=== design 1 ===
**Design 1: register map, names as in the netlist**

The bar under the picture is 10 um long. Other sequential cells in the stronger gray, the rest of the logic in the fainter gray.
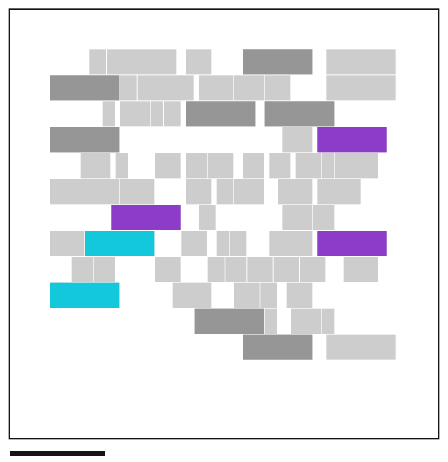
**Design 1: the metal 2 layer**

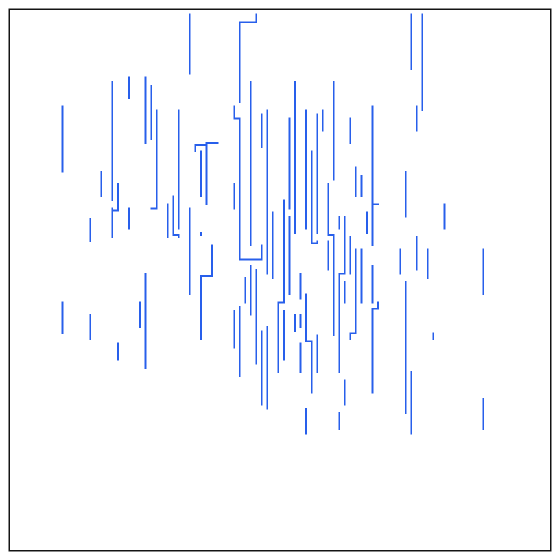
==> config.mk <==
export PLATFORM = sky130hd
export DESIGN_NAME = debounce_edge_sync
export DESIGN_NICKNAME = d
export VERILOG_FILES = /design/src/rtl/debounce_edge_sync.sv
export SDC_FILE = /design/constraint.sdc
export NUM_CORES = 1
export LEC_CHECK = 0
export CORE_MARGIN = 4
export CORE_UTILIZATION = 40
export DETAILED_ROUTE_END_ITERATION = 12
export GPL_TIMING_DRIVEN = 1
export HOLD_SLACK_MARGIN = 0.06
export PLACE_DENSITY = 0.65
export SLEW_MARGIN = 20
export SYNTH_ARGS = -nofsm -noshare
export SYNTH_HDL_FRONTEND = slang
export SYNTH_SLANG_ARGS = --single-unit
==> constraint.sdc <==
create_clock -name clk -period 1.9 [get_ports clk]
set_clock_uncertainty 0.15 [all_clocks]
set_input_delay 0.57 -clock clk [delete_from_list [all_inputs] [get_ports clk]]
set_output_delay 0.57 -clock clk [all_outputs]
set_load 0.05 [all_outputs]
==> src/rtl/debounce_edge_sync.sv <==
// Debounced, metastability-hardened level input with rise/fall pulses.
// A synchronizer chain feeds a four-state debounce FSM that flips q only after
// DEBOUNCE_CYCLES consecutive enabled samples disagree with it.
module debounce_edge_sync #(
  parameter int SYNC_STAGES     = 2,
  parameter int DEBOUNCE_CYCLES = 8
) (
  input  logic clk,
  input  logic sync_reset,
  input  logic din,
  input  logic sample_en,
  output logic q,
  output logic qb,
  output logic rise,
  output logic fall,
  output logic busy
);

  // Smallest counter that can hold DEBOUNCE_CYCLES-1; never narrower than one bit.
  localparam int CNT_W = (DEBOUNCE_CYCLES > 1) ? $clog2(DEBOUNCE_CYCLES) : 1;
  localparam logic [CNT_W-1:0] CNT_LAST  = CNT_W'(DEBOUNCE_CYCLES - 1);
  localparam bit               IMMEDIATE = (DEBOUNCE_CYCLES == 1);

  generate
    if (SYNC_STAGES < 2 || SYNC_STAGES > 4) begin : g_bad_sync_stages
      $error("debounce_edge_sync: SYNC_STAGES must be 2..4");
    end
    if (DEBOUNCE_CYCLES < 1 || DEBOUNCE_CYCLES > 65535) begin : g_bad_debounce_cycles
      $error("debounce_edge_sync: DEBOUNCE_CYCLES must be 1..65535");
    end
  endgenerate

  typedef enum logic [1:0] {
    STABLE_LOW  = 2'b00,
    WAIT_HIGH   = 2'b01,
    STABLE_HIGH = 2'b10,
    WAIT_LOW    = 2'b11
  } state_t;

  logic [SYNC_STAGES-1:0] sync_q;
  logic                   s;
  state_t                 state;
  logic [CNT_W-1:0]       cnt;

  assign s = sync_q[SYNC_STAGES-1];

  // The synchronizer shifts every cycle; only the debounce logic honours sample_en.
  // NOTE: sequential state uses non-blocking assignments only, so every flop
  // samples pre-edge values and the block order cannot change behaviour.
  // NOTE: the sync chain is a plain shift register, not a memory, so clearing it
  // on reset is cheap and guarantees no stale '1' leaks out after reset.
  always_ff @(posedge clk) begin
    if (sync_reset) begin
      sync_q <= '0;
      state  <= STABLE_LOW;
      cnt    <= '0;
      q      <= 1'b0;
      qb     <= 1'b1;
      rise   <= 1'b0;
      fall   <= 1'b0;
      busy   <= 1'b0;
    end else begin
      sync_q <= {sync_q[SYNC_STAGES-2:0], din};
      rise   <= 1'b0;
      fall   <= 1'b0;

      if (sample_en) begin
        unique case (state)
          STABLE_LOW: begin
            if (s) begin
              if (IMMEDIATE) begin
                state <= STABLE_HIGH;
                q     <= 1'b1;
                qb    <= 1'b0;
                rise  <= 1'b1;
              end else begin
                state <= WAIT_HIGH;
                cnt   <= CNT_W'(1);
                busy  <= 1'b1;
              end
            end
          end

          WAIT_HIGH: begin
            if (!s) begin
              // Glitch: the candidate edge did not persist, abandon it silently.
              state <= STABLE_LOW;
              cnt   <= '0;
              busy  <= 1'b0;
            end else if (cnt == CNT_LAST) begin
              state <= STABLE_HIGH;
              cnt   <= '0;
              busy  <= 1'b0;
              q     <= 1'b1;
              qb    <= 1'b0;
              rise  <= 1'b1;
            end else begin
              cnt <= cnt + CNT_W'(1);
            end
          end

          STABLE_HIGH: begin
            if (!s) begin
              if (IMMEDIATE) begin
                state <= STABLE_LOW;
                q     <= 1'b0;
                qb    <= 1'b1;
                fall  <= 1'b1;
              end else begin
                state <= WAIT_LOW;
                cnt   <= CNT_W'(1);
                busy  <= 1'b1;
              end
            end
          end

          WAIT_LOW: begin
            if (s) begin
              state <= STABLE_HIGH;
              cnt   <= '0;
              busy  <= 1'b0;
            end else if (cnt == CNT_LAST) begin
              state <= STABLE_LOW;
              cnt   <= '0;
              busy  <= 1'b0;
              q     <= 1'b0;
              qb    <= 1'b1;
              fall  <= 1'b1;
            end else begin
              cnt <= cnt + CNT_W'(1);
            end
          end

          default: begin
            state <= STABLE_LOW;
            cnt   <= '0;
            busy  <= 1'b0;
            q     <= 1'b0;
            qb    <= 1'b1;
          end
        endcase
      end
    end
  end

endmodule

==> impl_metrics.json <==
{
  "final_layout_size_suffix_gt1_frac": 0.290,
  "diodes": 0,
  "status": "complete, no violations",
  "synth_top_flop_cell": "dfxtp_1",
  "pre_cts_ws_ns": -0.0945,
  "fmax_ghz": 0.580,
  "crit_start": "sample_en",
  "hold_end": "sync_q[1]",
  "layout_min_cycle_time_ns": 1.72,
  "netlist_area_um2": 544,
  "criticalPathCategory": "input port to flip-flop",
  "r2r_slack_ns": 0.26,
  "slew_headroom": 0.784,
  "rsz0062_at_grt": "no",
  "grt.total_usage": 0.119,
  "cts_tree": "built",
  "r2r_cells": 5,
  "fp_util": 0.424,
  "avgRoutedWirePerCell_um": 12.3,
  "critical_path.reg2reg.startpoint": "cnt[0]",
  "cp.arrival_ns": 1.73,
  "drc": 0,
  "ys_sh_aoi": 0.175,
  "slowest_stage": "clkdlybuf4s50_1",
  "ys_sh_simple": 0.234,
  "grt_max_degree": 12,
  "openroad.warnings": 26,
  "seq_area_frac_synth": 0.441,
  "syn_area_per_cell_um2": 9.72,
  "synth-edff-count": 0,
  "power_per_cell_area_nw_per_um2": 693,
  "intPower_uw": 382
}
## Picture notes: 'register map, names as in the netlist' of design 1
legend:
  sync_q:
    color: cyan
    placed_flops: 2
  cnt:
    color: purple
    placed_flops: 3
not colored: 7
total sequential power: 273 uW
FF/Latch Area: 240 um2
Finished Core Util: 0.578

## Picture notes: 'the metal 2 layer' of design 1
longest straight run: 13.6 um
main direction: vertical
met2 usage: 0.158
WL final: 1030 um
via count: 437

==> flip-flops by register name (all words and copies together) (netlist names), named ones only <==
signal / cells
rise: 1
busy: 1
sync_q: 2
fall: 1
q: 1
cnt: 3
qb: 1
state: 1
==> layout make-up <==
type / instances / area, um2
Tap cell: 15 / 18.8
Inverter: 3 / 11.3
Sequential cell: 12 / 240
Timing Repair Buffer: 14 / 175
Clock buffer: 3 / 22.5
Fill cell: 107 / 542
Multi-Input combinational cell: 37 / 275
==> worst max-delay path: cells and delay by family <==
family,cells,cell delay (ns)
buf+inv,2,0.66
simple gates,2,0.49
==> power by group through the flow <==
stage	Sequential (mW)	Clock (mW)	Combinational, mW
after floorplan	0.295	0	0.0264
after global placement	0.278	0	0.0888
after detailed placement	0.279	0	0.0895
after CTS	0.273	0.159	0.0899
after global routing	0.274	0.166	0.0945
final	0.273	0.153	0.0894
==> per-layer routing <==
layer  GRT usage  up-vias  wire (um)
met2       0.158        7        443
met1       0.168      198        525
li1            -      230          -
met4      0.0877        0          9
met5           0        -          0
met3      0.0239        2         51

=== design 2 ===
**Design 2: signal wires on met1**

The bar under the picture is 50 um long. Cells faint in the background.
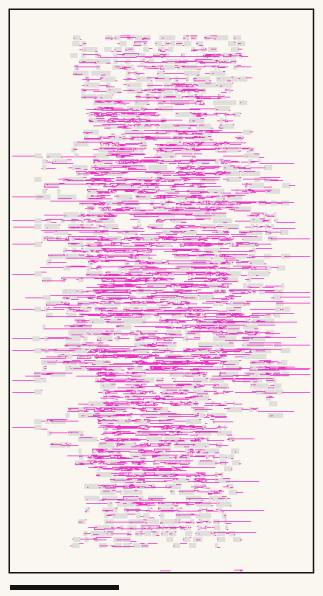
**Design 2: the metal 2 layer**

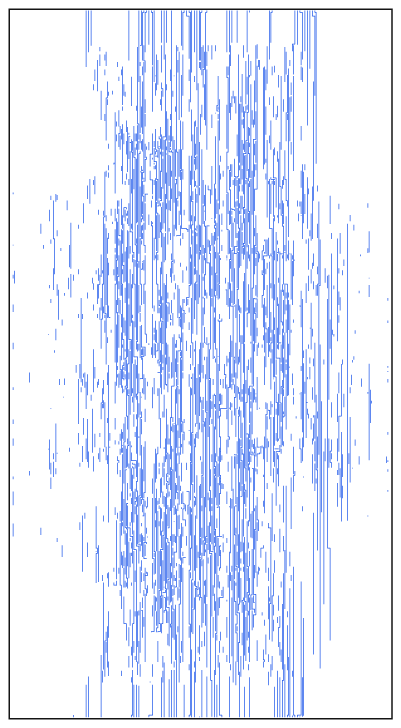
**Design 2: M3 wires**

The bar under the picture is 50 um long.
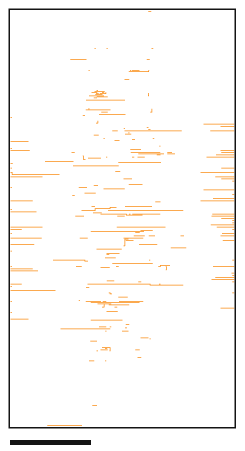
`src/rtl/gpio_port_ctrl_pkg.sv`:
```
// Shared constants and types for the GPIO port controller.
package gpio_port_ctrl_pkg;

   // Register offsets within one 32-pin bank
   localparam logic [1:0] REG_DATA_OUT = 2'd0;
   localparam logic [1:0] REG_DATA_IN  = 2'd1;
   localparam logic [1:0] REG_IRQ_EN   = 2'd2;
   localparam logic [1:0] REG_IRQ_STAT = 2'd3;

   localparam int unsigned REGS_PER_BANK = 4;
   localparam int unsigned MAX_WIDTH     = 1024;

   // Register bus handshake FSM
   typedef enum logic {
      ST_IDLE,
      ST_RESP
   } state_e;

endpackage

```
`src/rtl/gpio_port_ctrl_sync.sv`:
```
// gpio_sync: WIDTH x STAGES flop chain bringing asynchronous pins into the clk domain.
module gpio_sync #(
   parameter int unsigned WIDTH  = 32,
   parameter int unsigned STAGES = 2
) (
   input  logic             i_clk,
   input  logic             i_rst,
   input  logic [WIDTH-1:0] i_d,
   output logic [WIDTH-1:0] o_q
);

   logic [STAGES-1:0][WIDTH-1:0] r_chain;

   // Shift the pin sample one stage deeper every clock
   always_ff @(posedge i_clk) begin
      if (i_rst) begin
         r_chain <= '0;
      end else begin
         r_chain <= {r_chain[STAGES-2:0], i_d};
      end
   end

   assign o_q = r_chain[STAGES-1];

endmodule

```
`src/rtl/gpio_port_ctrl.sv`:
```
// gpio_port_ctrl: register-mapped GPIO port with input synchronizers, edge-detect
// status and a level interrupt.
// Build option: define GPIO_PORT_CTRL_BOTH_EDGES_EN to flag falling edges as well
// as rising edges; otherwise only rising edges set IRQ_STAT.
module gpio_port_ctrl
   import gpio_port_ctrl_pkg::*;
#(
   parameter int unsigned WIDTH       = 32,
   parameter int unsigned SYNC_STAGES = 2
) (
   input  logic             clk,
   input  logic             rst,
   input  logic             req_valid,
   output logic             req_ready,
   input  logic             req_write,
   input  logic [7:0]       req_addr,
   input  logic [31:0]      req_wdata,
   output logic             rsp_valid,
   output logic [31:0]      rsp_rdata,
   output logic             rsp_err,
   input  logic [WIDTH-1:0] gpio_out,
   output logic [WIDTH-1:0] gpio_in,
   output logic             irq
);

   localparam int unsigned NB     = WIDTH / 32;
   localparam int unsigned WARM_W = $clog2(SYNC_STAGES + 2);
   localparam logic [WARM_W-1:0] WARM_DONE = WARM_W'(SYNC_STAGES + 1);

   state_e             r_state, w_state_nxt;
   logic [WIDTH-1:0]   r_data_out, r_irq_en, r_irq_stat, r_prev;
   logic [WIDTH-1:0]   w_sync, w_edge, w_set, w_clr;
   logic [WIDTH-1:0]   w_data_out_nxt, w_irq_en_nxt;
   logic [31:0]        r_rsp_rdata, w_rd_data;
   logic               r_rsp_err, r_irq;
   logic [WARM_W-1:0]  r_warm;
   logic               w_accept, w_addr_err, w_wr, w_warm_done;
   logic [5:0]         w_bank;
   logic [1:0]         w_reg;

   gpio_sync #(
      .WIDTH  (WIDTH),
      .STAGES (SYNC_STAGES)
   ) u_sync (
      .i_clk (clk),
      .i_rst (rst),
      .i_d   (gpio_out),
      .o_q   (w_sync)
   );

   assign w_bank     = req_addr[7:2];
   assign w_reg      = req_addr[1:0];
   assign w_addr_err = ({1'b0, req_addr} >= 9'(REGS_PER_BANK * NB));
   assign w_accept   = req_valid & (r_state == ST_IDLE);
   assign w_wr       = w_accept & req_write & ~w_addr_err;

`ifdef GPIO_PORT_CTRL_BOTH_EDGES_EN
   assign w_edge = w_sync ^ r_prev;
`else
   assign w_edge = w_sync & ~r_prev;
`endif

   // Edges are ignored until the synchronizers and prev hold real pin values
   assign w_warm_done = (r_warm == WARM_DONE);
   assign w_set       = w_warm_done ? w_edge : '0;

   // Handshake FSM: accept in IDLE, strobe the response for one cycle in RESP
   always_comb begin
      w_state_nxt = r_state;
      req_ready   = 1'b0;
      rsp_valid   = 1'b0;
      case (r_state)
         ST_IDLE: begin
            req_ready = ~rst;
            if (w_accept) begin
               w_state_nxt = ST_RESP;
            end
         end
         ST_RESP: begin
            rsp_valid   = ~rst;
            w_state_nxt = ST_IDLE;
         end
         default: w_state_nxt = ST_IDLE;
      endcase
   end

   // Register decode: read mux plus write/W1C masks for the addressed bank
   always_comb begin
      w_data_out_nxt = r_data_out;
      w_irq_en_nxt   = r_irq_en;
      w_clr          = '0;
      w_rd_data      = '0;
      for (int b = 0; b < NB; b++) begin
         if (w_bank == 6'(b)) begin
            case (w_reg)
               REG_DATA_OUT: begin
                  w_rd_data = r_data_out[32*b +: 32];
                  if (w_wr) w_data_out_nxt[32*b +: 32] = req_wdata;
               end
               REG_DATA_IN: begin
                  w_rd_data = w_sync[32*b +: 32];
               end
               REG_IRQ_EN: begin
                  w_rd_data = r_irq_en[32*b +: 32];
                  if (w_wr) w_irq_en_nxt[32*b +: 32] = req_wdata;
               end
               REG_IRQ_STAT: begin
                  w_rd_data = r_irq_stat[32*b +: 32];
                  if (w_wr) w_clr[32*b +: 32] = req_wdata;
               end
            endcase
         end
      end
   end

   // State, registers, edge tracking and interrupt
   always_ff @(posedge clk) begin
      if (rst) begin
         r_state     <= ST_IDLE;
         r_data_out  <= '0;
         r_irq_en    <= '0;
         r_irq_stat  <= '0;
         r_prev      <= '0;
         r_warm      <= '0;
         r_irq       <= 1'b0;
         r_rsp_rdata <= '0;
         r_rsp_err   <= 1'b0;
      end else begin
         r_state    <= w_state_nxt;
         r_data_out <= w_data_out_nxt;
         r_irq_en   <= w_irq_en_nxt;
         // A hardware set on the same edge as a W1C clear wins
         r_irq_stat <= (r_irq_stat & ~w_clr) | w_set;
         r_prev     <= w_sync;
         r_irq      <= |(r_irq_stat & r_irq_en);
         if (!w_warm_done) begin
            r_warm <= r_warm + WARM_W'(1);
         end
         if (w_accept) begin
            r_rsp_rdata <= (req_write | w_addr_err) ? 32'h0 : w_rd_data;
            r_rsp_err   <= w_addr_err;
         end
      end
   end

   assign rsp_rdata = rsp_valid ? r_rsp_rdata : 32'h0;
   assign rsp_err   = rsp_valid & r_rsp_err;
   assign gpio_in   = rst ? '0 : r_data_out;
   assign irq       = r_irq & ~rst;

endmodule

```
`config.mk`:
```
export PLATFORM = sky130hd
export DESIGN_NAME = gpio_port_ctrl
export DESIGN_NICKNAME = d
export VERILOG_FILES = /design/src/rtl/gpio_port_ctrl_pkg.sv /design/src/rtl/gpio_port_ctrl_sync.sv /design/src/rtl/gpio_port_ctrl.sv
export SDC_FILE = /design/constraint.sdc
export NUM_CORES = 1
export LEC_CHECK = 0
export CELL_PAD_IN_SITES_DETAIL_PLACEMENT = 0
export CELL_PAD_IN_SITES_GLOBAL_PLACEMENT = 2
export CORE_ASPECT_RATIO = 2
export CORE_MARGIN = 10
export CORE_UTILIZATION = 34
export CTS_BUF_LIST = sky130_fd_sc_hd__clkbuf_16
export DETAILED_ROUTE_END_ITERATION = 7
export PLACE_DENSITY = 0.88
export SYNTH_ARGS = -nofsm -noshare
export SYNTH_HDL_FRONTEND = slang
export SYNTH_SLANG_ARGS = --single-unit
```
`constraint.sdc`:
```
create_clock -name clk -period 1.93 [get_ports clk]
set_input_delay 0.386 -clock clk [delete_from_list [all_inputs] [get_ports clk]]
set_output_delay 0.386 -clock clk [all_outputs]
set_load 0.005 [all_outputs]
```
==> impl_metrics.json <==
{
  "hold_end": "r_state",
  "final_layout_size_suffix_gt1_frac": 0.217,
  "instances_no_fill": 1495,
  "buffer_area_frac": 0.185,
  "syn_inst": 999,
  "layout_setup_ws_ns": -0.0386,
  "yosysMostFrequentCell": "dfxtp_1",
  "required_ns": 1.54,
  "ys_area_um2": 9710,
  "syn_area_per_cell_um2": 9.72,
  "reg2reg_to": "r_irq_en[30]",
  "placementRows": 87,
  "comb.multi_input.count": 649,
  "clock_buffers": 21,
  "seqCellArea_um2": 4630,
  "pre_cts_ws_ns": -0.491,
  "clkLatencyLatePin_ns": 0.51,
  "seqPwrFrac": 0.482,
  "max_slew.worst_pin.slew_ns": 0.461,
  "die-height_um": 259,
  "diodes": 1,
  "power_per_cell_area_nw_per_um2": 786,
  "maxPowerGroup": "sequential cells",
  "seq_cells": 229,
  "cp.arrival_ns": 1.58,
  "cts_resized": 201,
  "setup_tns_ns": -0.0386,
  "pg_seq_mw": 4.88,
  "io_buffers": 143,
  "sh_comb_area": 0.367,
  "grt_pass1_vias": 8278,
  "cts.clk_slew.worst_paths_ns": 0.07,
  "drt_iter0_markers": 676,
  "root_buffer": "clkbuf_16",
  "lay_top_cells": "204 x dfxtp_1, 132 x nand4_1, 128 x a21oi_1, 125 x nor2b_1, 85 x o31ai_1",
  "fin_nets": 1204,
  "grt.total_usage": 0.173,
  "power_mw": 10.1,
  "r2r_cells": 5,
  "layout_min_cycle_time_ns": 1.97,
  "cp-end-kind": "output port",
  "finalSetupViolCount": 1,
  "clock_skew_ns": 0.00688,
  "async_flop_share": 0,
  "post-route-cell-area_um2": 12900,
  "die_area_um2": 36100,
  "buffers": 223,
  "grt_overflow": 0,
  "leakage_nw": 4.65,
  "globalplace.congestion": 0.836,
  "postCtsSetupRepairBufs": 6,
  "status": "finished, violations left",
  "min_from": "rst",
  "placed_cell_area_um2": 11900,
  "htreeDepth": 1,
  "pwr-share-comb": 0.093,
  "r2r_slack_ns": 0.13,
  "violations": "setup timing",
  "antenna_found_initial": 2
}
About 'signal wires on met1' of design 2:
wire length on this layer: 12400 um
nets with wire on the layer: 1118
via count: 8470
grt met1 use: 0.187
WL final: 33700 um

About 'the metal 2 layer' of design 2:
longest straight run: 118 um
wire length on this layer: 18200 um

About 'M3 wires' of design 2:
main direction: horizontal
nets with wire on the layer: 143
longest straight run: 46.5 um
share of all routed wire: 4.8%
wire length on this layer: 1600 um

-- cell families (layout without fill, tap and decap cells) --
kind of cell / count (synthesis) / in the layout / synth area share
AND-OR/OR-AND: 242 / 242 / 0.160
XOR/XNOR: 1 / 1 / 0.000902
adder cells (fa/ha/maj): 1 / 1 / 0.00129
buffers and inverters: 121 / 260 / 0.0525
AND/OR/NAND/NOR: 372 / 372 / 0.238
multiplexers: 33 / 33 / 0.0753
flip-flops: 229 / 229 / 0.472
other: 0 / 1 / 0
-- critical path, cell delays in order (launching register included) --
cell	delay (ns)
dfxtp_2	0.32
nor2b_4	0.12
buf_6	0.13
buf_16	0.14
buf_12	0.12
and2_4	0.13
buf_6	0.11
-- metal layers --
layer  part of all wire  vias to the layer above  global-route usage
met3              0.048                       69              0.0245
met5            0.00056                        -                   0
met2               0.54                      302               0.322
met1               0.37                     4145               0.187
li1                   -                     3952                   -
met4              0.042                        2              0.0795
-- state kept, by name (all words and copies together) (netlist names) --
signal	cells
r_data_out	32
r_irq_en	32
r_irq_stat	32
r_prev	32
r_rsp_rdata	32
u_sync.o_q	32
u_sync.r_chain	32
r_warm	2
r_irq	1
r_rsp_err	1
r_state	1

=== design 3 ===
### config.mk
export PLATFORM = sky130hd
export DESIGN_NAME = ex
export DESIGN_NICKNAME = d
export VERILOG_FILES = /design/src/rtl/ex.sv
export SDC_FILE = /design/constraint.sdc
export NUM_CORES = 1
export LEC_CHECK = 0
export CAP_MARGIN = 10
export CELL_PAD_IN_SITES_DETAIL_PLACEMENT = 1
export CELL_PAD_IN_SITES_GLOBAL_PLACEMENT = 1
export CORE_ASPECT_RATIO = 0.75
export CORE_MARGIN = 10
export CORE_UTILIZATION = 30
export DETAILED_ROUTE_END_ITERATION = 12
export PLACE_DENSITY_LB_ADDON = 0.1
export SLEW_MARGIN = 20
export SYNTH_ARGS = -nofsm -noshare
export SYNTH_HDL_FRONTEND = slang
export SYNTH_SLANG_ARGS = --single-unit
### constraint.sdc
create_clock -name vclk -period 4.9
set_input_delay 0.735 -clock vclk [all_inputs]
set_output_delay 0.735 -clock vclk [all_outputs]
set_load 0.02 [all_outputs]
### src/rtl/ex.sv
// EX stage: ALU (logic/shift/move/arith) plus an optional iterative HI/LO multiplier.
// Latency: ALU results are combinational (0 cycles); MULT/MULTU holds stallreq_o for 33 cycles.
// Backpressure: stallreq_o asks the pipeline to hold IF/ID/EX; flush_i aborts an in-flight multiply.
//
// Optional feature: define EX_MULT_EN to build the multiply FSM, counter and HI/LO registers.
// Without it MULT/MULTU behave as NOP, stallreq_o is 0 and HI/LO (and MFHI/MFLO) read as 0.
//
// Ports:
//   clk, rst                    rising-edge clock, synchronous active-high reset
//   aluop_i, alusel_i           operation code and result class from decode
//   reg1_i, reg2_i              operands (shift amount is reg1_i[4:0], value shifted is reg2_i)
//   wd_i, wreg_i                destination register and write enable
//   flush_i                     abort an in-flight multiply / block a multiply start
//   wd_o, wreg_o, wdata_o       write-back request (also forwarded to decode)
//   stallreq_o, ovf_o           pipeline stall request, signed ADD/SUB overflow
//   hi_o, lo_o                  current HI/LO contents
module ex (
    input  logic        clk,
    input  logic        rst,
    input  logic [7:0]  aluop_i,
    input  logic [2:0]  alusel_i,
    input  logic [31:0] reg1_i,
    input  logic [31:0] reg2_i,
    input  logic [4:0]  wd_i,
    input  logic        wreg_i,
    input  logic        flush_i,
    output logic [4:0]  wd_o,
    output logic        wreg_o,
    output logic [31:0] wdata_o,
    output logic        stallreq_o,
    output logic        ovf_o,
    output logic [31:0] hi_o,
    output logic [31:0] lo_o
);

    localparam logic [7:0] OP_NOP   = 8'h00;
    localparam logic [7:0] OP_AND   = 8'h24;
    localparam logic [7:0] OP_OR    = 8'h25;
    localparam logic [7:0] OP_XOR   = 8'h26;
    localparam logic [7:0] OP_NOR   = 8'h27;
    localparam logic [7:0] OP_SLL   = 8'h7C;
    localparam logic [7:0] OP_SRL   = 8'h02;
    localparam logic [7:0] OP_SRA   = 8'h03;
    localparam logic [7:0] OP_ADD   = 8'h20;
    localparam logic [7:0] OP_ADDU  = 8'h21;
    localparam logic [7:0] OP_SUB   = 8'h22;
    localparam logic [7:0] OP_SUBU  = 8'h23;
    localparam logic [7:0] OP_SLT   = 8'h2A;
    localparam logic [7:0] OP_SLTU  = 8'h2B;
    localparam logic [7:0] OP_MFHI  = 8'h10;
    localparam logic [7:0] OP_MFLO  = 8'h12;
    localparam logic [7:0] OP_MULT  = 8'h18;
    localparam logic [7:0] OP_MULTU = 8'h19;

    localparam logic [2:0] SEL_NOP   = 3'b000;
    localparam logic [2:0] SEL_LOGIC = 3'b001;
    localparam logic [2:0] SEL_SHIFT = 3'b010;
    localparam logic [2:0] SEL_MOVE  = 3'b011;
    localparam logic [2:0] SEL_ARITH = 3'b100;
    localparam logic [2:0] SEL_MUL   = 3'b101;

    logic [31:0] hi;
    logic [31:0] lo;
    logic        mul_stall;

    logic        is_mul_op;
    logic [31:0] sum;
    logic [31:0] diff;
    logic        add_ovf;
    logic        sub_ovf;
    logic [4:0]  shamt;
    logic [31:0] result;
    logic        ovf;

    assign is_mul_op = (aluop_i == OP_MULT) || (aluop_i == OP_MULTU);
    assign sum       = reg1_i + reg2_i;
    assign diff      = reg1_i - reg2_i;
    // Signed overflow: operands agree in sign (add) / differ (sub) and the result sign flips.
    assign add_ovf   = (reg1_i[31] == reg2_i[31]) && (sum[31]  != reg1_i[31]);
    assign sub_ovf   = (reg1_i[31] != reg2_i[31]) && (diff[31] != reg1_i[31]);
    assign shamt     = reg1_i[4:0];

    always_comb begin
        result = '0;
        ovf    = 1'b0;
        case (alusel_i)
            SEL_LOGIC: begin
                case (aluop_i)
                    OP_AND:  result = reg1_i & reg2_i;
                    OP_OR:   result = reg1_i | reg2_i;
                    OP_XOR:  result = reg1_i ^ reg2_i;
                    OP_NOR:  result = ~(reg1_i | reg2_i);
                    default: result = '0;
                endcase
            end
            SEL_SHIFT: begin
                case (aluop_i)
                    OP_SLL:  result = reg2_i << shamt;
                    OP_SRL:  result = reg2_i >> shamt;
                    OP_SRA:  result = $signed(reg2_i) >>> shamt;
                    default: result = '0;
                endcase
            end
            SEL_MOVE: begin
                case (aluop_i)
                    OP_MFHI: result = hi;
                    OP_MFLO: result = lo;
                    default: result = '0;
                endcase
            end
            SEL_ARITH: begin
                case (aluop_i)
                    OP_ADD:  begin result = sum;  ovf = add_ovf; end
                    OP_ADDU: result = sum;
                    OP_SUB:  begin result = diff; ovf = sub_ovf; end
                    OP_SUBU: result = diff;
                    OP_SLT:  result = {31'd0, $signed(reg1_i) < $signed(reg2_i)};
                    OP_SLTU: result = {31'd0, reg1_i < reg2_i};
                    default: result = '0;
                endcase
            end
            default: result = '0;   // NOP, MUL (no direct result) and undefined classes
        endcase
    end

`ifdef EX_MULT_EN
    typedef enum logic [1:0] {
        IDLE = 2'd0,
        BUSY = 2'd1,
        DONE = 2'd2
    } mul_state_t;

    mul_state_t  state;
    mul_state_t  state_nxt;
    logic [4:0]  cnt;
    logic [63:0] acc;
    logic [63:0] mcand;
    logic [31:0] mplier;
    logic        neg;
    logic        start;
    logic        step;
    logic        commit;
    logic        is_signed;
    logic [31:0] mag1;
    logic [31:0] mag2;

    // Multiply magnitudes; the product sign is reapplied at commit for MULT.
    assign is_signed = (aluop_i == OP_MULT);
    assign mag1      = (is_signed && reg1_i[31]) ? (32'd0 - reg1_i) : reg1_i;
    assign mag2      = (is_signed && reg2_i[31]) ? (32'd0 - reg2_i) : reg2_i;

    always_ff @(posedge clk) begin
        if (rst) begin
            state  <= IDLE;
            cnt    <= '0;
            hi     <= '0;
            lo     <= '0;
            acc    <= '0;
            mcand  <= '0;
            mplier <= '0;
            neg    <= 1'b0;
        end else begin
            state <= state_nxt;
            if (start) begin
                cnt    <= '0;
                acc    <= '0;
                mcand  <= {32'd0, mag1};
                mplier <= mag2;
                neg    <= is_signed && (reg1_i[31] ^ reg2_i[31]);
            end else if (step) begin
                cnt    <= cnt + 5'd1;
                if (mplier[0]) begin
                    acc <= acc + mcand;
                end
                mcand  <= mcand << 1;
                mplier <= mplier >> 1;
            end
            if (commit) begin
                {hi, lo} <= neg ? (64'd0 - acc) : acc;
            end
        end
    end

    always_comb begin
        state_nxt = state;
        mul_stall = 1'b0;
        start     = 1'b0;
        step      = 1'b0;
        commit    = 1'b0;
        case (state)
            IDLE: begin
                if (is_mul_op && (alusel_i == SEL_MUL) && !flush_i) begin
                    start     = 1'b1;
                    mul_stall = 1'b1;
                    state_nxt = BUSY;
                end
            end
            BUSY: begin
                if (flush_i) begin
                    state_nxt = IDLE;
                end else begin
                    step      = 1'b1;
                    mul_stall = 1'b1;
                    if (cnt == 5'd31) begin
                        state_nxt = DONE;
                    end
                end
            end
            DONE: begin
                state_nxt = IDLE;
                commit    = !flush_i;
            end
            default: state_nxt = IDLE;
        endcase
    end
`else
    logic unused_nomul;

    assign hi           = '0;
    assign lo           = '0;
    assign mul_stall    = 1'b0;
    assign unused_nomul = clk ^ flush_i;
`endif

    // Reset forces a quiet write-back port; multiplies and overflowing ADD/SUB never write.
    assign wd_o       = rst ? 5'd0  : wd_i;
    assign wreg_o     = rst ? 1'b0  : (wreg_i && !ovf && !is_mul_op);
    assign wdata_o    = rst ? 32'd0 : result;
    assign ovf_o      = rst ? 1'b0  : ovf;
    assign stallreq_o = rst ? 1'b0  : mul_stall;
    assign hi_o       = hi;
    assign lo_o       = lo;

endmodule
==> impl_metrics.json <==
{
  "openroad.warnings": 107,
  "fmax_ghz": 0.206,
  "antenna_found_initial": 1,
  "ant_nets": 0,
  "post-route-period-util": 0.991,
  "die-height_um": 179,
  "synth.top_cell.area_share": 0.127,
  "ys_sh_aoi": 0.310,
  "layout_setup_ws_ns": 0.0450,
  "grt_pass1_vias": 13100,
  "cp-start-kind": "input port",
  "drt_iter0_markers": 1161,
  "power_mw": 1.52,
  "seq_area_frac_synth": 0,
  "ys_top_logic_family": "AND-OR/OR-AND gates",
  "fin_nets": 2033,
  "drc": 0,
  "max_cap_violations": 0,
  "instances_no_fill": 2293,
  "placed_cell_area_um2": 13500,
  "syn2layout_area_growth_pct": 38.9,
  "setup_tns_ns": 0,
  "core_um2": 33300,
  "synth.area.mux_share": 0.197,
  "finalMaxSlewViolations": 0,
  "seqCellArea_um2": 0,
  "finalSetupViolCount": 0,
  "cp_max_fo": 6,
  "max_slew.worst_pin.slew_ns": 0.944,
  "dp.final_hpwl_um": 43700,
  "synthTopCellsByCount": "153 x a21oi_1, 152 x nor2_1, 122 x o21ai_0",
  "netlist-cell-type-count": 86,
  "rsz0062_at_grt": "yes",
  "final_layout_size_suffix_gt1_frac": 0.263,
  "hp-class": "input port to output port",
  "diodes": 0,
  "crit_path_end": "wdata_o[30]",
  "ys_area_um2": 10100,
  "slew_headroom": 0.368,
  "lay_top_count": "buf_4",
  "logic_area_um2": 9310,
  "vdd_drop_max_mv": 0.0412,
  "io_pins": 188,
  "required_ns": 4.16,
  "placementRows": 58,
  "cp-end-kind": "output port",
  "place_inst": 2284,
  "dr.pass1.iters": 5,
  "power_per_cell_area_nw_per_um2": 109,
  "criticalPathCategory": "input port to output port",
  "status": "complete, no violations",
  "fillers": 4301,
  "xor_area_frac": 0.0278,
  "io_buffers": 121,
  "die_area_um2": 41400,
  "path_depth": 15,
  "die-width_um": 232,
  "vias_per_cell": 5.56
}
## routing by layer
layer  vias to the layer above  part of all wire  GRT usage
met5                         -           0.00015          0
met4                         2             0.030     0.0679
met3                        70             0.063     0.0329
met2                       448              0.45      0.406
met1                      6247              0.46      0.342
li1                       5971                 -          -
## worst min-delay path by stage
stage | endpoint | slack [ns] | depth (start not counted)
3_5_place_dp | wd_o[3] | 2.52 | 3
2_1_floorplan | wreg_o | 1.52 | 1
5_1_grt | wreg_o | 2.21 | 3
3_3_place_gp | wd_o[0] | 2.51 | 3
6_report | wreg_o | 2.18 | 3
4_1_cts | wreg_o | 2.20 | 3
## power breakdown
group	switching [mW]	leakage (nW)	internal, mW
Clock	0	0	0
Sequential	0	0	0
Combinational	0.856	6.30	0.665
## cell type report
| type | count | area share |
|---|---|---|
| multi-input combinational | 1273 | 0.665 |
| inverter | 123 | 0.0332 |
| timing repair buffer | 447 | 0.261 |
| tap | 450 | 0.0402 |
## cell families after synthesis
logic type	after synthesis
compound gates	492
xor+xnor	32
fa+ha+maj	104
buf+inv	298
mux	159
other cells	1
simple gates	421
## repair_timing
item	in CTS	in global routing
gates resized	93	79
setup endpoints to repair	26	25
pin swaps	15	28
buffers inserted	5	4
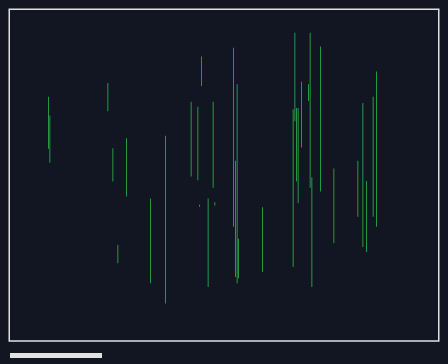
**Above:** design 3 (met4 routing).
The bar under the picture is 50 um long.
nets with wire on the layer: 32
main direction: vertical
wire length on this layer: 1600 um
longest straight run: 107 um
share of all routed wire: 2.9%
via count: 12700
WL final: 54100 um

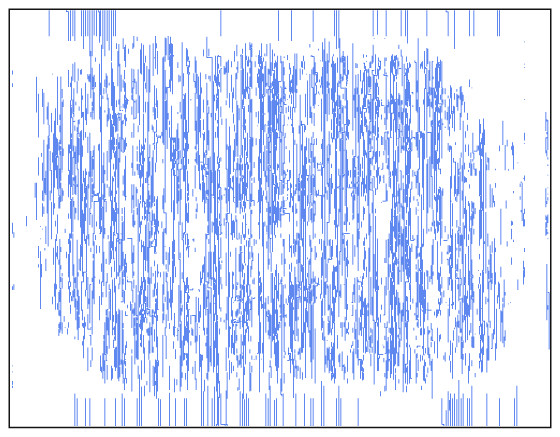
**Above:** design 3 (the metal 2 layer).
nets with wire on the layer: 1732
main direction: vertical
wire length on this layer: 24.2 mm
share of all routed wire: 45%


=== design 4 ===
File: src/rtl/param_fifo.sv
// Parametrised valid/ready FIFO with occupancy count, almost-full threshold and sticky overflow.
// Optional embedded properties are compiled in when PARAM_FIFO_ASSERT_EN is defined.

`ifdef PARAM_FIFO_ASSERT_EN
module param_fifo_chk #(
    parameter int WIDTH = 8,
    parameter int DEPTH = 4,
    parameter int AW    = 2
) (
    input logic          clk,
    input logic          rst,
    input logic [AW-1:0] wr_ptr,
    input logic [AW-1:0] rd_ptr,
    input logic [AW:0]   count,
    input logic          in_ready,
    input logic          out_valid
);
    localparam logic [AW:0] L_DEPTH = (AW+1)'(DEPTH);
    localparam logic [AW:0] L_ZERO  = (AW+1)'(0);

    // Occupancy can never exceed the number of entries.
    p_count_bound: assert property (@(posedge clk) disable iff (rst) count <= L_DEPTH);

    // Output-valid is exactly "not empty".
    p_valid: assert property (@(posedge clk) disable iff (rst) out_valid == (count != L_ZERO));

    // Input-ready is exactly "out of reset and not full".
    p_ready: assert property (@(posedge clk) disable iff (rst) in_ready == (!rst && count != L_DEPTH));

    // Pointer distance agrees with occupancy modulo the depth.
    p_ptr: assert property (@(posedge clk) disable iff (rst) AW'(wr_ptr - rd_ptr) == count[AW-1:0]);

    // Overridden depth must be the power of two the pointer width implies.
    p_param: assert property (@(posedge clk) DEPTH == (1 << AW));
endmodule
`endif

module param_fifo #(
    parameter  int WIDTH = 8,
    parameter  int DEPTH = 4,
    parameter  int AFULL = 3,
    localparam int AW    = $clog2(DEPTH)
) (
    input  logic             clk,
    input  logic             rst,
    input  logic             in_valid,
    output logic             in_ready,
    input  logic [WIDTH-1:0] in_data,
    output logic             out_valid,
    input  logic             out_ready,
    output logic [WIDTH-1:0] out_data,
    output logic [AW:0]      count,
    output logic             almost_full,
    output logic             overflow
);
    localparam logic [AW:0]   L_DEPTH = (AW+1)'(DEPTH);
    localparam logic [AW:0]   L_AFULL = (AW+1)'(AFULL);
    localparam logic [AW:0]   L_ZERO  = (AW+1)'(0);
    localparam logic [AW:0]   L_ONE   = (AW+1)'(1);
    localparam logic [AW-1:0] L_PINC  = AW'(1);

    logic [WIDTH-1:0] r_mem [DEPTH];
    logic [AW-1:0]    r_wr_ptr;
    logic [AW-1:0]    r_rd_ptr;
    logic [AW:0]      r_count;
    logic             r_overflow;
    logic             w_push;
    logic             w_pop;

    // Handshake decode; ready is gated by rst so nothing is written in a reset cycle.
    always_comb begin
        in_ready    = !rst && (r_count != L_DEPTH);
        out_valid   = (r_count != L_ZERO);
        w_push      = in_valid && in_ready;
        w_pop       = out_valid && out_ready;
        almost_full = (r_count >= L_AFULL);
        out_data    = r_mem[r_rd_ptr];
        count       = r_count;
        overflow    = r_overflow;
    end

    // Storage array; contents are deliberately left unreset.
    always_ff @(posedge clk) begin
        if (w_push) begin
            r_mem[r_wr_ptr] <= in_data;
        end
    end

    // Pointers, occupancy and sticky overflow with synchronous reset.
    always_ff @(posedge clk) begin
        if (rst) begin
            r_wr_ptr   <= '0;
            r_rd_ptr   <= '0;
            r_count    <= L_ZERO;
            r_overflow <= 1'b0;
        end else begin
            if (w_push) begin
                r_wr_ptr <= r_wr_ptr + L_PINC;
            end
            if (w_pop) begin
                r_rd_ptr <= r_rd_ptr + L_PINC;
            end
            case ({w_push, w_pop})
                2'b10:   r_count <= r_count + L_ONE;
                2'b01:   r_count <= r_count - L_ONE;
                default: r_count <= r_count;
            endcase
            if (in_valid && !in_ready) begin
                r_overflow <= 1'b1;
            end
        end
    end

`ifdef PARAM_FIFO_ASSERT_EN
    param_fifo_chk #(.WIDTH(WIDTH), .DEPTH(DEPTH), .AW(AW)) u_chk (
        .clk       (clk),
        .rst       (rst),
        .wr_ptr    (r_wr_ptr),
        .rd_ptr    (r_rd_ptr),
        .count     (r_count),
        .in_ready  (in_ready),
        .out_valid (out_valid)
    );
`endif
endmodule

File: config.mk
export PLATFORM = sky130hd
export DESIGN_NAME = param_fifo
export DESIGN_NICKNAME = d
export VERILOG_FILES = /design/src/rtl/param_fifo.sv
export SDC_FILE = /design/constraint.sdc
export NUM_CORES = 1
export LEC_CHECK = 0
export ABC_CLOCK_PERIOD_IN_PS = 2950
export CAP_MARGIN = 20
export CORE_ASPECT_RATIO = 0.75
export CORE_MARGIN = 5
export CORE_UTILIZATION = 50
export DETAILED_ROUTE_END_ITERATION = 6
export GPL_TIMING_DRIVEN = 1
export PLACE_DENSITY = 0.83
export SYNTH_ARGS = -nofsm -noshare
export SYNTH_HDL_FRONTEND = slang
export SYNTH_SLANG_ARGS = --single-unit
File: constraint.sdc
create_clock -name clk -period 2.95 [get_ports clk]
set_clock_uncertainty 0.05 [all_clocks]
set_input_delay 0.885 -clock clk [delete_from_list [all_inputs] [get_ports clk]]
set_output_delay 0.885 -clock clk [all_outputs]
set_load 0.1 [all_outputs]
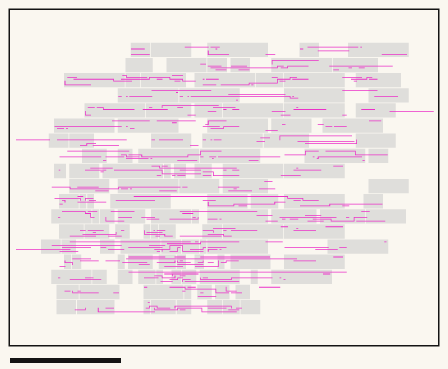
**Above:** design 4 (signal wires on met1).
The bar under the picture is 20 um long. Cells faint in the background.
main direction: horizontal
wire length on this layer: 1230 um
nets with wire on the layer: 130

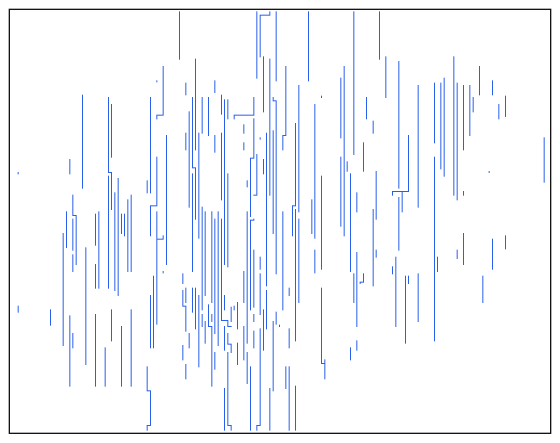
**Above:** design 4 (the metal 2 layer).
wire length on this layer: 1490 um
nets with wire on the layer: 127
main direction: vertical
met2 usage: 0.239
WL final: 2940 um
via count: 882

-- path summary, 6_finish.rpt --
kind,to,cells past startpoint,slack (ns)
setup / recovery,in_ready,4,0.16
hold / removal,overflow,2,0.43
hold reg to reg,overflow,2,0.43
setup reg to reg,count[2],9,0.53
-- sequential cells by signal, summed over array words and instances, names as in the netlist, named ones only --
register  cells
overflow      1
r_rd_ptr      2
r_mem        32
r_wr_ptr      2
count         3
-- final cells by class --
type                       count  share of cell area
sequential                    42               0.531
multi-input combinational     45               0.225
timing repair buffer          28               0.160
clock buffer                   6              0.0332
tap                           40              0.0229
clock inverter                 2              0.0172
inverter                       6              0.0103
-- metal layers --
layer  track usage  part of all wire  up-vias
li1              -                 -      418
met1         0.162              0.42      435
met2         0.239              0.51       23
met3        0.0572             0.058        6
met4        0.0399             0.015        0
met5             0                 0        -
-- report_power, final --
part           switching, mW  leakage (nW)  internal, mW  total (mW)
Sequential            0.0855         0.372         0.701       0.787
Clock                  0.186        0.0514         0.252       0.438
Combinational          0.723         0.356         0.368        1.09
-- worst min-delay path: cells and delay by family (launching register included) --
family	cells	cell delay [ns]
AND/OR/NAND/NOR	1	0.07
flip-flops	1	0.34
AND-OR/OR-AND	1	0.04
==> impl_metrics.json <==
{
  "status": "complete, no violations",
  "ys.warnings.count": 0,
  "syn_nets": 114,
  "io_buffers": 26,
  "cts_sinks": 42,
  "cp.arrival_ns": 1.85,
  "syn_inst": 96,
  "seqCellArea_um2": 1160,
  "yosys.area.top_type": "edfxtp_1",
  "numSynthFlops": 42,
  "die_area_um2": 4640,
  "clk_path_buf_depth": 2,
  "crit_start": "rst",
  "diodes": 0,
  "ys_top_logic_family": "multiplexers",
  "ant_nets": 0,
  "place_inst": 161,
  "synth_top_flop_cell": "edfxtp_1",
  "lay_top_cells": "32 x edfxtp_1, 11 x clkdlybuf4s50_1, 10 x dfxtp_1, 9 x buf_12",
  "async_flop_share": 0,
  "power_mw": 2.32,
  "ys_cells": 96,
  "syn2layout_area_growth_pct": 30.1,
  "yosysMostFrequentCell": "edfxtp_1",
  "drc": 0,
  "drt_iter0_markers": 22,
  "logic_area_um2": 493,
  "criticalPathCategory": "input port to output port",
  "hp-class": "flip-flop to flip-flop",
  "clkLatencyLatePin_ns": 0.29,
  "lay_top_count": "edfxtp_1",
  "globalplace.congestion": 0.662,
  "htreeDepth": 2,
  "core_um2": 3270,
  "dr.pass1.iters": 4,
  "placed_cell_area_um2": 2080,
  "postCtsSetupRepairBufs": 0,
  "pre_cts_ws_ns": 0.0322,
  "leakage_nw": 0.779,
  "netlist_area_um2": 1680,
  "dp.final_hpwl_um": 2070,
  "required_ns": 2.02,
  "synth.top_cell.area_share": 0.571,
  "post-route-util": 0.670,
  "cts_resized": 0,
  "die-width_um": 77.0,
  "fillers": 214,
  "antenna_found_initial": 0,
  "finalSetupViolCount": 0,
  "root_buffer": "clkbuf_8",
  "fmax_ghz": 0.358
}

=== design 5 ===
**Design 5: the metal 2 layer**

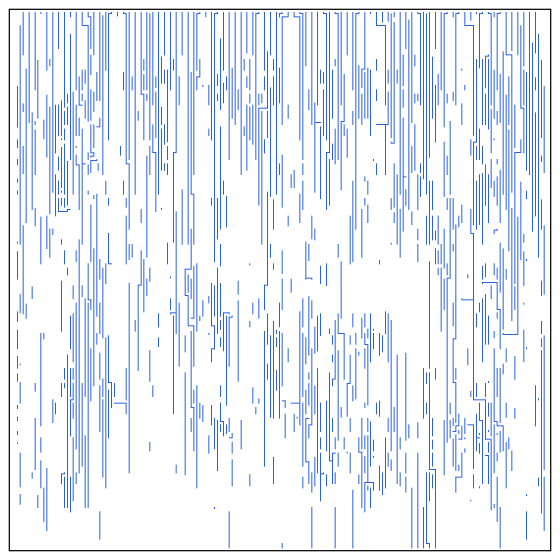
**Design 5: clock routing**

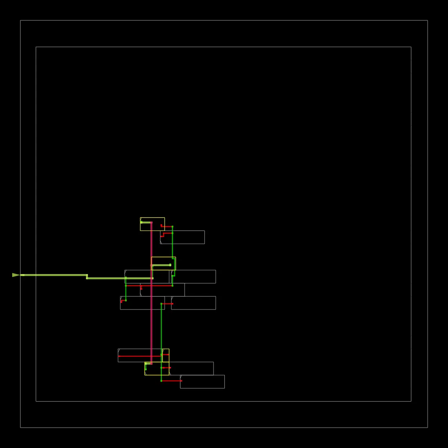
**Design 5: met4 routing**

The bar under the picture is 20 um long.
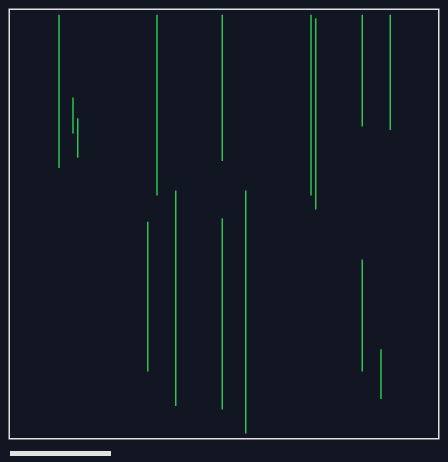
**src/rtl/wb_master_arbiter.sv**
```systemverilog
// -----------------------------------------------------------------------------
// wb_master_arbiter
//   Round-robin arbiter sharing one Wishbone slave bus between up to 4 masters.
//   A grant is held until the owner drops m_cycle; one dead (IDLE) cycle always
//   separates successive owners. The owner's request is muxed onto the slave
//   bus and ack/readdata are routed back to it.
//
// Parameters
//   NUM_MASTERS     number of requesters (1..4)
//   ADDR_WIDTH      Wishbone address width
//   DATA_WIDTH      Wishbone data width
//   TIMEOUT_CYCLES  strobe-without-ack limit (2..255), WB_ARB_TIMEOUT_EN only
//
// Ports
//   clk, reset                  clock, asynchronous active-low reset
//   m_address/m_writedata       per-master request payload, master i at slice i
//   m_write/m_strobe/m_cycle    per-master Wishbone controls
//   m_ack                       per-master acknowledge (owner's bit only)
//   m_readdata                  read data broadcast to all masters
//   grant                       registered one-hot owner vector
//   s_address..s_cycle          slave-side request, taken from the owner
//   s_readdata, s_ack           slave response
//   timeout_err                 one-cycle pulse when a transfer is aborted
//
// Configuration macro
//   WB_ARB_TIMEOUT_EN           enables the strobe-without-ack watchdog
// -----------------------------------------------------------------------------
module wb_master_arbiter #(
    parameter int unsigned NUM_MASTERS    = 4,
    parameter int unsigned ADDR_WIDTH     = 16,
    parameter int unsigned DATA_WIDTH     = 16,
    parameter int unsigned TIMEOUT_CYCLES = 255
) (
    input  logic                              clk,
    input  logic                              reset,
    input  logic [NUM_MASTERS*ADDR_WIDTH-1:0] m_address,
    input  logic [NUM_MASTERS*DATA_WIDTH-1:0] m_writedata,
    input  logic [NUM_MASTERS-1:0]            m_write,
    input  logic [NUM_MASTERS-1:0]            m_strobe,
    input  logic [NUM_MASTERS-1:0]            m_cycle,
    output logic [NUM_MASTERS-1:0]            m_ack,
    output logic [DATA_WIDTH-1:0]             m_readdata,
    output logic [NUM_MASTERS-1:0]            grant,
    output logic [ADDR_WIDTH-1:0]             s_address,
    output logic [DATA_WIDTH-1:0]             s_writedata,
    output logic                              s_write,
    output logic                              s_strobe,
    output logic                              s_cycle,
    input  logic [DATA_WIDTH-1:0]             s_readdata,
    input  logic                              s_ack,
    output logic                              timeout_err
);

    localparam int unsigned IDX_W = (NUM_MASTERS > 1) ? $clog2(NUM_MASTERS) : 1;

    if (NUM_MASTERS == 0 || NUM_MASTERS > 4 || TIMEOUT_CYCLES < 2 || TIMEOUT_CYCLES > 255) begin : g_param_check
        $error("wb_master_arbiter: illegal parameter value");
    end

    typedef enum logic {ST_IDLE, ST_OWN} state_t;

    state_t                 r_state;
    logic [NUM_MASTERS-1:0] r_grant;
    logic [IDX_W-1:0]       r_rr_ptr;
    logic [IDX_W-1:0]       r_owner;

    logic [NUM_MASTERS-1:0] w_pick_oh;
    logic [IDX_W-1:0]       w_pick_idx;
    logic                   w_found;
    logic                   w_stb_own;
    logic                   w_cyc_own;
    logic                   w_timeout;

    // Round-robin pick: first requester at or after the pointer, wrapping.
    always_comb begin
        logic [IDX_W:0] v_sum;
        w_pick_oh  = '0;
        w_pick_idx = '0;
        w_found    = 1'b0;
        for (int k = 0; k < NUM_MASTERS; k++) begin
            v_sum = {1'b0, r_rr_ptr} + (IDX_W+1)'(k);
            if (v_sum >= (IDX_W+1)'(NUM_MASTERS)) begin
                v_sum = v_sum - (IDX_W+1)'(NUM_MASTERS);
            end
            if (!w_found && m_cycle[v_sum[IDX_W-1:0]]) begin
                w_found                       = 1'b1;
                w_pick_idx                    = v_sum[IDX_W-1:0];
                w_pick_oh[v_sum[IDX_W-1:0]]   = 1'b1;
            end
        end
    end

    // Ownership FSM: grant held until the owner drops cycle, then one IDLE cycle.
    always_ff @(posedge clk or negedge reset) begin
        if (!reset) begin
            r_state  <= ST_IDLE;
            r_grant  <= '0;
            r_rr_ptr <= '0;
            r_owner  <= '0;
        end else begin
            case (r_state)
                ST_IDLE: begin
                    if (w_found) begin
                        r_grant <= w_pick_oh;
                        r_owner <= w_pick_idx;
                        r_state <= ST_OWN;
                    end
                end
                ST_OWN: begin
                    if (!m_cycle[r_owner]) begin
                        r_grant  <= '0;
                        r_rr_ptr <= (r_owner == IDX_W'(NUM_MASTERS - 1)) ? '0 : r_owner + 1'b1;
                        r_state  <= ST_IDLE;
                    end
                end
                default: begin
                    r_grant <= '0;
                    r_state <= ST_IDLE;
                end
            endcase
        end
    end

    // Slave mux: owner's request ANDed with grant, all zero when nobody owns.
    always_comb begin
        s_address   = '0;
        s_writedata = '0;
        s_write     = 1'b0;
        s_cycle     = 1'b0;
        w_stb_own   = 1'b0;
        for (int i = 0; i < NUM_MASTERS; i++) begin
            s_address   = s_address   | (m_address[i*ADDR_WIDTH +: ADDR_WIDTH]   & {ADDR_WIDTH{r_grant[i]}});
            s_writedata = s_writedata | (m_writedata[i*DATA_WIDTH +: DATA_WIDTH] & {DATA_WIDTH{r_grant[i]}});
            s_write     = s_write     | (m_write[i]  & r_grant[i]);
            s_cycle     = s_cycle     | (m_cycle[i]  & r_grant[i]);
            w_stb_own   = w_stb_own   | (m_strobe[i] & r_grant[i]);
        end
    end

    assign w_cyc_own = |(m_cycle & r_grant);

`ifdef WB_ARB_TIMEOUT_EN
    logic [7:0] r_to_cnt;

    // Fires on the TIMEOUT_CYCLES-th consecutive strobed cycle without an ack.
    assign w_timeout = (r_state == ST_OWN) && w_stb_own && !s_ack &&
                       (r_to_cnt == 8'(TIMEOUT_CYCLES - 1));

    always_ff @(posedge clk or negedge reset) begin
        if (!reset) begin
            r_to_cnt <= '0;
        end else if (r_state != ST_OWN || !w_cyc_own || s_ack || w_timeout) begin
            r_to_cnt <= '0;
        end else if (w_stb_own) begin
            r_to_cnt <= r_to_cnt + 8'd1;
        end
    end
`else
    assign w_timeout = 1'b0;
`endif

    assign s_strobe    = w_stb_own & ~w_timeout;
    assign grant       = r_grant;
    assign timeout_err = w_timeout;

    // Acks after the owner has dropped cycle are discarded.
    assign m_ack = w_timeout ? r_grant : ({NUM_MASTERS{s_ack}} & r_grant & m_cycle);

    assign m_readdata = w_timeout ? DATA_WIDTH'(16'hDEAD)
                                  : ((|r_grant) ? s_readdata : '0);

endmodule

```
**config.mk**
```make
export PLATFORM = sky130hd
export DESIGN_NAME = wb_master_arbiter
export DESIGN_NICKNAME = d
export VERILOG_FILES = /design/src/rtl/wb_master_arbiter.sv
export SDC_FILE = /design/constraint.sdc
export NUM_CORES = 1
export LEC_CHECK = 0
export ABC_AREA = 1
export CAP_MARGIN = 20
export CORE_MARGIN = 3
export CORE_UTILIZATION = 30
export CTS_CLUSTER_DIAMETER = 30
export DETAILED_ROUTE_END_ITERATION = 8
export MAX_ROUTING_LAYER = met4
export PLACE_DENSITY = 0.95
export SKIP_LAST_GASP = 1
export SLEW_MARGIN = 0
export SYNTH_ARGS = -nofsm -noshare
export SYNTH_HDL_FRONTEND = slang
export SYNTH_SLANG_ARGS = --single-unit
```
**constraint.sdc**
```tcl
create_clock -name clk -period 5.25 [get_ports clk]
set_input_delay 1.05 -clock clk [delete_from_list [all_inputs] [get_ports clk]]
set_output_delay 1.05 -clock clk [all_outputs]
set_load 0.03 [all_outputs]
```
==> impl_metrics.json <==
{
  "max_slew.worst_pin.slew_ns": 0.803,
  "post-route-cell-area_um2": 4090,
  "taps": 72,
  "vias_per_cell": 4.98,
  "grt_overflow": 0,
  "avgRoutedWirePerCell_um": 16.7,
  "seq_area_frac_synth": 0.122,
  "core_um2": 5710,
  "hp-class": "flip-flop to flip-flop",
  "drt_iter0_markers": 159,
  "status": "complete, no violations",
  "numSynthFlops": 9,
  "ys_top_logic_family": "simple AND/OR/NAND/NOR gates",
  "criticalPathCategory": "input port to output port",
  "post-route-period-util": 0.686,
  "hold_ws_ns": 0.562,
  "die_area_um2": 7120
}
About 'the metal 2 layer' of design 5:
longest straight run: 38.8 um
main direction: vertical
share of all routed wire: 49%
wire length on this layer: 5100 um
nets with wire on the layer: 581
via count: 3125
met2 usage: 0.489
WL final: 10500 um

About 'clock routing' of design 5:
Clk. pwr: 79.2 uW
worst clock skew: 0.000853 ns
TritonCTS Buffers: 3

About 'met4 routing' of design 5:
nets with wire on the layer: 15
longest straight run: 47.6 um
main direction: vertical
wire length on this layer: 413 um

## path summary, 6_finish.rpt
| kind | from | slack, ns | endpoint | cells after the start |
|---|---|---|---|---|
| max in group asynchronous | reset | 3.87 | r_rr_ptr[0] | 1 |
| worst max register to register | r_rr_ptr[0] | 3.07 | r_owner[0] | 11 |
| worst min register to register | r_owner[1] | 0.56 | r_owner[1] | 2 |
| worst min-delay path | r_owner[1] | 0.56 | r_owner[1] | 2 |
| min in group asynchronous | reset | 1.11 | grant[3] | 1 |
| worst max-delay path | m_cycle[0] | 1.65 | m_ack[0] | 4 |
## per-layer routing
metal	share of wire	global-route usage	vias to the layer above
met5	0	-	-
met1	0.37	0.307	1366
li1	-	-	1541
met2	0.49	0.489	187
met4	0.039	0.0978	0
met3	0.10	0.0913	31
## critical path, cell delays in order
cell and delay [ns]:
clkdlybuf4s50_1 0.59, nand2_1 0.12, nor2_1 0.11, clkdlybuf4s50_1 0.68
## registers in the layout, indices dropped and copies added (netlist names)
| name | flops |
|---|---|
| r_owner | 2 |
| r_state | 1 |
| grant | 4 |
| r_rr_ptr | 2 |

=== design 6 ===
**Design 6: the metal 2 layer**

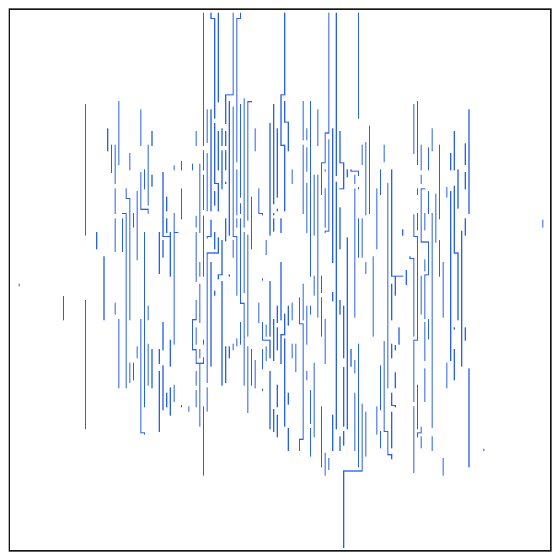
==> src/rtl/timer8_core.sv <==
// timer8_core: 8-bit timer/counter with prescaled count enable, compare match, CTC and flags.
// Optional PWM compare output on oc is built only when TIMER8_PWM_EN is defined.
module timer8_core #(
  parameter logic [7:0] OCR_RESET = 8'hFF
) (
  input  logic       clock,
  input  logic       reset,
  input  logic       tick8,
  input  logic       tick64,
  input  logic       tick256,
  input  logic       tick1024,
  input  logic       wr_en,
  input  logic [1:0] addr,
  input  logic [7:0] wdata,
  output logic [7:0] rdata,
  output logic       irq,
  output logic       oc
);

  localparam logic [1:0] ADDR_TCNT  = 2'd0;
  localparam logic [1:0] ADDR_OCR   = 2'd1;
  localparam logic [1:0] ADDR_CTRL  = 2'd2;
  localparam logic [1:0] ADDR_FLAGS = 2'd3;

  // Writable CTRL bits; bit 7 is reserved, bit 5 (PWM) only exists in the PWM build.
`ifdef TIMER8_PWM_EN
  localparam logic [7:0] CTRL_MASK = 8'h7F;
`else
  localparam logic [7:0] CTRL_MASK = 8'h5F;
`endif

  logic [7:0] r_tcnt;
  logic [7:0] r_ocr;
  logic [7:0] r_ctrl;
  logic       r_tov;
  logic       r_ocf;
  logic       r_oc;

  logic [2:0] w_cs;
  logic       w_ctc;
  logic       w_toie;
  logic       w_pwm;
  logic       w_ocie;
  logic       w_cnt_en;
  logic       w_tcnt_wr;
  logic       w_ocr_wr;
  logic       w_ctrl_wr;
  logic       w_flags_wr;
  logic       w_match;
  logic       w_top;
  logic       w_tov_set;
  logic       w_ocf_set;
  logic       w_tov_clr;
  logic       w_ocf_clr;
  logic [7:0] w_tcnt_next;
  logic       w_tov_next;
  logic       w_ocf_next;
  logic       w_oc_next;

  assign w_cs   = r_ctrl[2:0];
  assign w_ctc  = r_ctrl[3];
  assign w_toie = r_ctrl[4];
  assign w_pwm  = r_ctrl[5];
  assign w_ocie = r_ctrl[6];

  always_comb begin
    w_cnt_en = 1'b0;
    case (w_cs)
      3'd1:    w_cnt_en = 1'b1;
      3'd2:    w_cnt_en = tick8;
      3'd3:    w_cnt_en = tick64;
      3'd4:    w_cnt_en = tick256;
      3'd5:    w_cnt_en = tick1024;
      default: w_cnt_en = 1'b0;
    endcase
  end

  assign w_tcnt_wr  = wr_en && (addr == ADDR_TCNT);
  assign w_ocr_wr   = wr_en && (addr == ADDR_OCR);
  assign w_ctrl_wr  = wr_en && (addr == ADDR_CTRL);
  assign w_flags_wr = wr_en && (addr == ADDR_FLAGS);

  assign w_match = (r_tcnt == r_ocr);
  assign w_top   = (r_tcnt == 8'hFF);

  // A software TCNT write suppresses both the count and any flag event in that cycle.
  assign w_tov_set = w_cnt_en && !w_tcnt_wr && w_top;
  assign w_ocf_set = w_cnt_en && !w_tcnt_wr && w_match;

  assign w_tov_clr = w_flags_wr && wdata[0];
  assign w_ocf_clr = w_flags_wr && wdata[1];

  always_comb begin
    w_tcnt_next = r_tcnt;
    if (w_tcnt_wr) begin
      w_tcnt_next = wdata;
    end else if (w_cnt_en) begin
      if (w_ctc && w_match) begin
        w_tcnt_next = 8'h00;
      end else begin
        w_tcnt_next = r_tcnt + 8'd1;
      end
    end
  end

  // Hardware set has priority over a same-cycle W1C clear.
  assign w_tov_next = w_tov_set || (r_tov && !w_tov_clr);
  assign w_ocf_next = w_ocf_set || (r_ocf && !w_ocf_clr);

`ifdef TIMER8_PWM_EN
  assign w_oc_next = w_pwm && (r_tcnt < r_ocr);
`else
  assign w_oc_next = 1'b0;
`endif

  always_ff @(posedge clock) begin
    if (reset) begin
      r_tcnt <= 8'h00;
      r_ocr  <= OCR_RESET;
      r_ctrl <= 8'h00;
      r_tov  <= 1'b0;
      r_ocf  <= 1'b0;
      r_oc   <= 1'b0;
    end else begin
      r_tcnt <= w_tcnt_next;
      r_tov  <= w_tov_next;
      r_ocf  <= w_ocf_next;
      r_oc   <= w_oc_next;
      if (w_ocr_wr) begin
        r_ocr <= wdata;
      end
      if (w_ctrl_wr) begin
        r_ctrl <= wdata & CTRL_MASK;
      end
    end
  end

  always_comb begin
    rdata = 8'h00;
    case (addr)
      ADDR_TCNT:  rdata = r_tcnt;
      ADDR_OCR:   rdata = r_ocr;
      ADDR_CTRL:  rdata = r_ctrl;
      ADDR_FLAGS: rdata = {6'b000000, r_ocf, r_tov};
      default:    rdata = 8'h00;
    endcase
  end

  assign irq = (r_tov && w_toie) || (r_ocf && w_ocie);
  assign oc  = r_oc;

endmodule

==> config.mk <==
export PLATFORM = sky130hd
export DESIGN_NAME = timer8_core
export DESIGN_NICKNAME = d
export VERILOG_FILES = /design/src/rtl/timer8_core.sv
export SDC_FILE = /design/constraint.sdc
export NUM_CORES = 1
export LEC_CHECK = 0
export CORE_MARGIN = 8
export CORE_UTILIZATION = 55
export DETAILED_ROUTE_END_ITERATION = 10
export DONT_BUFFER_PORTS = 1
export MAX_ROUTING_LAYER = met4
export PLACE_DENSITY = 0.69
export RECOVER_POWER = 50
export SLEW_MARGIN = 5
export SYNTH_ARGS = -nofsm -noshare
export SYNTH_HDL_FRONTEND = slang
export SYNTH_SLANG_ARGS = --single-unit
==> constraint.sdc <==
create_clock -name clock -period 2.1 [get_ports clock]
set_input_delay 0.525 -clock clock [delete_from_list [all_inputs] [get_ports clock]]
set_output_delay 0.525 -clock clock [all_outputs]
set_load 0.01 [all_outputs]
==> impl_metrics.json <==
{
  "cp-end-kind": "output port",
  "fp_util": 0.581,
  "pwr-share-comb": 0.128,
  "cts_sinks": 24,
  "grt_max_degree": 32,
  "syn2layout_area_growth_pct": 2.59,
  "vias_per_cell": 6.33,
  "p_sw_uw": 236,
  "netlist_area_um2": 1450,
  "synth-edff-count": 0,
  "grt_overflow": 0,
  "grt_busiest_layer": "met2",
  "placed_cell_area_um2": 1440,
  "power_uw": 964,
  "status": "complete, no violations",
  "cp-start-kind": "flip-flop",
  "post-route-util": 0.596,
  "post-route-period-util": 0.870,
  "io_buffers": 0,
  "met2_usage": 0.269,
  "seqCellArea_um2": 480,
  "synth.top_cell.area_share": 0.331,
  "drt-met1-wl_um": 1520,
  "maxUsedRoutingLayer": "met4",
  "seqPwrFrac": 0.521,
  "final_layout_size_suffix_gt1_frac": 0.0514,
  "crit_buf_inv": 0,
  "placementRows": 18,
  "fmax_ghz": 0.547,
  "cts_resized": 0,
  "ys_area_um2": 1450,
  "yosysMostFrequentCell": "nand2_1",
  "switching_share": 0.245,
  "slowest_stage": "mux4_2",
  "cts.clk_slew.worst_paths_ns": 0.14,
  "intPower_uw": 728,
  "cp.arrival_ns": 1.30,
  "finalWirelength_um": 3690,
  "die-height_um": 67.4,
  "grtUsageMet1": 0.215,
  "rsz0062_at_grt": "no"
}
About 'the metal 2 layer' of design 6:
longest straight run: 30.8 um
main direction: vertical
share of all routed wire: 46%
nets with wire on the layer: 162
wire length on this layer: 1710 um

[worst paths after layout]
| kind | start | to | slack, ns | cells after the start |
|---|---|---|---|---|
| setup / recovery | r_tcnt[0] | rdata[0] | 0.27 | 1 |
| hold / removal | reset | r_ctrl[3] | 0.25 | 1 |
| setup reg to reg | r_ctrl[1] | r_tcnt[7] | 0.42 | 5 |
| hold reg to reg | r_ctrl[4] | r_ctrl[4] | 0.48 | 2 |
[kinds of logic (layout without fill, tap and decap cells)]
family / Yosys count / in the layout / share of synthesized area
xor+xnor: 13 / 13 / 0.0784
compound gates: 36 / 36 / 0.182
simple gates: 86 / 86 / 0.281
flops: 24 / 24 / 0.331
fa+ha+maj: 1 / 1 / 0.00862
other cells: 1 / 1 / 0.00258
mux: 8 / 8 / 0.0724
buf+inv: 15 / 6 / 0.0440
[area by class of cell]
cell class              count  area share
flip-flops and latches     24       0.323
well taps                  30      0.0252
multi-input cells         145       0.609
clock buffers               3      0.0151
repair buffers              2     0.00756
clock inverters             1      0.0202
[flip-flops by register name (all words and copies together), names as in the netlist]
| signal | flops |
|---|---|
| r_ocr | 8 |
| r_tcnt | 8 |
| r_ocf | 1 |
| r_tov | 1 |
| r_ctrl | 6 |

=== design 7 ===
**Design 7: signal wires on met1**

The bar under the picture is 50 um long. Cells faint in the background.
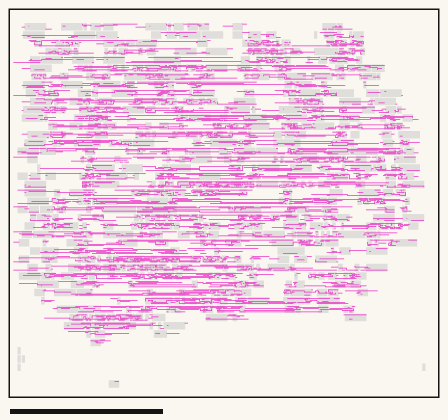
**Design 7: the metal 2 layer**

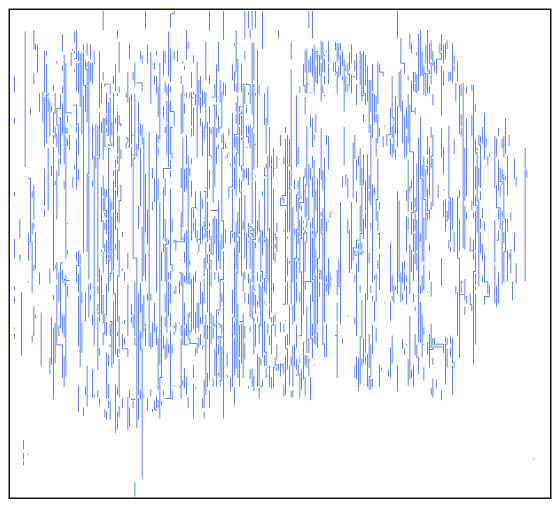
==> config.mk <==
export PLATFORM = sky130hd
export DESIGN_NAME = calc_entry_ctrl
export DESIGN_NICKNAME = d
export VERILOG_FILES = /design/src/rtl/calc_entry_ctrl.sv
export SDC_FILE = /design/constraint.sdc
export NUM_CORES = 1
export LEC_CHECK = 0
export CAP_MARGIN = 5
export CELL_PAD_IN_SITES_DETAIL_PLACEMENT = 0
export CELL_PAD_IN_SITES_GLOBAL_PLACEMENT = 2
export CORE_ASPECT_RATIO = 0.9
export CORE_MARGIN = 2
export CORE_UTILIZATION = 37
export DETAILED_ROUTE_END_ITERATION = 6
export GPL_TIMING_DRIVEN = 0
export PLACE_DENSITY = 0.91
export REMOVE_ABC_BUFFERS = 1
export SETUP_SLACK_MARGIN = 0.2
export SYNTH_ARGS = -nofsm -noshare
export SYNTH_HDL_FRONTEND = slang
export SYNTH_SLANG_ARGS = --single-unit
==> constraint.sdc <==
create_clock -name clk -period 4.7 [get_ports clk]
set_input_delay 0.94 -clock clk [delete_from_list [all_inputs] [get_ports clk]]
set_output_delay 0.94 -clock clk [all_outputs]
set_load 0.02 [all_outputs]
==> src/rtl/calc_entry_ctrl.sv <==
// Keypad calculator controller: two-operand BCD entry,
// digit-serial add/subtract, packed-BCD display word.
module calc_entry_ctrl #(
    parameter int NDIG = 3
) (
    input  logic        clk,
    input  logic        rst,
    input  logic        press,
    input  logic [3:0]  scan_code,
    output logic [23:0] disp_code,
    output logic        neg,
    output logic        busy,
    output logic        done,
    output logic [1:0]  phase
);

    localparam int AW = 4 * NDIG;
    localparam int RW = 4 * (NDIG + 1);
    localparam int CW = $clog2(NDIG + 1);
    localparam int IW = (NDIG > 1) ? $clog2(NDIG) : 1;

    typedef enum logic [1:0] {
        S_A    = 2'd0,
        S_B    = 2'd1,
        S_CALC = 2'd2,
        S_RES  = 2'd3
    } state_t;

    state_t        r_state, w_state;
    logic [AW-1:0] r_a, w_a, r_b, w_b;
    logic [AW-1:0] r_x, w_x, r_y, w_y;
    logic [CW-1:0] r_cnt_a, w_cnt_a, r_cnt_b, w_cnt_b;
    logic [RW-1:0] r_r, w_r;
    logic [IW-1:0] r_idx, w_idx;
    logic          r_op, w_op;
    logic          r_c, w_c;
    logic          r_neg, w_neg;
    logic [23:0]   r_disp, w_disp;
    logic          r_neg_o, w_neg_o;
    logic          r_busy, w_busy;
    logic          r_done, w_done;

    logic w_dig, w_add, w_sub, w_eq, w_clr, w_bksp;
    assign w_dig  = press && (scan_code <= 4'd9);
    assign w_add  = press && (scan_code == 4'hA);
    assign w_sub  = press && (scan_code == 4'hB);
    assign w_clr  = press && (scan_code == 4'hC);
    assign w_eq   = press && (scan_code == 4'hE);
    assign w_bksp = press && (scan_code == 4'hF);

    // The operand being edited depends on which entry state we are in
    logic [AW-1:0] w_opd, w_opd_n;
    logic [CW-1:0] w_cnt, w_cnt_n;
    assign w_opd = (r_state == S_A) ? r_a : r_b;
    assign w_cnt = (r_state == S_A) ? r_cnt_a : r_cnt_b;

    logic [3:0] w_xd, w_yd, w_dg;
    logic [4:0] w_s;
    assign w_xd = r_x[r_idx*4 +: 4];
    assign w_yd = r_y[r_idx*4 +: 4];

    always_comb begin
        w_state = r_state;
        w_a     = r_a;
        w_b     = r_b;
        w_x     = r_x;
        w_y     = r_y;
        w_cnt_a = r_cnt_a;
        w_cnt_b = r_cnt_b;
        w_r     = r_r;
        w_idx   = r_idx;
        w_op    = r_op;
        w_c     = r_c;
        w_neg   = r_neg;
        w_done  = 1'b0;
        w_opd_n = w_opd;
        w_cnt_n = w_cnt;
        w_s     = '0;
        w_dg    = '0;

        unique case (r_state)
            S_A, S_B: begin
                if (w_dig && (w_cnt < CW'(NDIG))) begin
                    w_opd_n = (w_opd << 4) | AW'(scan_code);
                    w_cnt_n = w_cnt + CW'(1);
                end else if (w_bksp && (w_cnt != '0)) begin
                    w_opd_n = w_opd >> 4;
                    w_cnt_n = w_cnt - CW'(1);
                end
                if (r_state == S_A) begin
                    w_a     = w_opd_n;
                    w_cnt_a = w_cnt_n;
                    if (w_add || w_sub) begin
                        w_op    = w_sub;
                        w_b     = '0;
                        w_cnt_b = '0;
                        w_state = S_B;
                    end
                end else begin
                    w_b     = w_opd_n;
                    w_cnt_b = w_cnt_n;
                    if ((w_add || w_sub) && (r_cnt_b == '0))
                        w_op = w_sub;
                    if (w_eq && (r_cnt_b != '0)) begin
                        // Subtract always runs larger minus smaller
                        if (r_op && (r_a < r_b)) begin
                            w_x   = r_b;
                            w_y   = r_a;
                            w_neg = 1'b1;
                        end else begin
                            w_x   = r_a;
                            w_y   = r_b;
                            w_neg = 1'b0;
                        end
                        w_idx   = '0;
                        w_c     = 1'b0;
                        w_r     = '0;
                        w_state = S_CALC;
                    end
                end
            end
            S_CALC: begin
                if (!r_op) begin
                    w_s = {1'b0, w_xd} + {1'b0, w_yd} + {4'b0, r_c};
                    w_c = (w_s > 5'd9);
                    w_dg = w_c ? (w_s[3:0] + 4'd6) : w_s[3:0];
                end else begin
                    w_s = {1'b0, w_xd} - {1'b0, w_yd} - {4'b0, r_c};
                    w_c = w_s[4];
                    w_dg = w_c ? (w_s[3:0] + 4'd10) : w_s[3:0];
                end
                w_r[r_idx*4 +: 4] = w_dg;
                if (r_idx == IW'(NDIG - 1)) begin
                    w_r[RW-1 -: 4] = r_op ? 4'd0 : {3'b0, w_c};
                    w_state = S_RES;
                    w_done  = 1'b1;
                end else begin
                    w_idx = r_idx + IW'(1);
                end
            end
            S_RES: begin
                if (w_dig) begin
                    w_a     = AW'(scan_code);
                    w_cnt_a = CW'(1);
                    w_b     = '0;
                    w_cnt_b = '0;
                    w_neg   = 1'b0;
                    w_state = S_A;
                end
            end
        endcase

        if (w_clr) begin
            w_state = S_A;
            w_a     = '0;
            w_b     = '0;
            w_x     = '0;
            w_y     = '0;
            w_cnt_a = '0;
            w_cnt_b = '0;
            w_r     = '0;
            w_idx   = '0;
            w_op    = 1'b0;
            w_c     = 1'b0;
            w_neg   = 1'b0;
            w_done  = 1'b0;
        end

        unique case (w_state)
            S_A:         w_disp = 24'(w_a);
            S_B, S_CALC: w_disp = 24'(w_b);
            S_RES:       w_disp = 24'(w_r);
        endcase
        w_neg_o = (w_state == S_RES) && w_neg;
        w_busy  = (w_state == S_CALC);
    end

    always_ff @(posedge clk) begin
        if (rst) begin
            r_state <= S_A;
            r_a     <= '0;
            r_b     <= '0;
            r_x     <= '0;
            r_y     <= '0;
            r_cnt_a <= '0;
            r_cnt_b <= '0;
            r_r     <= '0;
            r_idx   <= '0;
            r_op    <= 1'b0;
            r_c     <= 1'b0;
            r_neg   <= 1'b0;
            r_disp  <= '0;
            r_neg_o <= 1'b0;
            r_busy  <= 1'b0;
            r_done  <= 1'b0;
        end else begin
            r_state <= w_state;
            r_a     <= w_a;
            r_b     <= w_b;
            r_x     <= w_x;
            r_y     <= w_y;
            r_cnt_a <= w_cnt_a;
            r_cnt_b <= w_cnt_b;
            r_r     <= w_r;
            r_idx   <= w_idx;
            r_op    <= w_op;
            r_c     <= w_c;
            r_neg   <= w_neg;
            r_disp  <= w_disp;
            r_neg_o <= w_neg_o;
            r_busy  <= w_busy;
            r_done  <= w_done;
        end
    end

    assign disp_code = r_disp;
    assign neg       = r_neg_o;
    assign busy      = r_busy;
    assign done      = r_done;
    assign phase     = r_state;

endmodule

==> impl_metrics.json <==
{
  "status": "complete, no violations",
  "drc": 0,
  "reg2reg_to": "disp_code[7]",
  "leakage_nw": 2.67,
  "path_depth": 13,
  "pwr-share-clk": 0.439,
  "p_sw_uw": 491,
  "drt_iter0_markers": 461,
  "die_area_um2": 17700,
  "cpPeakStageDelay_ns": 0.69,
  "lay_top_cells": "92 x dfxtp_1, 68 x o21ai_0, 63 x a21oi_1, 58 x nand2_1, 50 x mux2i_1",
  "placed_cell_area_um2": 6510,
  "synthTopCellsByCount": "94 x dfxtp_1, 68 x o21ai_0, 63 x a21oi_1",
  "htreeDepth": 3,
  "dr.pass1.iters": 6,
  "post-route-cell-area_um2": 6830,
  "crit_buf_inv": 0,
  "clock_skew_ns": 0.0128,
  "r2r_cells": 13,
  "pg_comb_uw": 181
}
Notes on 'signal wires on met1' of design 7 above:
wire length on this layer: 9100 um
longest straight run: 54.3 um
main direction: horizontal
nets with wire on the layer: 741
share of all routed wire: 47%
grt met1 use: 0.308
WL final: 19500 um
via count: 5752

Notes on 'the metal 2 layer' of design 7 above:
longest straight run: 55.4 um
wire length on this layer: 8510 um
nets with wire on the layer: 656
share of all routed wire: 44%
main direction: vertical
met2 usage: 0.342

## cell type report
cell class	count	area, um2
flip-flops and latches	94	1880
multi-input cells	568	3930
clock inverters	7	86.3
repair buffers	28	290
fillers	1625	9410
inverters	41	154
well taps	207	259
clock buffers	9	225
## metrics by stage
| stage | hold slack (ns) | power, mW | std cells |
|---|---|---|---|
| finish | 0.464 | 1.79 | 954 |
| global route | 0.475 | 1.85 | 954 |
| CTS | 0.464 | 1.80 | 954 |
| detailed placement | 0.451 | 1.02 | 938 |
| global placement | 0.442 | 1.01 | 937 |
| floorplan | 0.432 | 0.946 | 703 |
## metal layers
| layer | track usage | vias up |
|---|---|---|
| met4 | 0.0654 | 0 |
| met2 | 0.342 | 250 |
| li1 | - | 2708 |
| met5 | 0 | - |
| met3 | 0.0411 | 33 |
| met1 | 0.308 | 2761 |
## worst register-to-register path, stage by stage (launching register included)
cell and delay (ns):
dfxtp_2 0.69, mux2i_1 0.27, o22ai_1 0.20, fa_1 0.52, fa_1 0.42, nor2b_1 0.17
nand2b_1 0.16, ha_1 0.23, nor2_1 0.11, mux2i_1 0.08, o211ai_1 0.32, mux2i_4 0.45
nand4_1 0.19, a221oi_2 0.29

=== design 8 ===
`src/rtl/mem_ctrl_pkg.sv`:
```
// mem_ctrl_pkg: state and owner encodings shared by the memory controller
package mem_ctrl_pkg;
  typedef enum logic [1:0] {MC_IDLE, MC_RD, MC_WR, MC_DONE} mc_state_t;
  typedef enum logic {OWN_IF, OWN_LSB} mc_owner_t;
  localparam logic [1:0] IF_LEN = 2'd3;
endpackage

```
`src/rtl/mem_ctrl.sv`:
```
// mem_ctrl: serialises fetch/LSB accesses onto the byte-wide RAM bus; MC_IO_STALL_EN holds IO writes while io_buffer_full
module mem_ctrl
  import mem_ctrl_pkg::*;
#(
  parameter int ADDR_W = 32,
  parameter int IO_HI_BIT = 17
) (
  input  logic              clk,
  input  logic              rst,
  input  logic              rdy,
  input  logic              inst_MC_req,
  input  logic [ADDR_W-1:0] inst_MC_addr,
  output logic              inst_MC_flag,
  output logic [31:0]       inst_MC,
  input  logic              lsb_req,
  input  logic              lsb_wr,
  input  logic [1:0]        lsb_len,
  input  logic [ADDR_W-1:0] lsb_addr,
  input  logic [31:0]       lsb_wdata,
  output logic              lsb_done,
  output logic [31:0]       lsb_rdata,
  input  logic [7:0]        mem_din,
  input  logic              io_buffer_full,
  output logic [7:0]        mem_dout,
  output logic [ADDR_W-1:0] mem_a,
  output logic              mem_wr
);
  mc_state_t         state, state_n;
  mc_owner_t         owner;
  logic [2:0]        cnt, cnt_n;
  logic [ADDR_W-1:0] addr;
  logic [1:0]        len, idx;
  logic [31:0]       wdata, word;
  logic [7:0]        byte_q [4];
  logic              wr_q, go, latch_lsb, latch_if, idle_hold, wr_hold, done_in, own_lsb;

`ifdef MC_IO_STALL_EN
  assign idle_hold = io_buffer_full && lsb_wr && lsb_addr[IO_HI_BIT -: 2] == 2'b11;
  assign wr_hold = io_buffer_full && addr[IO_HI_BIT -: 2] == 2'b11;
`else
  logic unused_full;
  assign unused_full = io_buffer_full;
  assign idle_hold = 1'b0;
  assign wr_hold = 1'b0;
`endif

  assign go = rdy && !rst;
  assign done_in = state_n == MC_DONE && state != MC_DONE;
  assign own_lsb = latch_lsb || owner == OWN_LSB;

  always_comb begin
    state_n = state;
    cnt_n = cnt;
    mem_a = '0;
    mem_wr = 1'b0;
    mem_dout = '0;
    latch_lsb = 1'b0;
    latch_if = 1'b0;
    idx = '0;
    word = {byte_q[3], byte_q[2], byte_q[1], byte_q[0]};
    case (state)
      MC_IDLE:
        if (go && lsb_req && !idle_hold) begin
          latch_lsb = 1'b1;
          mem_a = lsb_addr;
          mem_wr = lsb_wr;
          mem_dout = lsb_wr ? lsb_wdata[7:0] : '0;
          state_n = !lsb_wr ? MC_RD : lsb_len == 2'd0 ? MC_DONE : MC_WR;
          cnt_n = lsb_wr && lsb_len == 2'd0 ? 3'd0 : 3'd1;
        end else if (go && inst_MC_req && !lsb_req) begin
          latch_if = 1'b1;
          mem_a = inst_MC_addr;
          state_n = MC_RD;
          cnt_n = 3'd1;
        end
      MC_RD: begin
        idx = cnt[1:0] - 2'd1;
        word[{idx, 3'b000} +: 8] = mem_din;
        // while frozen, re-present the byte still owed so mem_din is valid on resume
        mem_a = !rdy ? addr + ADDR_W'(cnt - 3'd1)
              : cnt <= {1'b0, len} ? addr + ADDR_W'(cnt) : '0;
        state_n = cnt == {1'b0, len} + 3'd1 ? MC_DONE : MC_RD;
        cnt_n = cnt == {1'b0, len} + 3'd1 ? 3'd0 : cnt + 3'd1;
      end
      MC_WR:
        if (!wr_hold) begin
          mem_wr = 1'b1;
          mem_a = addr + ADDR_W'(cnt);
          mem_dout = wdata[{cnt[1:0], 3'b000} +: 8];
          state_n = cnt[1:0] == len ? MC_DONE : MC_WR;
          cnt_n = cnt[1:0] == len ? 3'd0 : cnt + 3'd1;
        end
      default: begin
        state_n = MC_IDLE;
        cnt_n = '0;
      end
    endcase
    mem_wr = mem_wr && go;
    mem_a = rst ? '0 : mem_a;
  end

  always_ff @(posedge clk) begin
    if (rst) begin
      state <= MC_IDLE;
      cnt <= '0;
      owner <= OWN_IF;
      addr <= '0;
      len <= '0;
      wdata <= '0;
      wr_q <= 1'b0;
      byte_q <= '{default: '0};
      inst_MC_flag <= 1'b0;
      lsb_done <= 1'b0;
      inst_MC <= '0;
      lsb_rdata <= '0;
    end else if (rdy) begin
      state <= state_n;
      cnt <= cnt_n;
      if (latch_lsb || latch_if) begin
        addr <= latch_lsb ? lsb_addr : inst_MC_addr;
        len <= latch_lsb ? lsb_len : IF_LEN;
        wdata <= latch_lsb ? lsb_wdata : '0;
        wr_q <= latch_lsb && lsb_wr;
        owner <= latch_lsb ? OWN_LSB : OWN_IF;
        byte_q <= '{default: '0};
      end
      if (state == MC_RD) byte_q[idx] <= mem_din;
      inst_MC_flag <= done_in && !own_lsb;
      lsb_done <= done_in && own_lsb;
      if (done_in && !own_lsb) inst_MC <= word;
      if (done_in && own_lsb) lsb_rdata <= (latch_lsb || wr_q) ? '0 : word;
    end
  end
endmodule

```
`config.mk`:
```
export PLATFORM = sky130hd
export DESIGN_NAME = mem_ctrl
export DESIGN_NICKNAME = d
export VERILOG_FILES = /design/src/rtl/mem_ctrl_pkg.sv /design/src/rtl/mem_ctrl.sv
export SDC_FILE = /design/constraint.sdc
export NUM_CORES = 1
export LEC_CHECK = 0
export CAP_MARGIN = 20
export CORE_UTILIZATION = 35
export CTS_BUF_LIST = sky130_fd_sc_hd__clkbuf_4
export DETAILED_ROUTE_END_ITERATION = 16
export GPL_TIMING_DRIVEN = 0
export HOLD_SLACK_MARGIN = 0.03
export PLACE_DENSITY = 0.61
export SLEW_MARGIN = 25
export SYNTH_ARGS = -nofsm -noshare
export SYNTH_HDL_FRONTEND = slang
export SYNTH_SLANG_ARGS = --single-unit
```
`constraint.sdc`:
```
create_clock -name clk -period 8.1 [get_ports clk]
set_clock_uncertainty 0.05 [all_clocks]
set_input_delay 1.62 -clock clk [delete_from_list [all_inputs] [get_ports clk]]
set_output_delay 1.62 -clock clk [all_outputs]
set_load 0.005 [all_outputs]
```
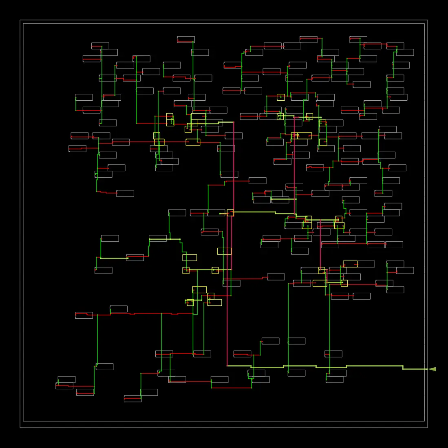
**Above:** design 8 (clock routing).
TritonCTS Buffers: 17
Clk. pwr: 566 uW
Flops: 171
clk sinks: 171
clock buf count: 17

==> impl_metrics.json <==
{
  "vdd_drop_max_mv": 0.110,
  "max_cap_violations": 0,
  "die_area_um2": 29900,
  "fillers": 2891,
  "io_buffers": 210,
  "clkLatencyLatePin_ns": 0.58,
  "largest_class": "combinational gates",
  "netlist_top_cells_area": "dfxtp_1 34%, nand2_1 7.4%, a21oi_1 6.8%",
  "r2r_slack_ns": 4.23,
  "synth.area.mux_share": 0.0236,
  "final_layout_size_suffix_gt1_frac": 0.0496,
  "critical_path.reg2reg.startpoint": "cnt[1]",
  "crit_buf_inv": 5,
  "ys_sh_aoi": 0.264,
  "yosys.area.top_type": "dfxtp_1",
  "root_buffer": "clkbuf_4",
  "placementRows": 62,
  "ys_sh_simple": 0.224,
  "dp.final_hpwl_um": 29900,
  "inverters": 16,
  "openroad.warnings": 35,
  "r2r_cells": 9,
  "crit_chain": "buf_1 -> inv_1 -> ha_1 -> clkbuf_1 -> inv_1 -> ha_1 -> a21o_1 -> a21oi_1 -> o21a_1 -> o211ai_1 -> nand2_1 -> o21ai_1 -> a31o_2 -> or4_1 -> o211ai_1 -> clkdlybuf4s50_1",
  "numSynthFlops": 171,
  "dr.pass1.iters": 7,
  "grt_overflow": 0,
  "core_um2": 28700,
  "grt_pass1_wl_um": 60500,
  "htreeDepth": 4,
  "switching_share": 0.375,
  "yosysMostFrequentCell": "nand2_1",
  "pwr-share-clk": 0.280,
  "cts.clk_slew.worst_paths_ns": 0.20,
  "hold_viol_final": 0,
  "criticalPathCategory": "flip-flop to output port",
  "buffer_area_frac": 0.193,
  "slew_headroom": 0.384,
  "status": "complete, no violations",
  "lay_top_cells": "210 x clkdlybuf4s50_1, 201 x nand2_1, 171 x dfxtp_1, 143 x nor2_1, 139 x a21oi_1",
  "slowest_stage": "dfxtp_1",
  "cpPeakStageDelay_ns": 0.64,
  "syn_area_per_cell_um2": 7.82,
  "cts_resized": 0,
  "setup_tns_ns": 0,
  "buffers": 310,
  "netlist-cell-type-count": 65,
  "layout_min_cycle_time_ns": 7.62,
  "taps": 384,
  "sh_comb_area": 0.481,
  "p_sw_uw": 760,
  "post-route-cell-area_um2": 13200,
  "cp.arrival_ns": 5.95,
  "vias": 11100,
  "adder_share": 0.0578,
  "ys.warnings.count": 0,
  "seqPwrFrac": 0.439
}
[layer usage]
metal,track usage,up-vias,part of all wire
li1,-,5251,-
met1,0.347,5234,0.45
met2,0.403,487,0.45
met3,0.0486,79,0.078
met4,0.100,0,0.029
met5,0,-,0
[how the worst min path moves through the flow]
stage                   from       endpoint  depth (start not counted)
2_1_floorplan      byte_q[3]      byte_q[3]                          2
3_3_place_gp   lsb_rdata[10]  lsb_rdata[10]                          2
3_5_place_dp    lsb_rdata[9]   lsb_rdata[9]                          2
4_1_cts         lsb_rdata[9]   lsb_rdata[9]                          2
5_1_grt         lsb_rdata[9]   lsb_rdata[9]                          2
6_report       lsb_rdata[20]  lsb_rdata[20]                          2
[stage by stage]
stage	instances	hold slack (ns)	util	worst slack, ns
2_1_floorplan	1307	0.398	-	1.74
3_3_place_gp	1901	0.391	0.446	-1.20
3_5_place_dp	1904	0.395	0.447	1.19
4_1_cts	1936	0.416	0.459	0.512
5_1_grt	1937	0.424	0.459	0.112
6_report	1937	0.416	0.459	0.480

=== design 9 ===
--- config.mk ---
export PLATFORM = sky130hd
export DESIGN_NAME = lift53_line_flat
export DESIGN_NICKNAME = d
export VERILOG_FILES = /design/src/rtl/lift53_line_if.sv /design/src/rtl/lift53_line.sv /design/src/flat_wrapper.sv
export SDC_FILE = /design/constraint.sdc
export NUM_CORES = 1
export LEC_CHECK = 0
export ABC_AREA = 1
export CAP_MARGIN = 20
export CORE_UTILIZATION = 39
export CTS_CLUSTER_SIZE = 14
export DETAILED_ROUTE_END_ITERATION = 8
export PLACE_DENSITY = 0.55
export SYNTH_ARGS = -nofsm -noshare
export SYNTH_HDL_FRONTEND = slang
export SYNTH_SLANG_ARGS = --single-unit
--- constraint.sdc ---
create_clock -name clk -period 6.6 [get_ports clk]
set_input_delay 1.65 -clock clk [delete_from_list [all_inputs] [get_ports clk]]
set_output_delay 1.65 -clock clk [all_outputs]
set_load 0.01 [all_outputs]
--- src/rtl/lift53_line_if.sv ---
`default_nettype none
// ============================================================================
//  Interface : lift53_line_if
//  Brief     : Pixel-in / coefficient-pair-out valid/ready streams for
//              lift53_line. The optional bypass control exists only when
//              LIFT53_BYPASS_EN is defined.
//  Revision  : 1.0
// ============================================================================
interface lift53_line_if #(
  parameter int DATA_W = 8
);
  logic                     in_valid;
  logic                     in_ready;
  logic [DATA_W-1:0]        in_data;
  logic                     out_valid;
  logic                     out_ready;
  logic signed [DATA_W+1:0] out_L;
  logic signed [DATA_W+1:0] out_H;
  logic                     out_last;
`ifdef LIFT53_BYPASS_EN
  logic                     bypass;

  modport master (
    output in_valid, in_data, out_ready, bypass,
    input  in_ready, out_valid, out_L, out_H, out_last
  );
  modport slave (
    input  in_valid, in_data, out_ready, bypass,
    output in_ready, out_valid, out_L, out_H, out_last
  );
`else
  modport master (
    output in_valid, in_data, out_ready,
    input  in_ready, out_valid, out_L, out_H, out_last
  );
  modport slave (
    input  in_valid, in_data, out_ready,
    output in_ready, out_valid, out_L, out_H, out_last
  );
`endif
endinterface
`default_nettype wire

--- src/rtl/lift53_line.sv ---
`default_nettype none
// ============================================================================
//  Module   : lift53_line
//  Brief    : Forward LeGall 5/3 integer lifting over one image line with
//             symmetric extension at both ends; one (low, high) pair per two
//             input pixels on a valid/ready stream.
//  Config   : LIFT53_BYPASS_EN - adds a per-line bypass input that passes the
//             raw even/odd pixels through as the pair instead of transforming.
//  Revision : 1.0
// ============================================================================
module lift53_line #(
  parameter int DATA_W   = 8,
  parameter int LINE_LEN = 16
) (
  input  logic         clk,
  input  logic         rst_n,
  lift53_line_if.slave bus
);

  localparam int SW    = DATA_W + 2;
  localparam int IDX_W = $clog2(LINE_LEN);
  localparam logic [IDX_W-1:0] LAST_IDX = IDX_W'(LINE_LEN - 1);

  // line position and lifting history
  logic [IDX_W-1:0]     idx;
  logic [DATA_W-1:0]    even_q;
  logic [DATA_W-1:0]    odd_q;
  logic signed [SW-1:0] dprev_q;
  logic                 first_q;

  logic                 accept;
  logic                 is_last;
  logic                 xf_load;
  logic                 xf_commit;
  logic                 pair_load;
  logic signed [SW-1:0] e0, e2, od, avg, d, dleft, s;
  logic signed [SW:0]   upd_sum, upd_q4;
  logic signed [SW-1:0] pair_l, pair_h;

  assign accept       = bus.in_valid && bus.in_ready;
  assign bus.in_ready = !bus.out_valid || bus.out_ready;
  assign is_last      = (idx == LAST_IDX);

  // Predict/update datapath. On the final odd pixel the right neighbour
  // x[LINE_LEN] mirrors to x[LINE_LEN-2], which is still held in even_q.
  always_comb begin
    e0 = {2'b00, even_q};
    if (is_last) begin
      od = {2'b00, bus.in_data};
      e2 = e0;
    end else begin
      od = {2'b00, odd_q};
      e2 = {2'b00, bus.in_data};
    end
    avg   = (e0 + e2) >>> 1;
    d     = od - avg;
    dleft = first_q ? d : dprev_q;
    // d[n-1] + d[n] + 2 can reach 2^(DATA_W+1), one past the signed range of
    // SW bits, so the update sum gets one guard bit; the quarter fits again.
    upd_sum = {dleft[SW-1], dleft} + {d[SW-1], d} + (SW+1)'(2);
    upd_q4  = upd_sum >>> 2;
    s       = e0 + $signed(upd_q4[SW-1:0]);
  end

  // transformed pairs: every even pixel after x[0], plus the final odd pixel
  assign xf_load = accept && (is_last || (!idx[0] && (idx != '0)));

`ifdef LIFT53_BYPASS_EN
  logic byp_line;
  assign xf_commit = xf_load && !byp_line;
  assign pair_load = byp_line ? (accept && idx[0]) : xf_load;
  assign pair_l    = byp_line ? {2'b00, even_q} : s;
  assign pair_h    = byp_line ? {2'b00, bus.in_data} : d;

  // bypass mode is latched with x[0] and held for the whole line
  always_ff @(posedge clk) begin
    if (!rst_n) begin
      byp_line <= 1'b0;
    end else if (accept && (idx == '0)) begin
      byp_line <= bus.bypass;
    end
  end
`else
  assign xf_commit = xf_load;
  assign pair_load = xf_load;
  assign pair_l    = s;
  assign pair_h    = d;
`endif

  // index counter and pixel/detail history, advanced on every acceptance
  always_ff @(posedge clk) begin
    if (!rst_n) begin
      idx     <= '0;
      even_q  <= '0;
      odd_q   <= '0;
      dprev_q <= '0;
      first_q <= 1'b0;
    end else if (accept) begin
      idx <= is_last ? '0 : idx + 1'b1;
      if (!idx[0]) begin
        even_q <= bus.in_data;
      end else begin
        odd_q <= bus.in_data;
      end
      if (idx == '0) begin
        first_q <= 1'b1;
      end
      if (xf_commit) begin
        dprev_q <= d;
        first_q <= 1'b0;
      end
    end
  end

  // single-entry output register; a new load wins over a drain
  always_ff @(posedge clk) begin
    if (!rst_n) begin
      bus.out_valid <= 1'b0;
      bus.out_L     <= '0;
      bus.out_H     <= '0;
      bus.out_last  <= 1'b0;
    end else if (pair_load) begin
      bus.out_valid <= 1'b1;
      bus.out_L     <= pair_l;
      bus.out_H     <= pair_h;
      bus.out_last  <= is_last;
    end else if (bus.out_ready) begin
      bus.out_valid <= 1'b0;
    end
  end

endmodule
`default_nettype wire

--- src/flat_wrapper.sv ---
// flat-port wrapper written by rule: the top's interface ports become plain ports
module lift53_line_flat 
#(
  parameter int DATA_W   = 8,
  parameter int LINE_LEN = 16
)
  (clk, rst_n, bus_in_valid, bus_in_data, bus_out_ready, bus_in_ready, bus_out_valid, bus_out_L, bus_out_H, bus_out_last);
  lift53_line_if #(.DATA_W(DATA_W)) bus_i ();
  input  logic clk;
  input  logic rst_n;
  input wire logic [$bits(bus_i.in_valid)-1:0] bus_in_valid;
  input wire logic [$bits(bus_i.in_data)-1:0] bus_in_data;
  input wire logic [$bits(bus_i.out_ready)-1:0] bus_out_ready;
  output wire logic [$bits(bus_i.in_ready)-1:0] bus_in_ready;
  output wire logic [$bits(bus_i.out_valid)-1:0] bus_out_valid;
  output wire logic [$bits(bus_i.out_L)-1:0] bus_out_L;
  output wire logic [$bits(bus_i.out_H)-1:0] bus_out_H;
  output wire logic [$bits(bus_i.out_last)-1:0] bus_out_last;
  assign bus_i.in_valid = bus_in_valid;
  assign bus_i.in_data = bus_in_data;
  assign bus_i.out_ready = bus_out_ready;
  assign bus_in_ready = bus_i.in_ready;
  assign bus_out_valid = bus_i.out_valid;
  assign bus_out_L = bus_i.out_L;
  assign bus_out_H = bus_i.out_H;
  assign bus_out_last = bus_i.out_last;
  lift53_line #(.DATA_W(DATA_W), .LINE_LEN(LINE_LEN)) u_core (.clk(clk), .rst_n(rst_n), .bus(bus_i));
endmodule
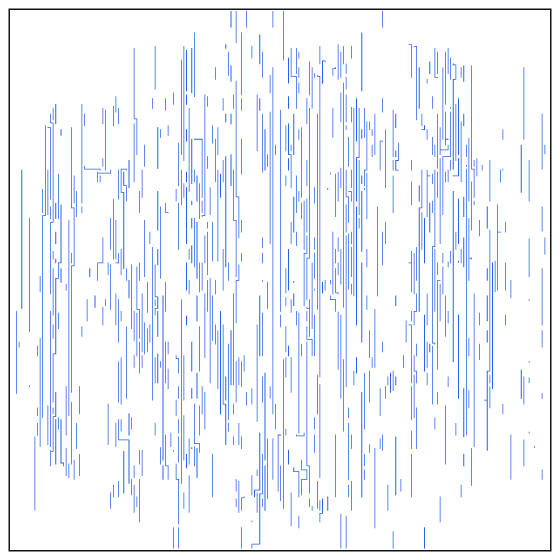
**Above:** design 9 (the metal 2 layer).
main direction: vertical
longest straight run: 60.9 um
wire length on this layer: 4250 um
nets with wire on the layer: 494
share of all routed wire: 50%

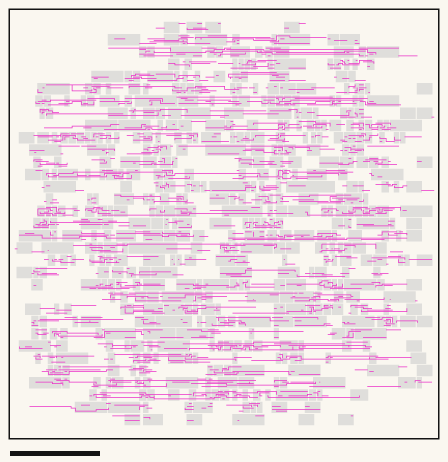
**Above:** design 9 (signal wires on met1).
The bar under the picture is 20 um long. Cells faint in the background.
wire length on this layer: 3940 um
nets with wire on the layer: 583
share of all routed wire: 46%
main direction: horizontal

==> impl_metrics.json <==
{
  "pre_cts_ws_ns": -0.278,
  "place_inst": 661,
  "fin_nets": 624,
  "fillers": 818,
  "ys_cells": 486,
  "yosys.area.top_type": "dfxtp_1",
  "netlist_area_um2": 3370,
  "netlist-cell-type-count": 35,
  "clk_path_buf_depth": 2,
  "buffers": 86,
  "setup_tns_ns": 0,
  "powerClk_uw": 260,
  "drc": 0,
  "r2r_cells": 37,
  "switching_share": 0.417,
  "ys_area_um2": 3370,
  "pg_comb_mw": 1.18,
  "seq_cells": 42,
  "max_slew.worst_pin.slew_ns": 0.492,
  "fp_util": 0.406,
  "lay_top_count": "nand2_1",
  "criticalPathCategory": "input port to flip-flop",
  "post-route-period-util": 0.936,
  "cts_sinks": 42,
  "xor_area_frac": 0.0545,
  "finalSetupViolCount": 0,
  "buffer_area_frac": 0.165,
  "netlist_top_cells_area": "dfxtp_1 25%, ha_1 16%, nand2_1 9.2%",
  "die-width_um": 95.0,
  "power_per_cell_area_nw_per_um2": 391,
  "required_ns": 6.80,
  "inverters": 78,
  "openroad.warnings": 29,
  "io_buffers": 34,
  "post-route-util": 0.536,
  "syn_inst": 486,
  "p_sw_uw": 727,
  "fmax_ghz": 0.162,
  "syn_area_per_cell_um2": 6.94,
  "hold_viol_final": 0,
  "ys_sh_aoi": 0.196,
  "placed_cell_area_um2": 4130,
  "syn2layout_area_growth_pct": 32.0,
  "grt_pass1_wl_um": 13900,
  "status": "complete, no violations",
  "numSynthFlops": 42
}
[Yosys cell counts (all sizes together)]
cell / n
inv: 77
o21bai: 3
o311ai: 1
or2: 2
nor3: 2
a21oi: 60
o211ai: 4
nor4: 1
clkinv: 1
xor2: 13
dfxtp: 42
nand3: 27
a21boi: 1
fa: 4
xnor2: 8
and2: 1
o31ai: 1
clkbuf: 6
a31oi: 2
buf: 7
ha: 42
nand3b: 1
nor2: 32
nand2: 87
o21ai: 53
nand4: 8
[flip-flops by register name, summed over array words and instances (netlist names)]
signal                cells
u_core.bus.out_L         10
u_core.dprev_q            9
u_core.even_q             8
u_core.odd_q              8
u_core.idx                4
u_core.bus.out_last       1
u_core.bus.out_valid      1
u_core.first_q            1
[worst max-delay path: cells and delay by family]
| family | cells | cell delay [ns] |
|---|---|---|
| xor gates and xnor gates | 2 | 0.33 |
| buffers and inverters | 7 | 0.96 |
| AOI/OAI and AO/OA | 6 | 0.73 |
| adders and majority gates | 6 | 2.04 |
| and+or+nand+nor | 8 | 0.62 |
[routing by layer]
metal,global-route usage,vias to the layer above,part of all wire
met4,0.0391,0,0.0070
met1,0.244,1476,0.46
met3,0.0266,4,0.026
met5,0,-,0
met2,0.367,53,0.50
li1,-,1765,-

=== design 10 ===
**Design 10: signal wires on met1**

The bar under the picture is 20 um long. Cells faint in the background.
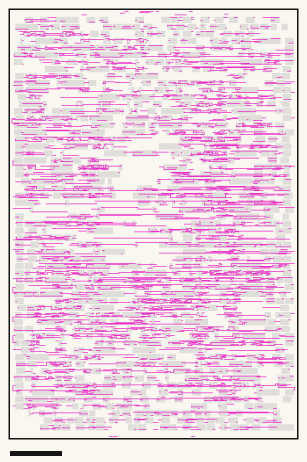
`config.mk`:
```
export PLATFORM = sky130hd
export DESIGN_NAME = pc_fetch_flat
export DESIGN_NICKNAME = d
export VERILOG_FILES = /design/src/rtl/pc_fetch_if.sv /design/src/rtl/pc_fetch.sv /design/src/flat_wrapper.sv
export SDC_FILE = /design/constraint.sdc
export NUM_CORES = 1
export LEC_CHECK = 0
export ABC_CLOCK_PERIOD_IN_PS = 2500
export CORE_ASPECT_RATIO = 1.5
export CORE_UTILIZATION = 35
export DETAILED_ROUTE_END_ITERATION = 10
export GPL_TIMING_DRIVEN = 0
export PLACE_DENSITY_LB_ADDON = 0.05
export SLEW_MARGIN = 0
export SYNTH_ARGS = -nofsm -noshare
export SYNTH_HDL_FRONTEND = slang
export SYNTH_SLANG_ARGS = --single-unit
```
`constraint.sdc`:
```
create_clock -name clk -period 2.5 [get_ports clk]
set_clock_uncertainty 0.1 [all_clocks]
set_input_delay 0.625 -clock clk [delete_from_list [all_inputs] [get_ports clk]]
set_output_delay 0.625 -clock clk [all_outputs]
set_load 0.01 [all_outputs]
```
`src/rtl/pc_fetch_if.sv`:
```
`default_nettype none
// =============================================================================
// Module   : pc_fetch_if
// Brief    : Redirect, instruction-bus and decode-handshake signals of pc_fetch.
// Revision : 1.0
// =============================================================================
interface pc_fetch_if;
    logic        trap_en;
    logic [63:0] trap_pc;
    logic        br_en;
    logic [63:0] br_pc;
    logic        ibus_req;
    logic [63:0] ibus_addr;
    logic        ibus_gnt;
    logic        ibus_rvalid;
    logic [31:0] ibus_rdata;
    logic        id_valid;
    logic        id_ready;
    logic [31:0] id_inst;
    logic [63:0] id_pc;
    logic        id_misalign;

    modport master (
        input  trap_en, trap_pc, br_en, br_pc,
        input  ibus_gnt, ibus_rvalid, ibus_rdata, id_ready,
        output ibus_req, ibus_addr, id_valid, id_inst, id_pc, id_misalign
    );

    modport slave (
        output trap_en, trap_pc, br_en, br_pc,
        output ibus_gnt, ibus_rvalid, ibus_rdata, id_ready,
        input  ibus_req, ibus_addr, id_valid, id_inst, id_pc, id_misalign
    );
endinterface
`default_nettype wire

```
`src/rtl/pc_fetch.sv`:
```
`default_nettype none
// =============================================================================
// Module   : pc_fetch
// Brief    : Instruction-fetch front end: owns the PC, keeps one bus read in
//            flight, applies trap/branch redirects and feeds decode.
// Revision : 1.0
// =============================================================================
module pc_fetch #(
    parameter logic [63:0] RESET_PC = 64'h0000_0000_0000_1000
) (
    input  logic       clk,
    input  logic       rst_n,
    pc_fetch_if.master bus
);
    typedef enum logic [1:0] {
        S_FETCH = 2'd0,
        S_WAIT  = 2'd1,
        S_HOLD  = 2'd2,
        S_DRAIN = 2'd3
    } state_e;

    localparam logic [31:0] c_nop_inst = 32'h0000_0013;

    state_e      state_q, state_d;
    logic [63:0] pc_q, pc_d;
    logic [31:0] inst_q, inst_d;
    logic        misalign_q, misalign_d;

    logic        w_redir;
    logic [63:0] w_target;
    logic        w_tgt_mis;

    assign w_redir   = bus.trap_en | bus.br_en;
    assign w_target  = bus.trap_en ? bus.trap_pc : bus.br_pc;
    assign w_tgt_mis = |w_target[1:0];

    always_comb begin
        state_d    = state_q;
        pc_d       = pc_q;
        inst_d     = inst_q;
        misalign_d = misalign_q;

        // Any redirect retargets the PC; a misaligned target is served as a NOP.
        if (w_redir) begin
            pc_d       = w_target;
            misalign_d = w_tgt_mis;
            if (w_tgt_mis) begin
                inst_d = c_nop_inst;
            end
        end

        case (state_q)
            S_FETCH: begin
                if (w_redir) begin
                    if (bus.ibus_gnt)   state_d = S_DRAIN;
                    else if (w_tgt_mis) state_d = S_HOLD;
                    else                state_d = S_FETCH;
                end else if (bus.ibus_gnt) begin
                    state_d = S_WAIT;
                end
            end
            S_WAIT: begin
                if (w_redir) begin
                    if (!bus.ibus_rvalid) state_d = S_DRAIN;
                    else if (w_tgt_mis)   state_d = S_HOLD;
                    else                  state_d = S_FETCH;
                end else if (bus.ibus_rvalid) begin
                    inst_d     = bus.ibus_rdata;
                    misalign_d = 1'b0;
                    state_d    = S_HOLD;
                end
            end
            S_HOLD: begin
                if (w_redir) begin
                    state_d = w_tgt_mis ? S_HOLD : S_FETCH;
                end else if (bus.id_ready) begin
                    pc_d    = pc_q + 64'd4;
                    state_d = S_FETCH;
                end
            end
            S_DRAIN: begin
                // misalign_d already reflects a redirect landing in this cycle.
                if (bus.ibus_rvalid) begin
                    state_d = misalign_d ? S_HOLD : S_FETCH;
                end
            end
            default: state_d = S_FETCH;
        endcase
    end

    always_ff @(posedge clk or negedge rst_n) begin
        if (!rst_n) begin
            state_q    <= S_FETCH;
            pc_q       <= RESET_PC;
            inst_q     <= 32'h0;
            misalign_q <= 1'b0;
        end else begin
            state_q    <= state_d;
            pc_q       <= pc_d;
            inst_q     <= inst_d;
            misalign_q <= misalign_d;
        end
    end

    assign bus.ibus_req    = rst_n & (state_q == S_FETCH);
    assign bus.ibus_addr   = pc_q;
    assign bus.id_valid    = (state_q == S_HOLD) & ~w_redir;
    assign bus.id_inst     = inst_q;
    assign bus.id_pc       = pc_q;
    assign bus.id_misalign = misalign_q;

    // Read data may only return while a transaction is outstanding.
    a_rvalid_outstanding: assert property (@(posedge clk) disable iff (!rst_n)
        bus.ibus_rvalid |-> (state_q == S_WAIT || state_q == S_DRAIN));

endmodule
`default_nettype wire

```
`src/flat_wrapper.sv`:
```
// flat-port wrapper written by rule: the top's interface ports become plain ports
module pc_fetch_flat 
#(
    parameter logic [63:0] RESET_PC = 64'h0000_0000_0000_1000
)
  (clk, rst_n, bus_trap_en, bus_trap_pc, bus_br_en, bus_br_pc, bus_ibus_gnt, bus_ibus_rvalid, bus_ibus_rdata, bus_id_ready, bus_ibus_req, bus_ibus_addr, bus_id_valid, bus_id_inst, bus_id_pc, bus_id_misalign);
  pc_fetch_if bus_i ();
  input  logic clk;
  input  logic rst_n;
  input wire logic [$bits(bus_i.trap_en)-1:0] bus_trap_en;
  input wire logic [$bits(bus_i.trap_pc)-1:0] bus_trap_pc;
  input wire logic [$bits(bus_i.br_en)-1:0] bus_br_en;
  input wire logic [$bits(bus_i.br_pc)-1:0] bus_br_pc;
  input wire logic [$bits(bus_i.ibus_gnt)-1:0] bus_ibus_gnt;
  input wire logic [$bits(bus_i.ibus_rvalid)-1:0] bus_ibus_rvalid;
  input wire logic [$bits(bus_i.ibus_rdata)-1:0] bus_ibus_rdata;
  input wire logic [$bits(bus_i.id_ready)-1:0] bus_id_ready;
  output wire logic [$bits(bus_i.ibus_req)-1:0] bus_ibus_req;
  output wire logic [$bits(bus_i.ibus_addr)-1:0] bus_ibus_addr;
  output wire logic [$bits(bus_i.id_valid)-1:0] bus_id_valid;
  output wire logic [$bits(bus_i.id_inst)-1:0] bus_id_inst;
  output wire logic [$bits(bus_i.id_pc)-1:0] bus_id_pc;
  output wire logic [$bits(bus_i.id_misalign)-1:0] bus_id_misalign;
  assign bus_i.trap_en = bus_trap_en;
  assign bus_i.trap_pc = bus_trap_pc;
  assign bus_i.br_en = bus_br_en;
  assign bus_i.br_pc = bus_br_pc;
  assign bus_i.ibus_gnt = bus_ibus_gnt;
  assign bus_i.ibus_rvalid = bus_ibus_rvalid;
  assign bus_i.ibus_rdata = bus_ibus_rdata;
  assign bus_i.id_ready = bus_id_ready;
  assign bus_ibus_req = bus_i.ibus_req;
  assign bus_ibus_addr = bus_i.ibus_addr;
  assign bus_id_valid = bus_i.id_valid;
  assign bus_id_inst = bus_i.id_inst;
  assign bus_id_pc = bus_i.id_pc;
  assign bus_id_misalign = bus_i.id_misalign;
  pc_fetch #(.RESET_PC(RESET_PC)) u_core (.clk(clk), .rst_n(rst_n), .bus(bus_i));
endmodule
```
==> impl_metrics.json <==
{
  "vias": 6508,
  "clkLatencyLatePin_ns": 0.35,
  "numSynthFlops": 99,
  "dp.final_hpwl_um": 17700,
  "syn_area_per_cell_um2": 8.71,
  "crit_start": "u_core.bus.ibus_addr[21]",
  "placementRows": 59,
  "pg_comb_mw": 1.53,
  "placed_cell_area_um2": 9830,
  "lay_top_count": "clkdlybuf4s50_1",
  "seqCellArea_um2": 2480,
  "status": "finished, violations left",
  "sh_seq_area": 0.240,
  "max_slew.worst_pin.slew_ns": 0.799,
  "grt_pass1_vias": 6486,
  "final_layout_size_suffix_gt1_frac": 0.136,
  "instances_no_fill": 1291,
  "cts_tree": "built",
  "finalMaxSlewViolations": 0,
  "layout_setup_ws_ns": 0.148,
  "fp_util": 0.359,
  "synth-edff-count": 0,
  "grt_overflow": 0,
  "drt-met1-wl_um": 8960,
  "io_buffers": 329,
  "inverters": 9,
  "hold_viol_final": 0,
  "violations": "DRC",
  "diodes": 2,
  "die-height_um": 166,
  "cts_sinks": 99,
  "pg_seq_mw": 1.92,
  "syn2layout_area_growth_pct": 65.2,
  "grt_pass1_wl_um": 36000,
  "met2_usage": 0.474,
  "switching_share": 0.306,
  "wl_met3_um": 1390,
  "root_buffer": "clkbuf_16",
  "clock_area_frac": 0.0286,
  "cp-end-kind": "flip-flop",
  "clk_path_buf_depth": 2,
  "crit_path_end": "u_core.bus.ibus_addr[54]",
  "syn_inst": 717,
  "required_ns": 2.61,
  "ys_area_um2": 6250,
  "drc": 44,
  "critical_path.reg2reg.startpoint": "u_core.bus.ibus_addr[21]",
  "leakage_nw": 3.98,
  "place_inst": 1260,
  "pwr-share-comb": 0.315,
  "async_flop_share": 1.00,
  "slowest_stage": "dfrtp_1",
  "grt.total_usage": 0.250,
  "netlist_top_cells_area": "dfrtp_1 39%, buf_4 7.7%, nand2_1 7.3%",
  "grt_max_degree": 52,
  "comb.multi_input.count": 508,
  "layout_min_cycle_time_ns": 2.35,
  "lay_top_cells": "323 x clkdlybuf4s50_1, 122 x nand2_1, 96 x dfrtp_1, 76 x buf_4, 74 x a21oi_1",
  "fillers": 1643,
  "synth.top_cell.area_share": 0.392,
  "r2r_cells": 7,
  "die_area_um2": 18400,
  "cts_hold_buf": 0,
  "setup_tns_ns": 0,
  "path_depth": 7,
  "intPower_mw": 3.37,
  "cp_max_fo": 9,
  "sh_comb_area": 0.304,
  "largest_reg_flops": 64,
  "power_mw": 4.86
}
## Picture notes: 'signal wires on met1' of design 10
longest straight run: 52.4 um
main direction: horizontal
wire length on this layer: 8960 um
share of all routed wire: 38%
nets with wire on the layer: 1049
grt met1 use: 0.282
WL final: 23300 um

[kinds of logic (layout without fill, tap and decap cells)]
| group | Yosys count | in the layout | synth area share |
|---|---|---|---|
| simple gates | 275 | 275 | 0.245 |
| compound gates | 159 | 159 | 0.144 |
| buf+inv | 110 | 469 | 0.107 |
| flops | 99 | 99 | 0.397 |
| xor+xnor | 58 | 58 | 0.0813 |
| mux | 15 | 15 | 0.0242 |
| fa+ha+maj | 1 | 1 | 0.00200 |
| other cells | 0 | 2 | 0 |
[cell usage after synthesis, types with 3 or more instances]
cell      number
and4_1         4
nor2b_1       21
o22ai_1        7
nor4_2        10
nor2_1        18
a211oi_1      20
buf_2          4
dfrtp_1       98
a22oi_1       11
xnor2_1       51
xor2_1         7
buf_1          3
inv_1          8
nor4_1         9
o21ai_1        7
and3_1         6
o21ai_0       33
nand4_1       17
nand3_1       19
or3_1          5
nand2_1      122
clkbuf_1      29
buf_4         64
nor3_1        20
nand2b_1       4
mux2i_1       14
a21oi_1       74
nand3_2        4
[what timing repair did]
item                       4_1_cts  5_1_grt
gates cloned                     0        1
pin swaps                        3        3
gates resized                   22       12
setup endpoints to repair       95       56
buffers inserted                 6        7

=== design 11 ===
**Design 11: signal wires on met1**

The bar under the picture is 100 um long. Cells faint in the background.
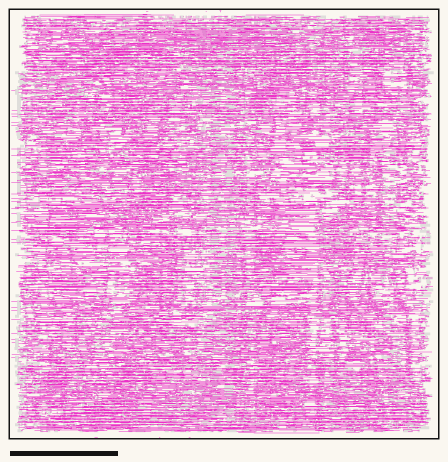
**Design 11: the metal 2 layer**

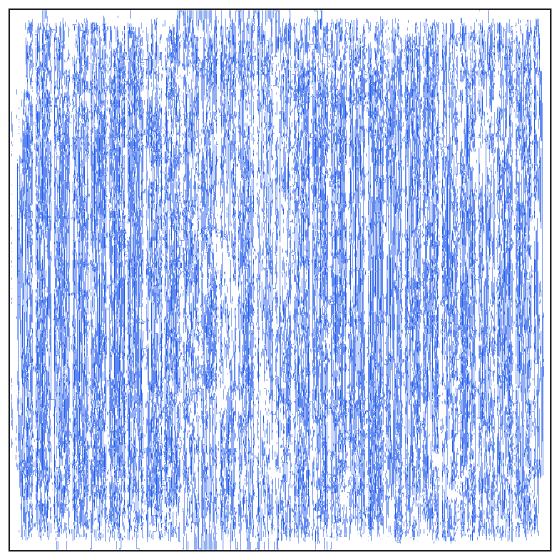
**Design 11: M3 wires**

The bar under the picture is 100 um long.
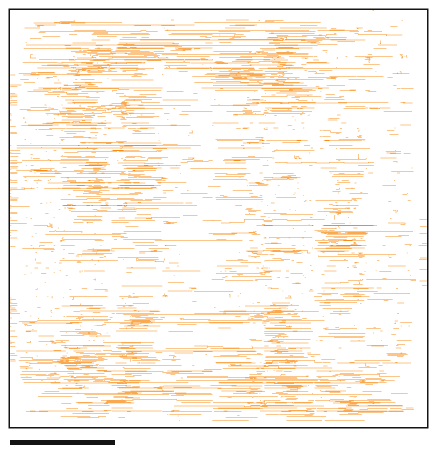
## src/rtl/alu_mc.sv

```systemverilog
// alu_mc: multi-cycle integer execution unit. Base ALU ops finish in one cycle;
// multiply/divide iterate one bit per cycle over WIDTH cycles.
module alu_mc #(
   parameter int WIDTH = 64
) (
   input  logic             clk,
   input  logic             rst_n,
   input  logic             in_valid,
   output logic             in_ready,
   input  logic [WIDTH-1:0] a,
   input  logic [WIDTH-1:0] b,
   input  logic [4:0]       opcode,
   output logic             out_valid,
   input  logic             out_ready,
   output logic [WIDTH-1:0] result,
   output logic             carry_flag,
   output logic             overflow_flag,
   output logic             zero_flag
);
   localparam int CW = $clog2(WIDTH);

   typedef enum logic [1:0] {IDLE, BUSY, DONE} state_t;

   state_t               state_q, state_d;
   logic                 accept;
   logic [CW-1:0]        cnt_q;
   logic [2:0]           op_q;
   logic [WIDTH-1:0]     a_q, b_q;
   logic [2*WIDTH-1:0]   acc_q;

   // Signedness of an operand for a given M-extension funct3.
   function automatic logic op_signed(input logic [2:0] f, input logic is_a);
      if (f[2]) return ~f[0];
      if (is_a) return (f[1:0] == 2'b01) || (f[1:0] == 2'b10);
      return f[1:0] == 2'b01;
   endfunction

   always_comb begin
      // NOTE: every output of a combinational block gets a default first, so
      // no path through the case leaves it unassigned and infers a latch.
      state_d   = state_q;
      in_ready  = 1'b0;
      out_valid = 1'b0;
      case (state_q)
         IDLE: begin
            in_ready = 1'b1;
            if (in_valid) state_d = opcode[4] ? BUSY : DONE;
         end
         BUSY: begin
            if (cnt_q == '0) state_d = DONE;
         end
         DONE: begin
            out_valid = 1'b1;
            in_ready  = out_ready;
            if (out_ready) state_d = in_valid ? (opcode[4] ? BUSY : DONE) : IDLE;
         end
         default: state_d = IDLE;
      endcase
   end

   assign accept = in_valid & in_ready;

   logic [CW-1:0]    shamt;
   logic [WIDTH:0]   add_sum, sub_sum;
   logic [WIDTH-1:0] base_res;
   logic             base_c, base_v, base_known;

   assign shamt   = b[CW-1:0];
   assign add_sum = {1'b0, a} + {1'b0, b};
   assign sub_sum = {1'b0, a} - {1'b0, b};

   always_comb begin
      base_res   = '0;
      base_c     = 1'b0;
      base_v     = 1'b0;
      base_known = 1'b1;
      case (opcode[3:0])
         4'b0000: begin
            base_res = add_sum[WIDTH-1:0];
            base_c   = add_sum[WIDTH];
            base_v   = (a[WIDTH-1] == b[WIDTH-1]) && (add_sum[WIDTH-1] != a[WIDTH-1]);
         end
         4'b1000: begin
            // The high bit of the widened difference is the borrow.
            base_res = sub_sum[WIDTH-1:0];
            base_c   = sub_sum[WIDTH];
            base_v   = (a[WIDTH-1] != b[WIDTH-1]) && (sub_sum[WIDTH-1] != a[WIDTH-1]);
         end
         4'b0010: base_res = {{(WIDTH-1){1'b0}}, $signed(a) < $signed(b)};
         4'b0011: base_res = {{(WIDTH-1){1'b0}}, a < b};
         4'b0001: base_res = a << shamt;
         4'b0101: base_res = a >> shamt;
         4'b1101: base_res = $signed(a) >>> shamt;
         4'b0111: base_res = a & b;
         4'b0110: base_res = a | b;
         4'b0100: base_res = a ^ b;
         default: base_known = 1'b0;
      endcase
   end

   logic [WIDTH-1:0] in_mag_a, in_mag_b, mag_a, mag_b;
   logic             sign_a, sign_b, neg_res, div_zero, div_ovf;

   assign in_mag_a = (op_signed(opcode[2:0], 1'b1) & a[WIDTH-1]) ? -a : a;
   assign in_mag_b = (op_signed(opcode[2:0], 1'b0) & b[WIDTH-1]) ? -b : b;

   assign sign_a   = op_signed(op_q, 1'b1) & a_q[WIDTH-1];
   assign sign_b   = op_signed(op_q, 1'b0) & b_q[WIDTH-1];
   assign mag_a    = sign_a ? -a_q : a_q;
   assign mag_b    = sign_b ? -b_q : b_q;
   assign neg_res  = (op_q[2] & op_q[1]) ? sign_a : (sign_a ^ sign_b);
   assign div_zero = (b_q == '0);
   assign div_ovf  = op_q[2] & ~op_q[0] & (a_q == {1'b1, {(WIDTH-1){1'b0}}}) & (&b_q);

   logic [WIDTH:0]     msum, part;
   logic [WIDTH-1:0]   dsub;
   logic               ge;
   logic [2*WIDTH-1:0] iter_next;

   // Multiply: add |a| into the upper half when the multiplier LSB is set, then
   // shift right. Divide: shift the dividend into the partial remainder and
   // subtract the divisor when it fits.
   assign msum = {1'b0, acc_q[2*WIDTH-1:WIDTH]} + (acc_q[0] ? {1'b0, mag_a} : '0);
   assign part = acc_q[2*WIDTH-1:WIDTH-1];
   assign ge   = part >= {1'b0, mag_b};
   assign dsub = part[WIDTH-1:0] - mag_b;
   assign iter_next = !op_q[2] ? {msum, acc_q[WIDTH-1:1]} :
                      ge       ? {dsub, acc_q[WIDTH-2:0], 1'b1} :
                                 {part[WIDTH-1:0], acc_q[WIDTH-2:0], 1'b0};

   logic [2*WIDTH-1:0] prod;
   logic [WIDTH-1:0]   quo, rem, m_res;
   logic               m_v;

   always_comb begin
      prod  = neg_res ? -iter_next : iter_next;
      quo   = neg_res ? -iter_next[WIDTH-1:0] : iter_next[WIDTH-1:0];
      rem   = neg_res ? -iter_next[2*WIDTH-1:WIDTH] : iter_next[2*WIDTH-1:WIDTH];
      m_res = '0;
      m_v   = 1'b0;
      if (!op_q[2]) begin
         m_res = (op_q[1:0] == 2'b00) ? prod[WIDTH-1:0] : prod[2*WIDTH-1:WIDTH];
      end else if (op_q[1]) begin
         m_res = div_zero ? a_q : rem;
         m_v   = div_ovf;
      end else begin
         m_res = div_zero ? '1 : quo;
         m_v   = div_ovf;
      end
   end

   always_ff @(posedge clk or negedge rst_n) begin
      if (!rst_n) state_q <= IDLE;
      else        state_q <= state_d;
   end

   // NOTE: sequential state uses non-blocking assignments only, so every
   // register samples the pre-edge values regardless of statement order.
   always_ff @(posedge clk or negedge rst_n) begin
      if (!rst_n) begin
         cnt_q         <= '0;
         op_q          <= '0;
         a_q           <= '0;
         b_q           <= '0;
         acc_q         <= '0;
         result        <= '0;
         carry_flag    <= 1'b0;
         overflow_flag <= 1'b0;
         zero_flag     <= 1'b0;
      end else if (accept) begin
         a_q   <= a;
         b_q   <= b;
         op_q  <= opcode[2:0];
         cnt_q <= CW'(WIDTH - 1);
         acc_q <= opcode[2] ? {{WIDTH{1'b0}}, in_mag_a} : {{WIDTH{1'b0}}, in_mag_b};
         if (!opcode[4]) begin
            result        <= base_res;
            carry_flag    <= base_c;
            overflow_flag <= base_v;
            zero_flag     <= base_known && (base_res == '0);
         end
      end else if (state_q == BUSY) begin
         acc_q <= iter_next;
         if (cnt_q == '0) begin
            result        <= m_res;
            carry_flag    <= 1'b0;
            overflow_flag <= m_v;
            zero_flag     <= (m_res == '0);
         end else begin
            cnt_q <= cnt_q - 1'b1;
         end
      end
   end

endmodule

```

## config.mk

```make
export PLATFORM = sky130hd
export DESIGN_NAME = alu_mc
export DESIGN_NICKNAME = d
export VERILOG_FILES = /design/src/rtl/alu_mc.sv
export SDC_FILE = /design/constraint.sdc
export NUM_CORES = 2
export LEC_CHECK = 0
export CELL_PAD_IN_SITES_DETAIL_PLACEMENT = 1
export CELL_PAD_IN_SITES_GLOBAL_PLACEMENT = 2
export CORE_MARGIN = 4
export CORE_UTILIZATION = 38
export CTS_BUF_LIST = sky130_fd_sc_hd__clkbuf_4
export CTS_CLUSTER_DIAMETER = 40
export CTS_CLUSTER_SIZE = 14
export DETAILED_ROUTE_END_ITERATION = 8
export GPL_TIMING_DRIVEN = 0
export PLACE_DENSITY_LB_ADDON = 0.3
export REMOVE_ABC_BUFFERS = 1
export SLEW_MARGIN = 20
export SYNTH_ARGS = -nofsm -noshare
export SYNTH_HDL_FRONTEND = slang
export SYNTH_SLANG_ARGS = --single-unit
export TNS_END_PERCENT = 30
```

## constraint.sdc

```tcl
create_clock -name clk -period 13.4 [get_ports clk]
set_clock_uncertainty 0.1 [all_clocks]
set_input_delay 2.68 -clock clk [delete_from_list [all_inputs] [get_ports clk]]
set_output_delay 2.68 -clock clk [all_outputs]
set_load 0.1 [all_outputs]
```

==> impl_metrics.json <==
{
  "die-width_um": 397,
  "vias_per_cell": 6.92,
  "max_slew.worst_pin.slew_ns": 1.36,
  "slowest_stage": "or4_1",
  "grt_overflow": 0,
  "cts_sinks": 334,
  "netlist-cell-type-count": 108,
  "slew_headroom": 0.0831,
  "grt_pass1_wl_um": 504000,
  "root_buffer": "clkbuf_4",
  "cpPeakStageDelay_ns": 0.66,
  "yosys.area.top_type": "dfrtp_1",
  "placementRows": 142,
  "instances_no_fill": 10100,
  "hp-class": "flip-flop to flip-flop",
  "synthTopCellsByCount": "929 x nand2_1, 795 x nor2_1, 735 x o21ai_0",
  "fillers": 18800,
  "status": "complete, no violations",
  "reg2reg_to": "zero_flag",
  "placed_cell_area_um2": 62100,
  "cts_tree": "built",
  "crit_top_cell": "nand2_1",
  "fin_nets": 8458,
  "rsz0062_at_grt": "no",
  "netlist_top_cells_area": "dfrtp_1 15%, ha_1 7.3%, o21ai_0 6.4%",
  "finalSetupViolCount": 0,
  "post-route-cell-area_um2": 63700,
  "cp.arrival_ns": 14.11,
  "ys_area_um2": 57500,
  "fp_util": 0.383,
  "min_from": "result[9]",
  "critical_path.reg2reg.startpoint": "b_q[6]",
  "drc": 0,
  "clkLatencyLatePin_ns": 1.05,
  "dr.pass1.iters": 8,
  "synth.top_cell.area_share": 0.145,
  "pre_cts_ws_ns": -2.38,
  "openroad.warnings": 163,
  "netlist_area_um2": 57500,
  "clk_path_buf_depth": 3,
  "required_ns": 14.27,
  "ys_cells": 8219,
  "leakage_nw": 24.7,
  "lay_top_cells": "919 x nand2_1, 783 x nor2_1, 730 x o21ai_0, 716 x a21oi_1, 369 x xnor2_1",
  "avgRoutedWirePerCell_um": 35.6,
  "r2r_slack_ns": 0.16,
  "place_inst": 9904,
  "synth_top_flop_cell": "dfrtp_1",
  "syn2layout_area_growth_pct": 10.9
}
## Picture notes: 'signal wires on met1' of design 11
nets with wire on the layer: 7931
wire length on this layer: 145 mm
longest straight run: 175 um

## Picture notes: 'the metal 2 layer' of design 11
longest straight run: 249 um
share of all routed wire: 43%
wire length on this layer: 153 mm

## Picture notes: 'M3 wires' of design 11
share of all routed wire: 8.8%
main direction: horizontal
wire length on this layer: 31.6 mm

layer usage:
layer	GRT usage	share of wire
met1	0.566	0.40
met2	0.658	0.43
met3	0.0798	0.088
met4	0.299	0.082
met5	0	0.00021
power by group:
group,switching (mW),total [mW],internal [mW]
clock network,0.577,1.15,0.573
logic,11.9,17.3,5.43
registers,1.07,2.54,1.47
total,13.5,21.0,7.48
worst max-delay path: cells and delay by family (launching register included):
kind | cells | cell delay (ns)
simple gates | 27 | 9.13
compound gates | 7 | 2.05
fa+ha+maj | 2 | 0.63
flops | 1 | 0.61
xor+xnor | 2 | 0.38
buf+inv | 1 | 0.20
kinds of logic after synthesis:
group / share of synthesized area
simple gates: 0.241
flops: 0.145
compound gates: 0.320
xor+xnor: 0.0751
mux: 0.0811
fa+ha+maj: 0.0746
buf+inv: 0.0626
cell type report:
cell class                 instances  share of cell area
clock inverter                    53              0.0113
clock buffer                      73             0.00860
sequential                       334               0.131
inverter                         270              0.0163
multi-input combinational       6958               0.724
antenna                           14            0.000550
timing repair buffer             345              0.0687
tap                             2016              0.0396


==> layout pictures side by side <==
M3 wires.
image #1
The bar under the picture is 20 um long.
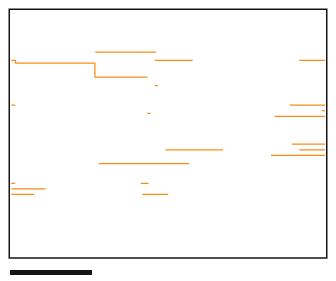
image #2
The bar under the picture is 50 um long.
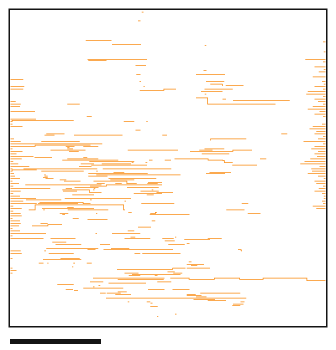
image #3
The bar under the picture is 20 um long.
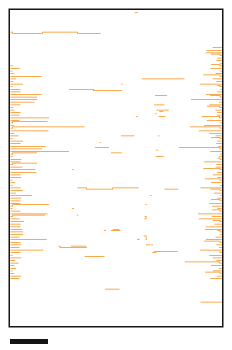
image #4
The bar under the picture is 20 um long.
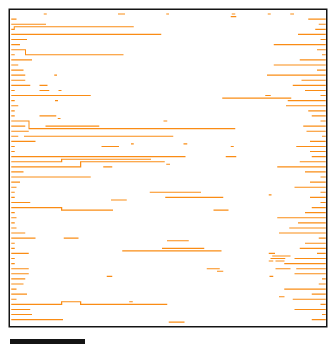
image #5
The bar under the picture is 20 um long.
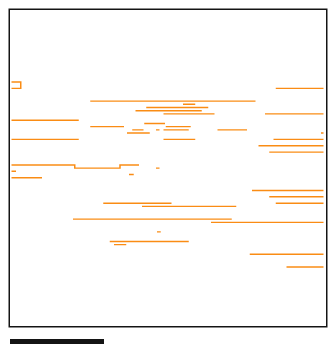
image #6
The bar under the picture is 20 um long.
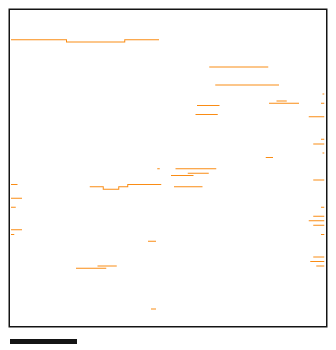
- largest die: image #2
For design 9, see image #6.
For design 10, see image #3.
For design 5, see image #4.
For design 6, see image #5.
For design 8, see image #2.
For design 4, see image #1.


==> screenshots <==
Signal wires on met1.
panel A
The bar under the picture is 10 um long. Cells faint in the background.
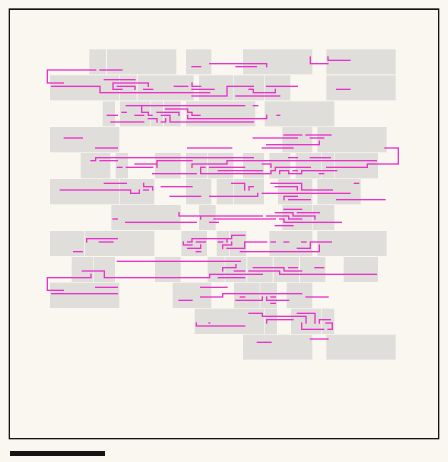
panel B
The bar under the picture is 50 um long. Cells faint in the background.
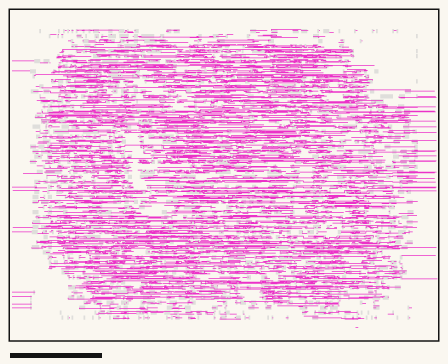
panel C
The bar under the picture is 20 um long. Cells faint in the background.
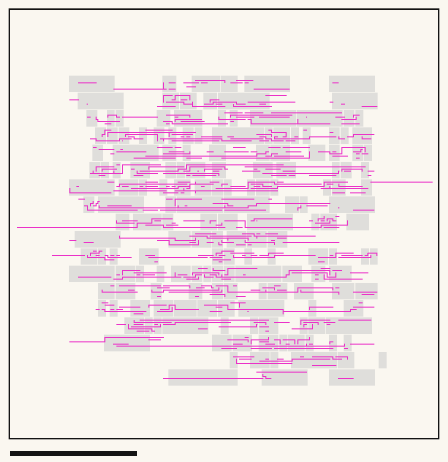
panel D
The bar under the picture is 50 um long. Cells faint in the background.
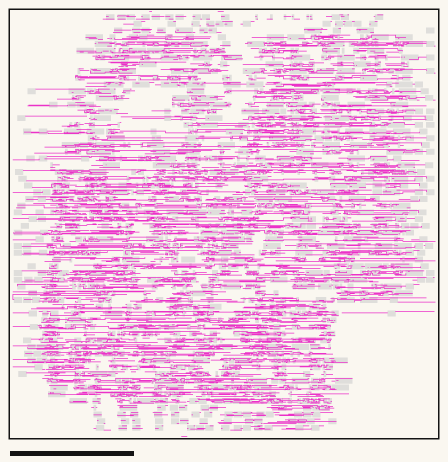
panel E
The bar under the picture is 20 um long. Cells faint in the background.
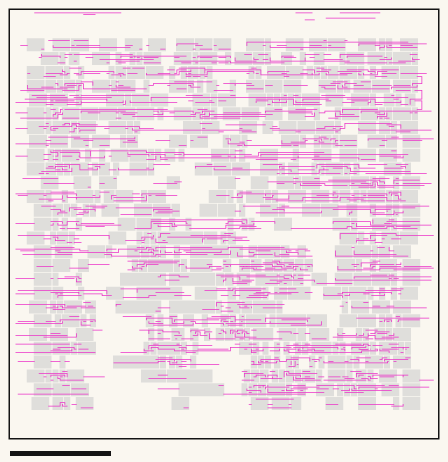
Panel E comes from design 5.
Panel C comes from design 6.
Panel D comes from design 8.
Panel B comes from design 3.
Panel A comes from design 1.
- smallest die: panel A
- largest die: panel B

Key to panel A:
nets with wire on the layer: 68
wire length on this layer: 526 um
share of all routed wire: 51%
main direction: horizontal
longest straight run: 16.6 um

No activity file was given, so power comes from the tool's default toggle rates.
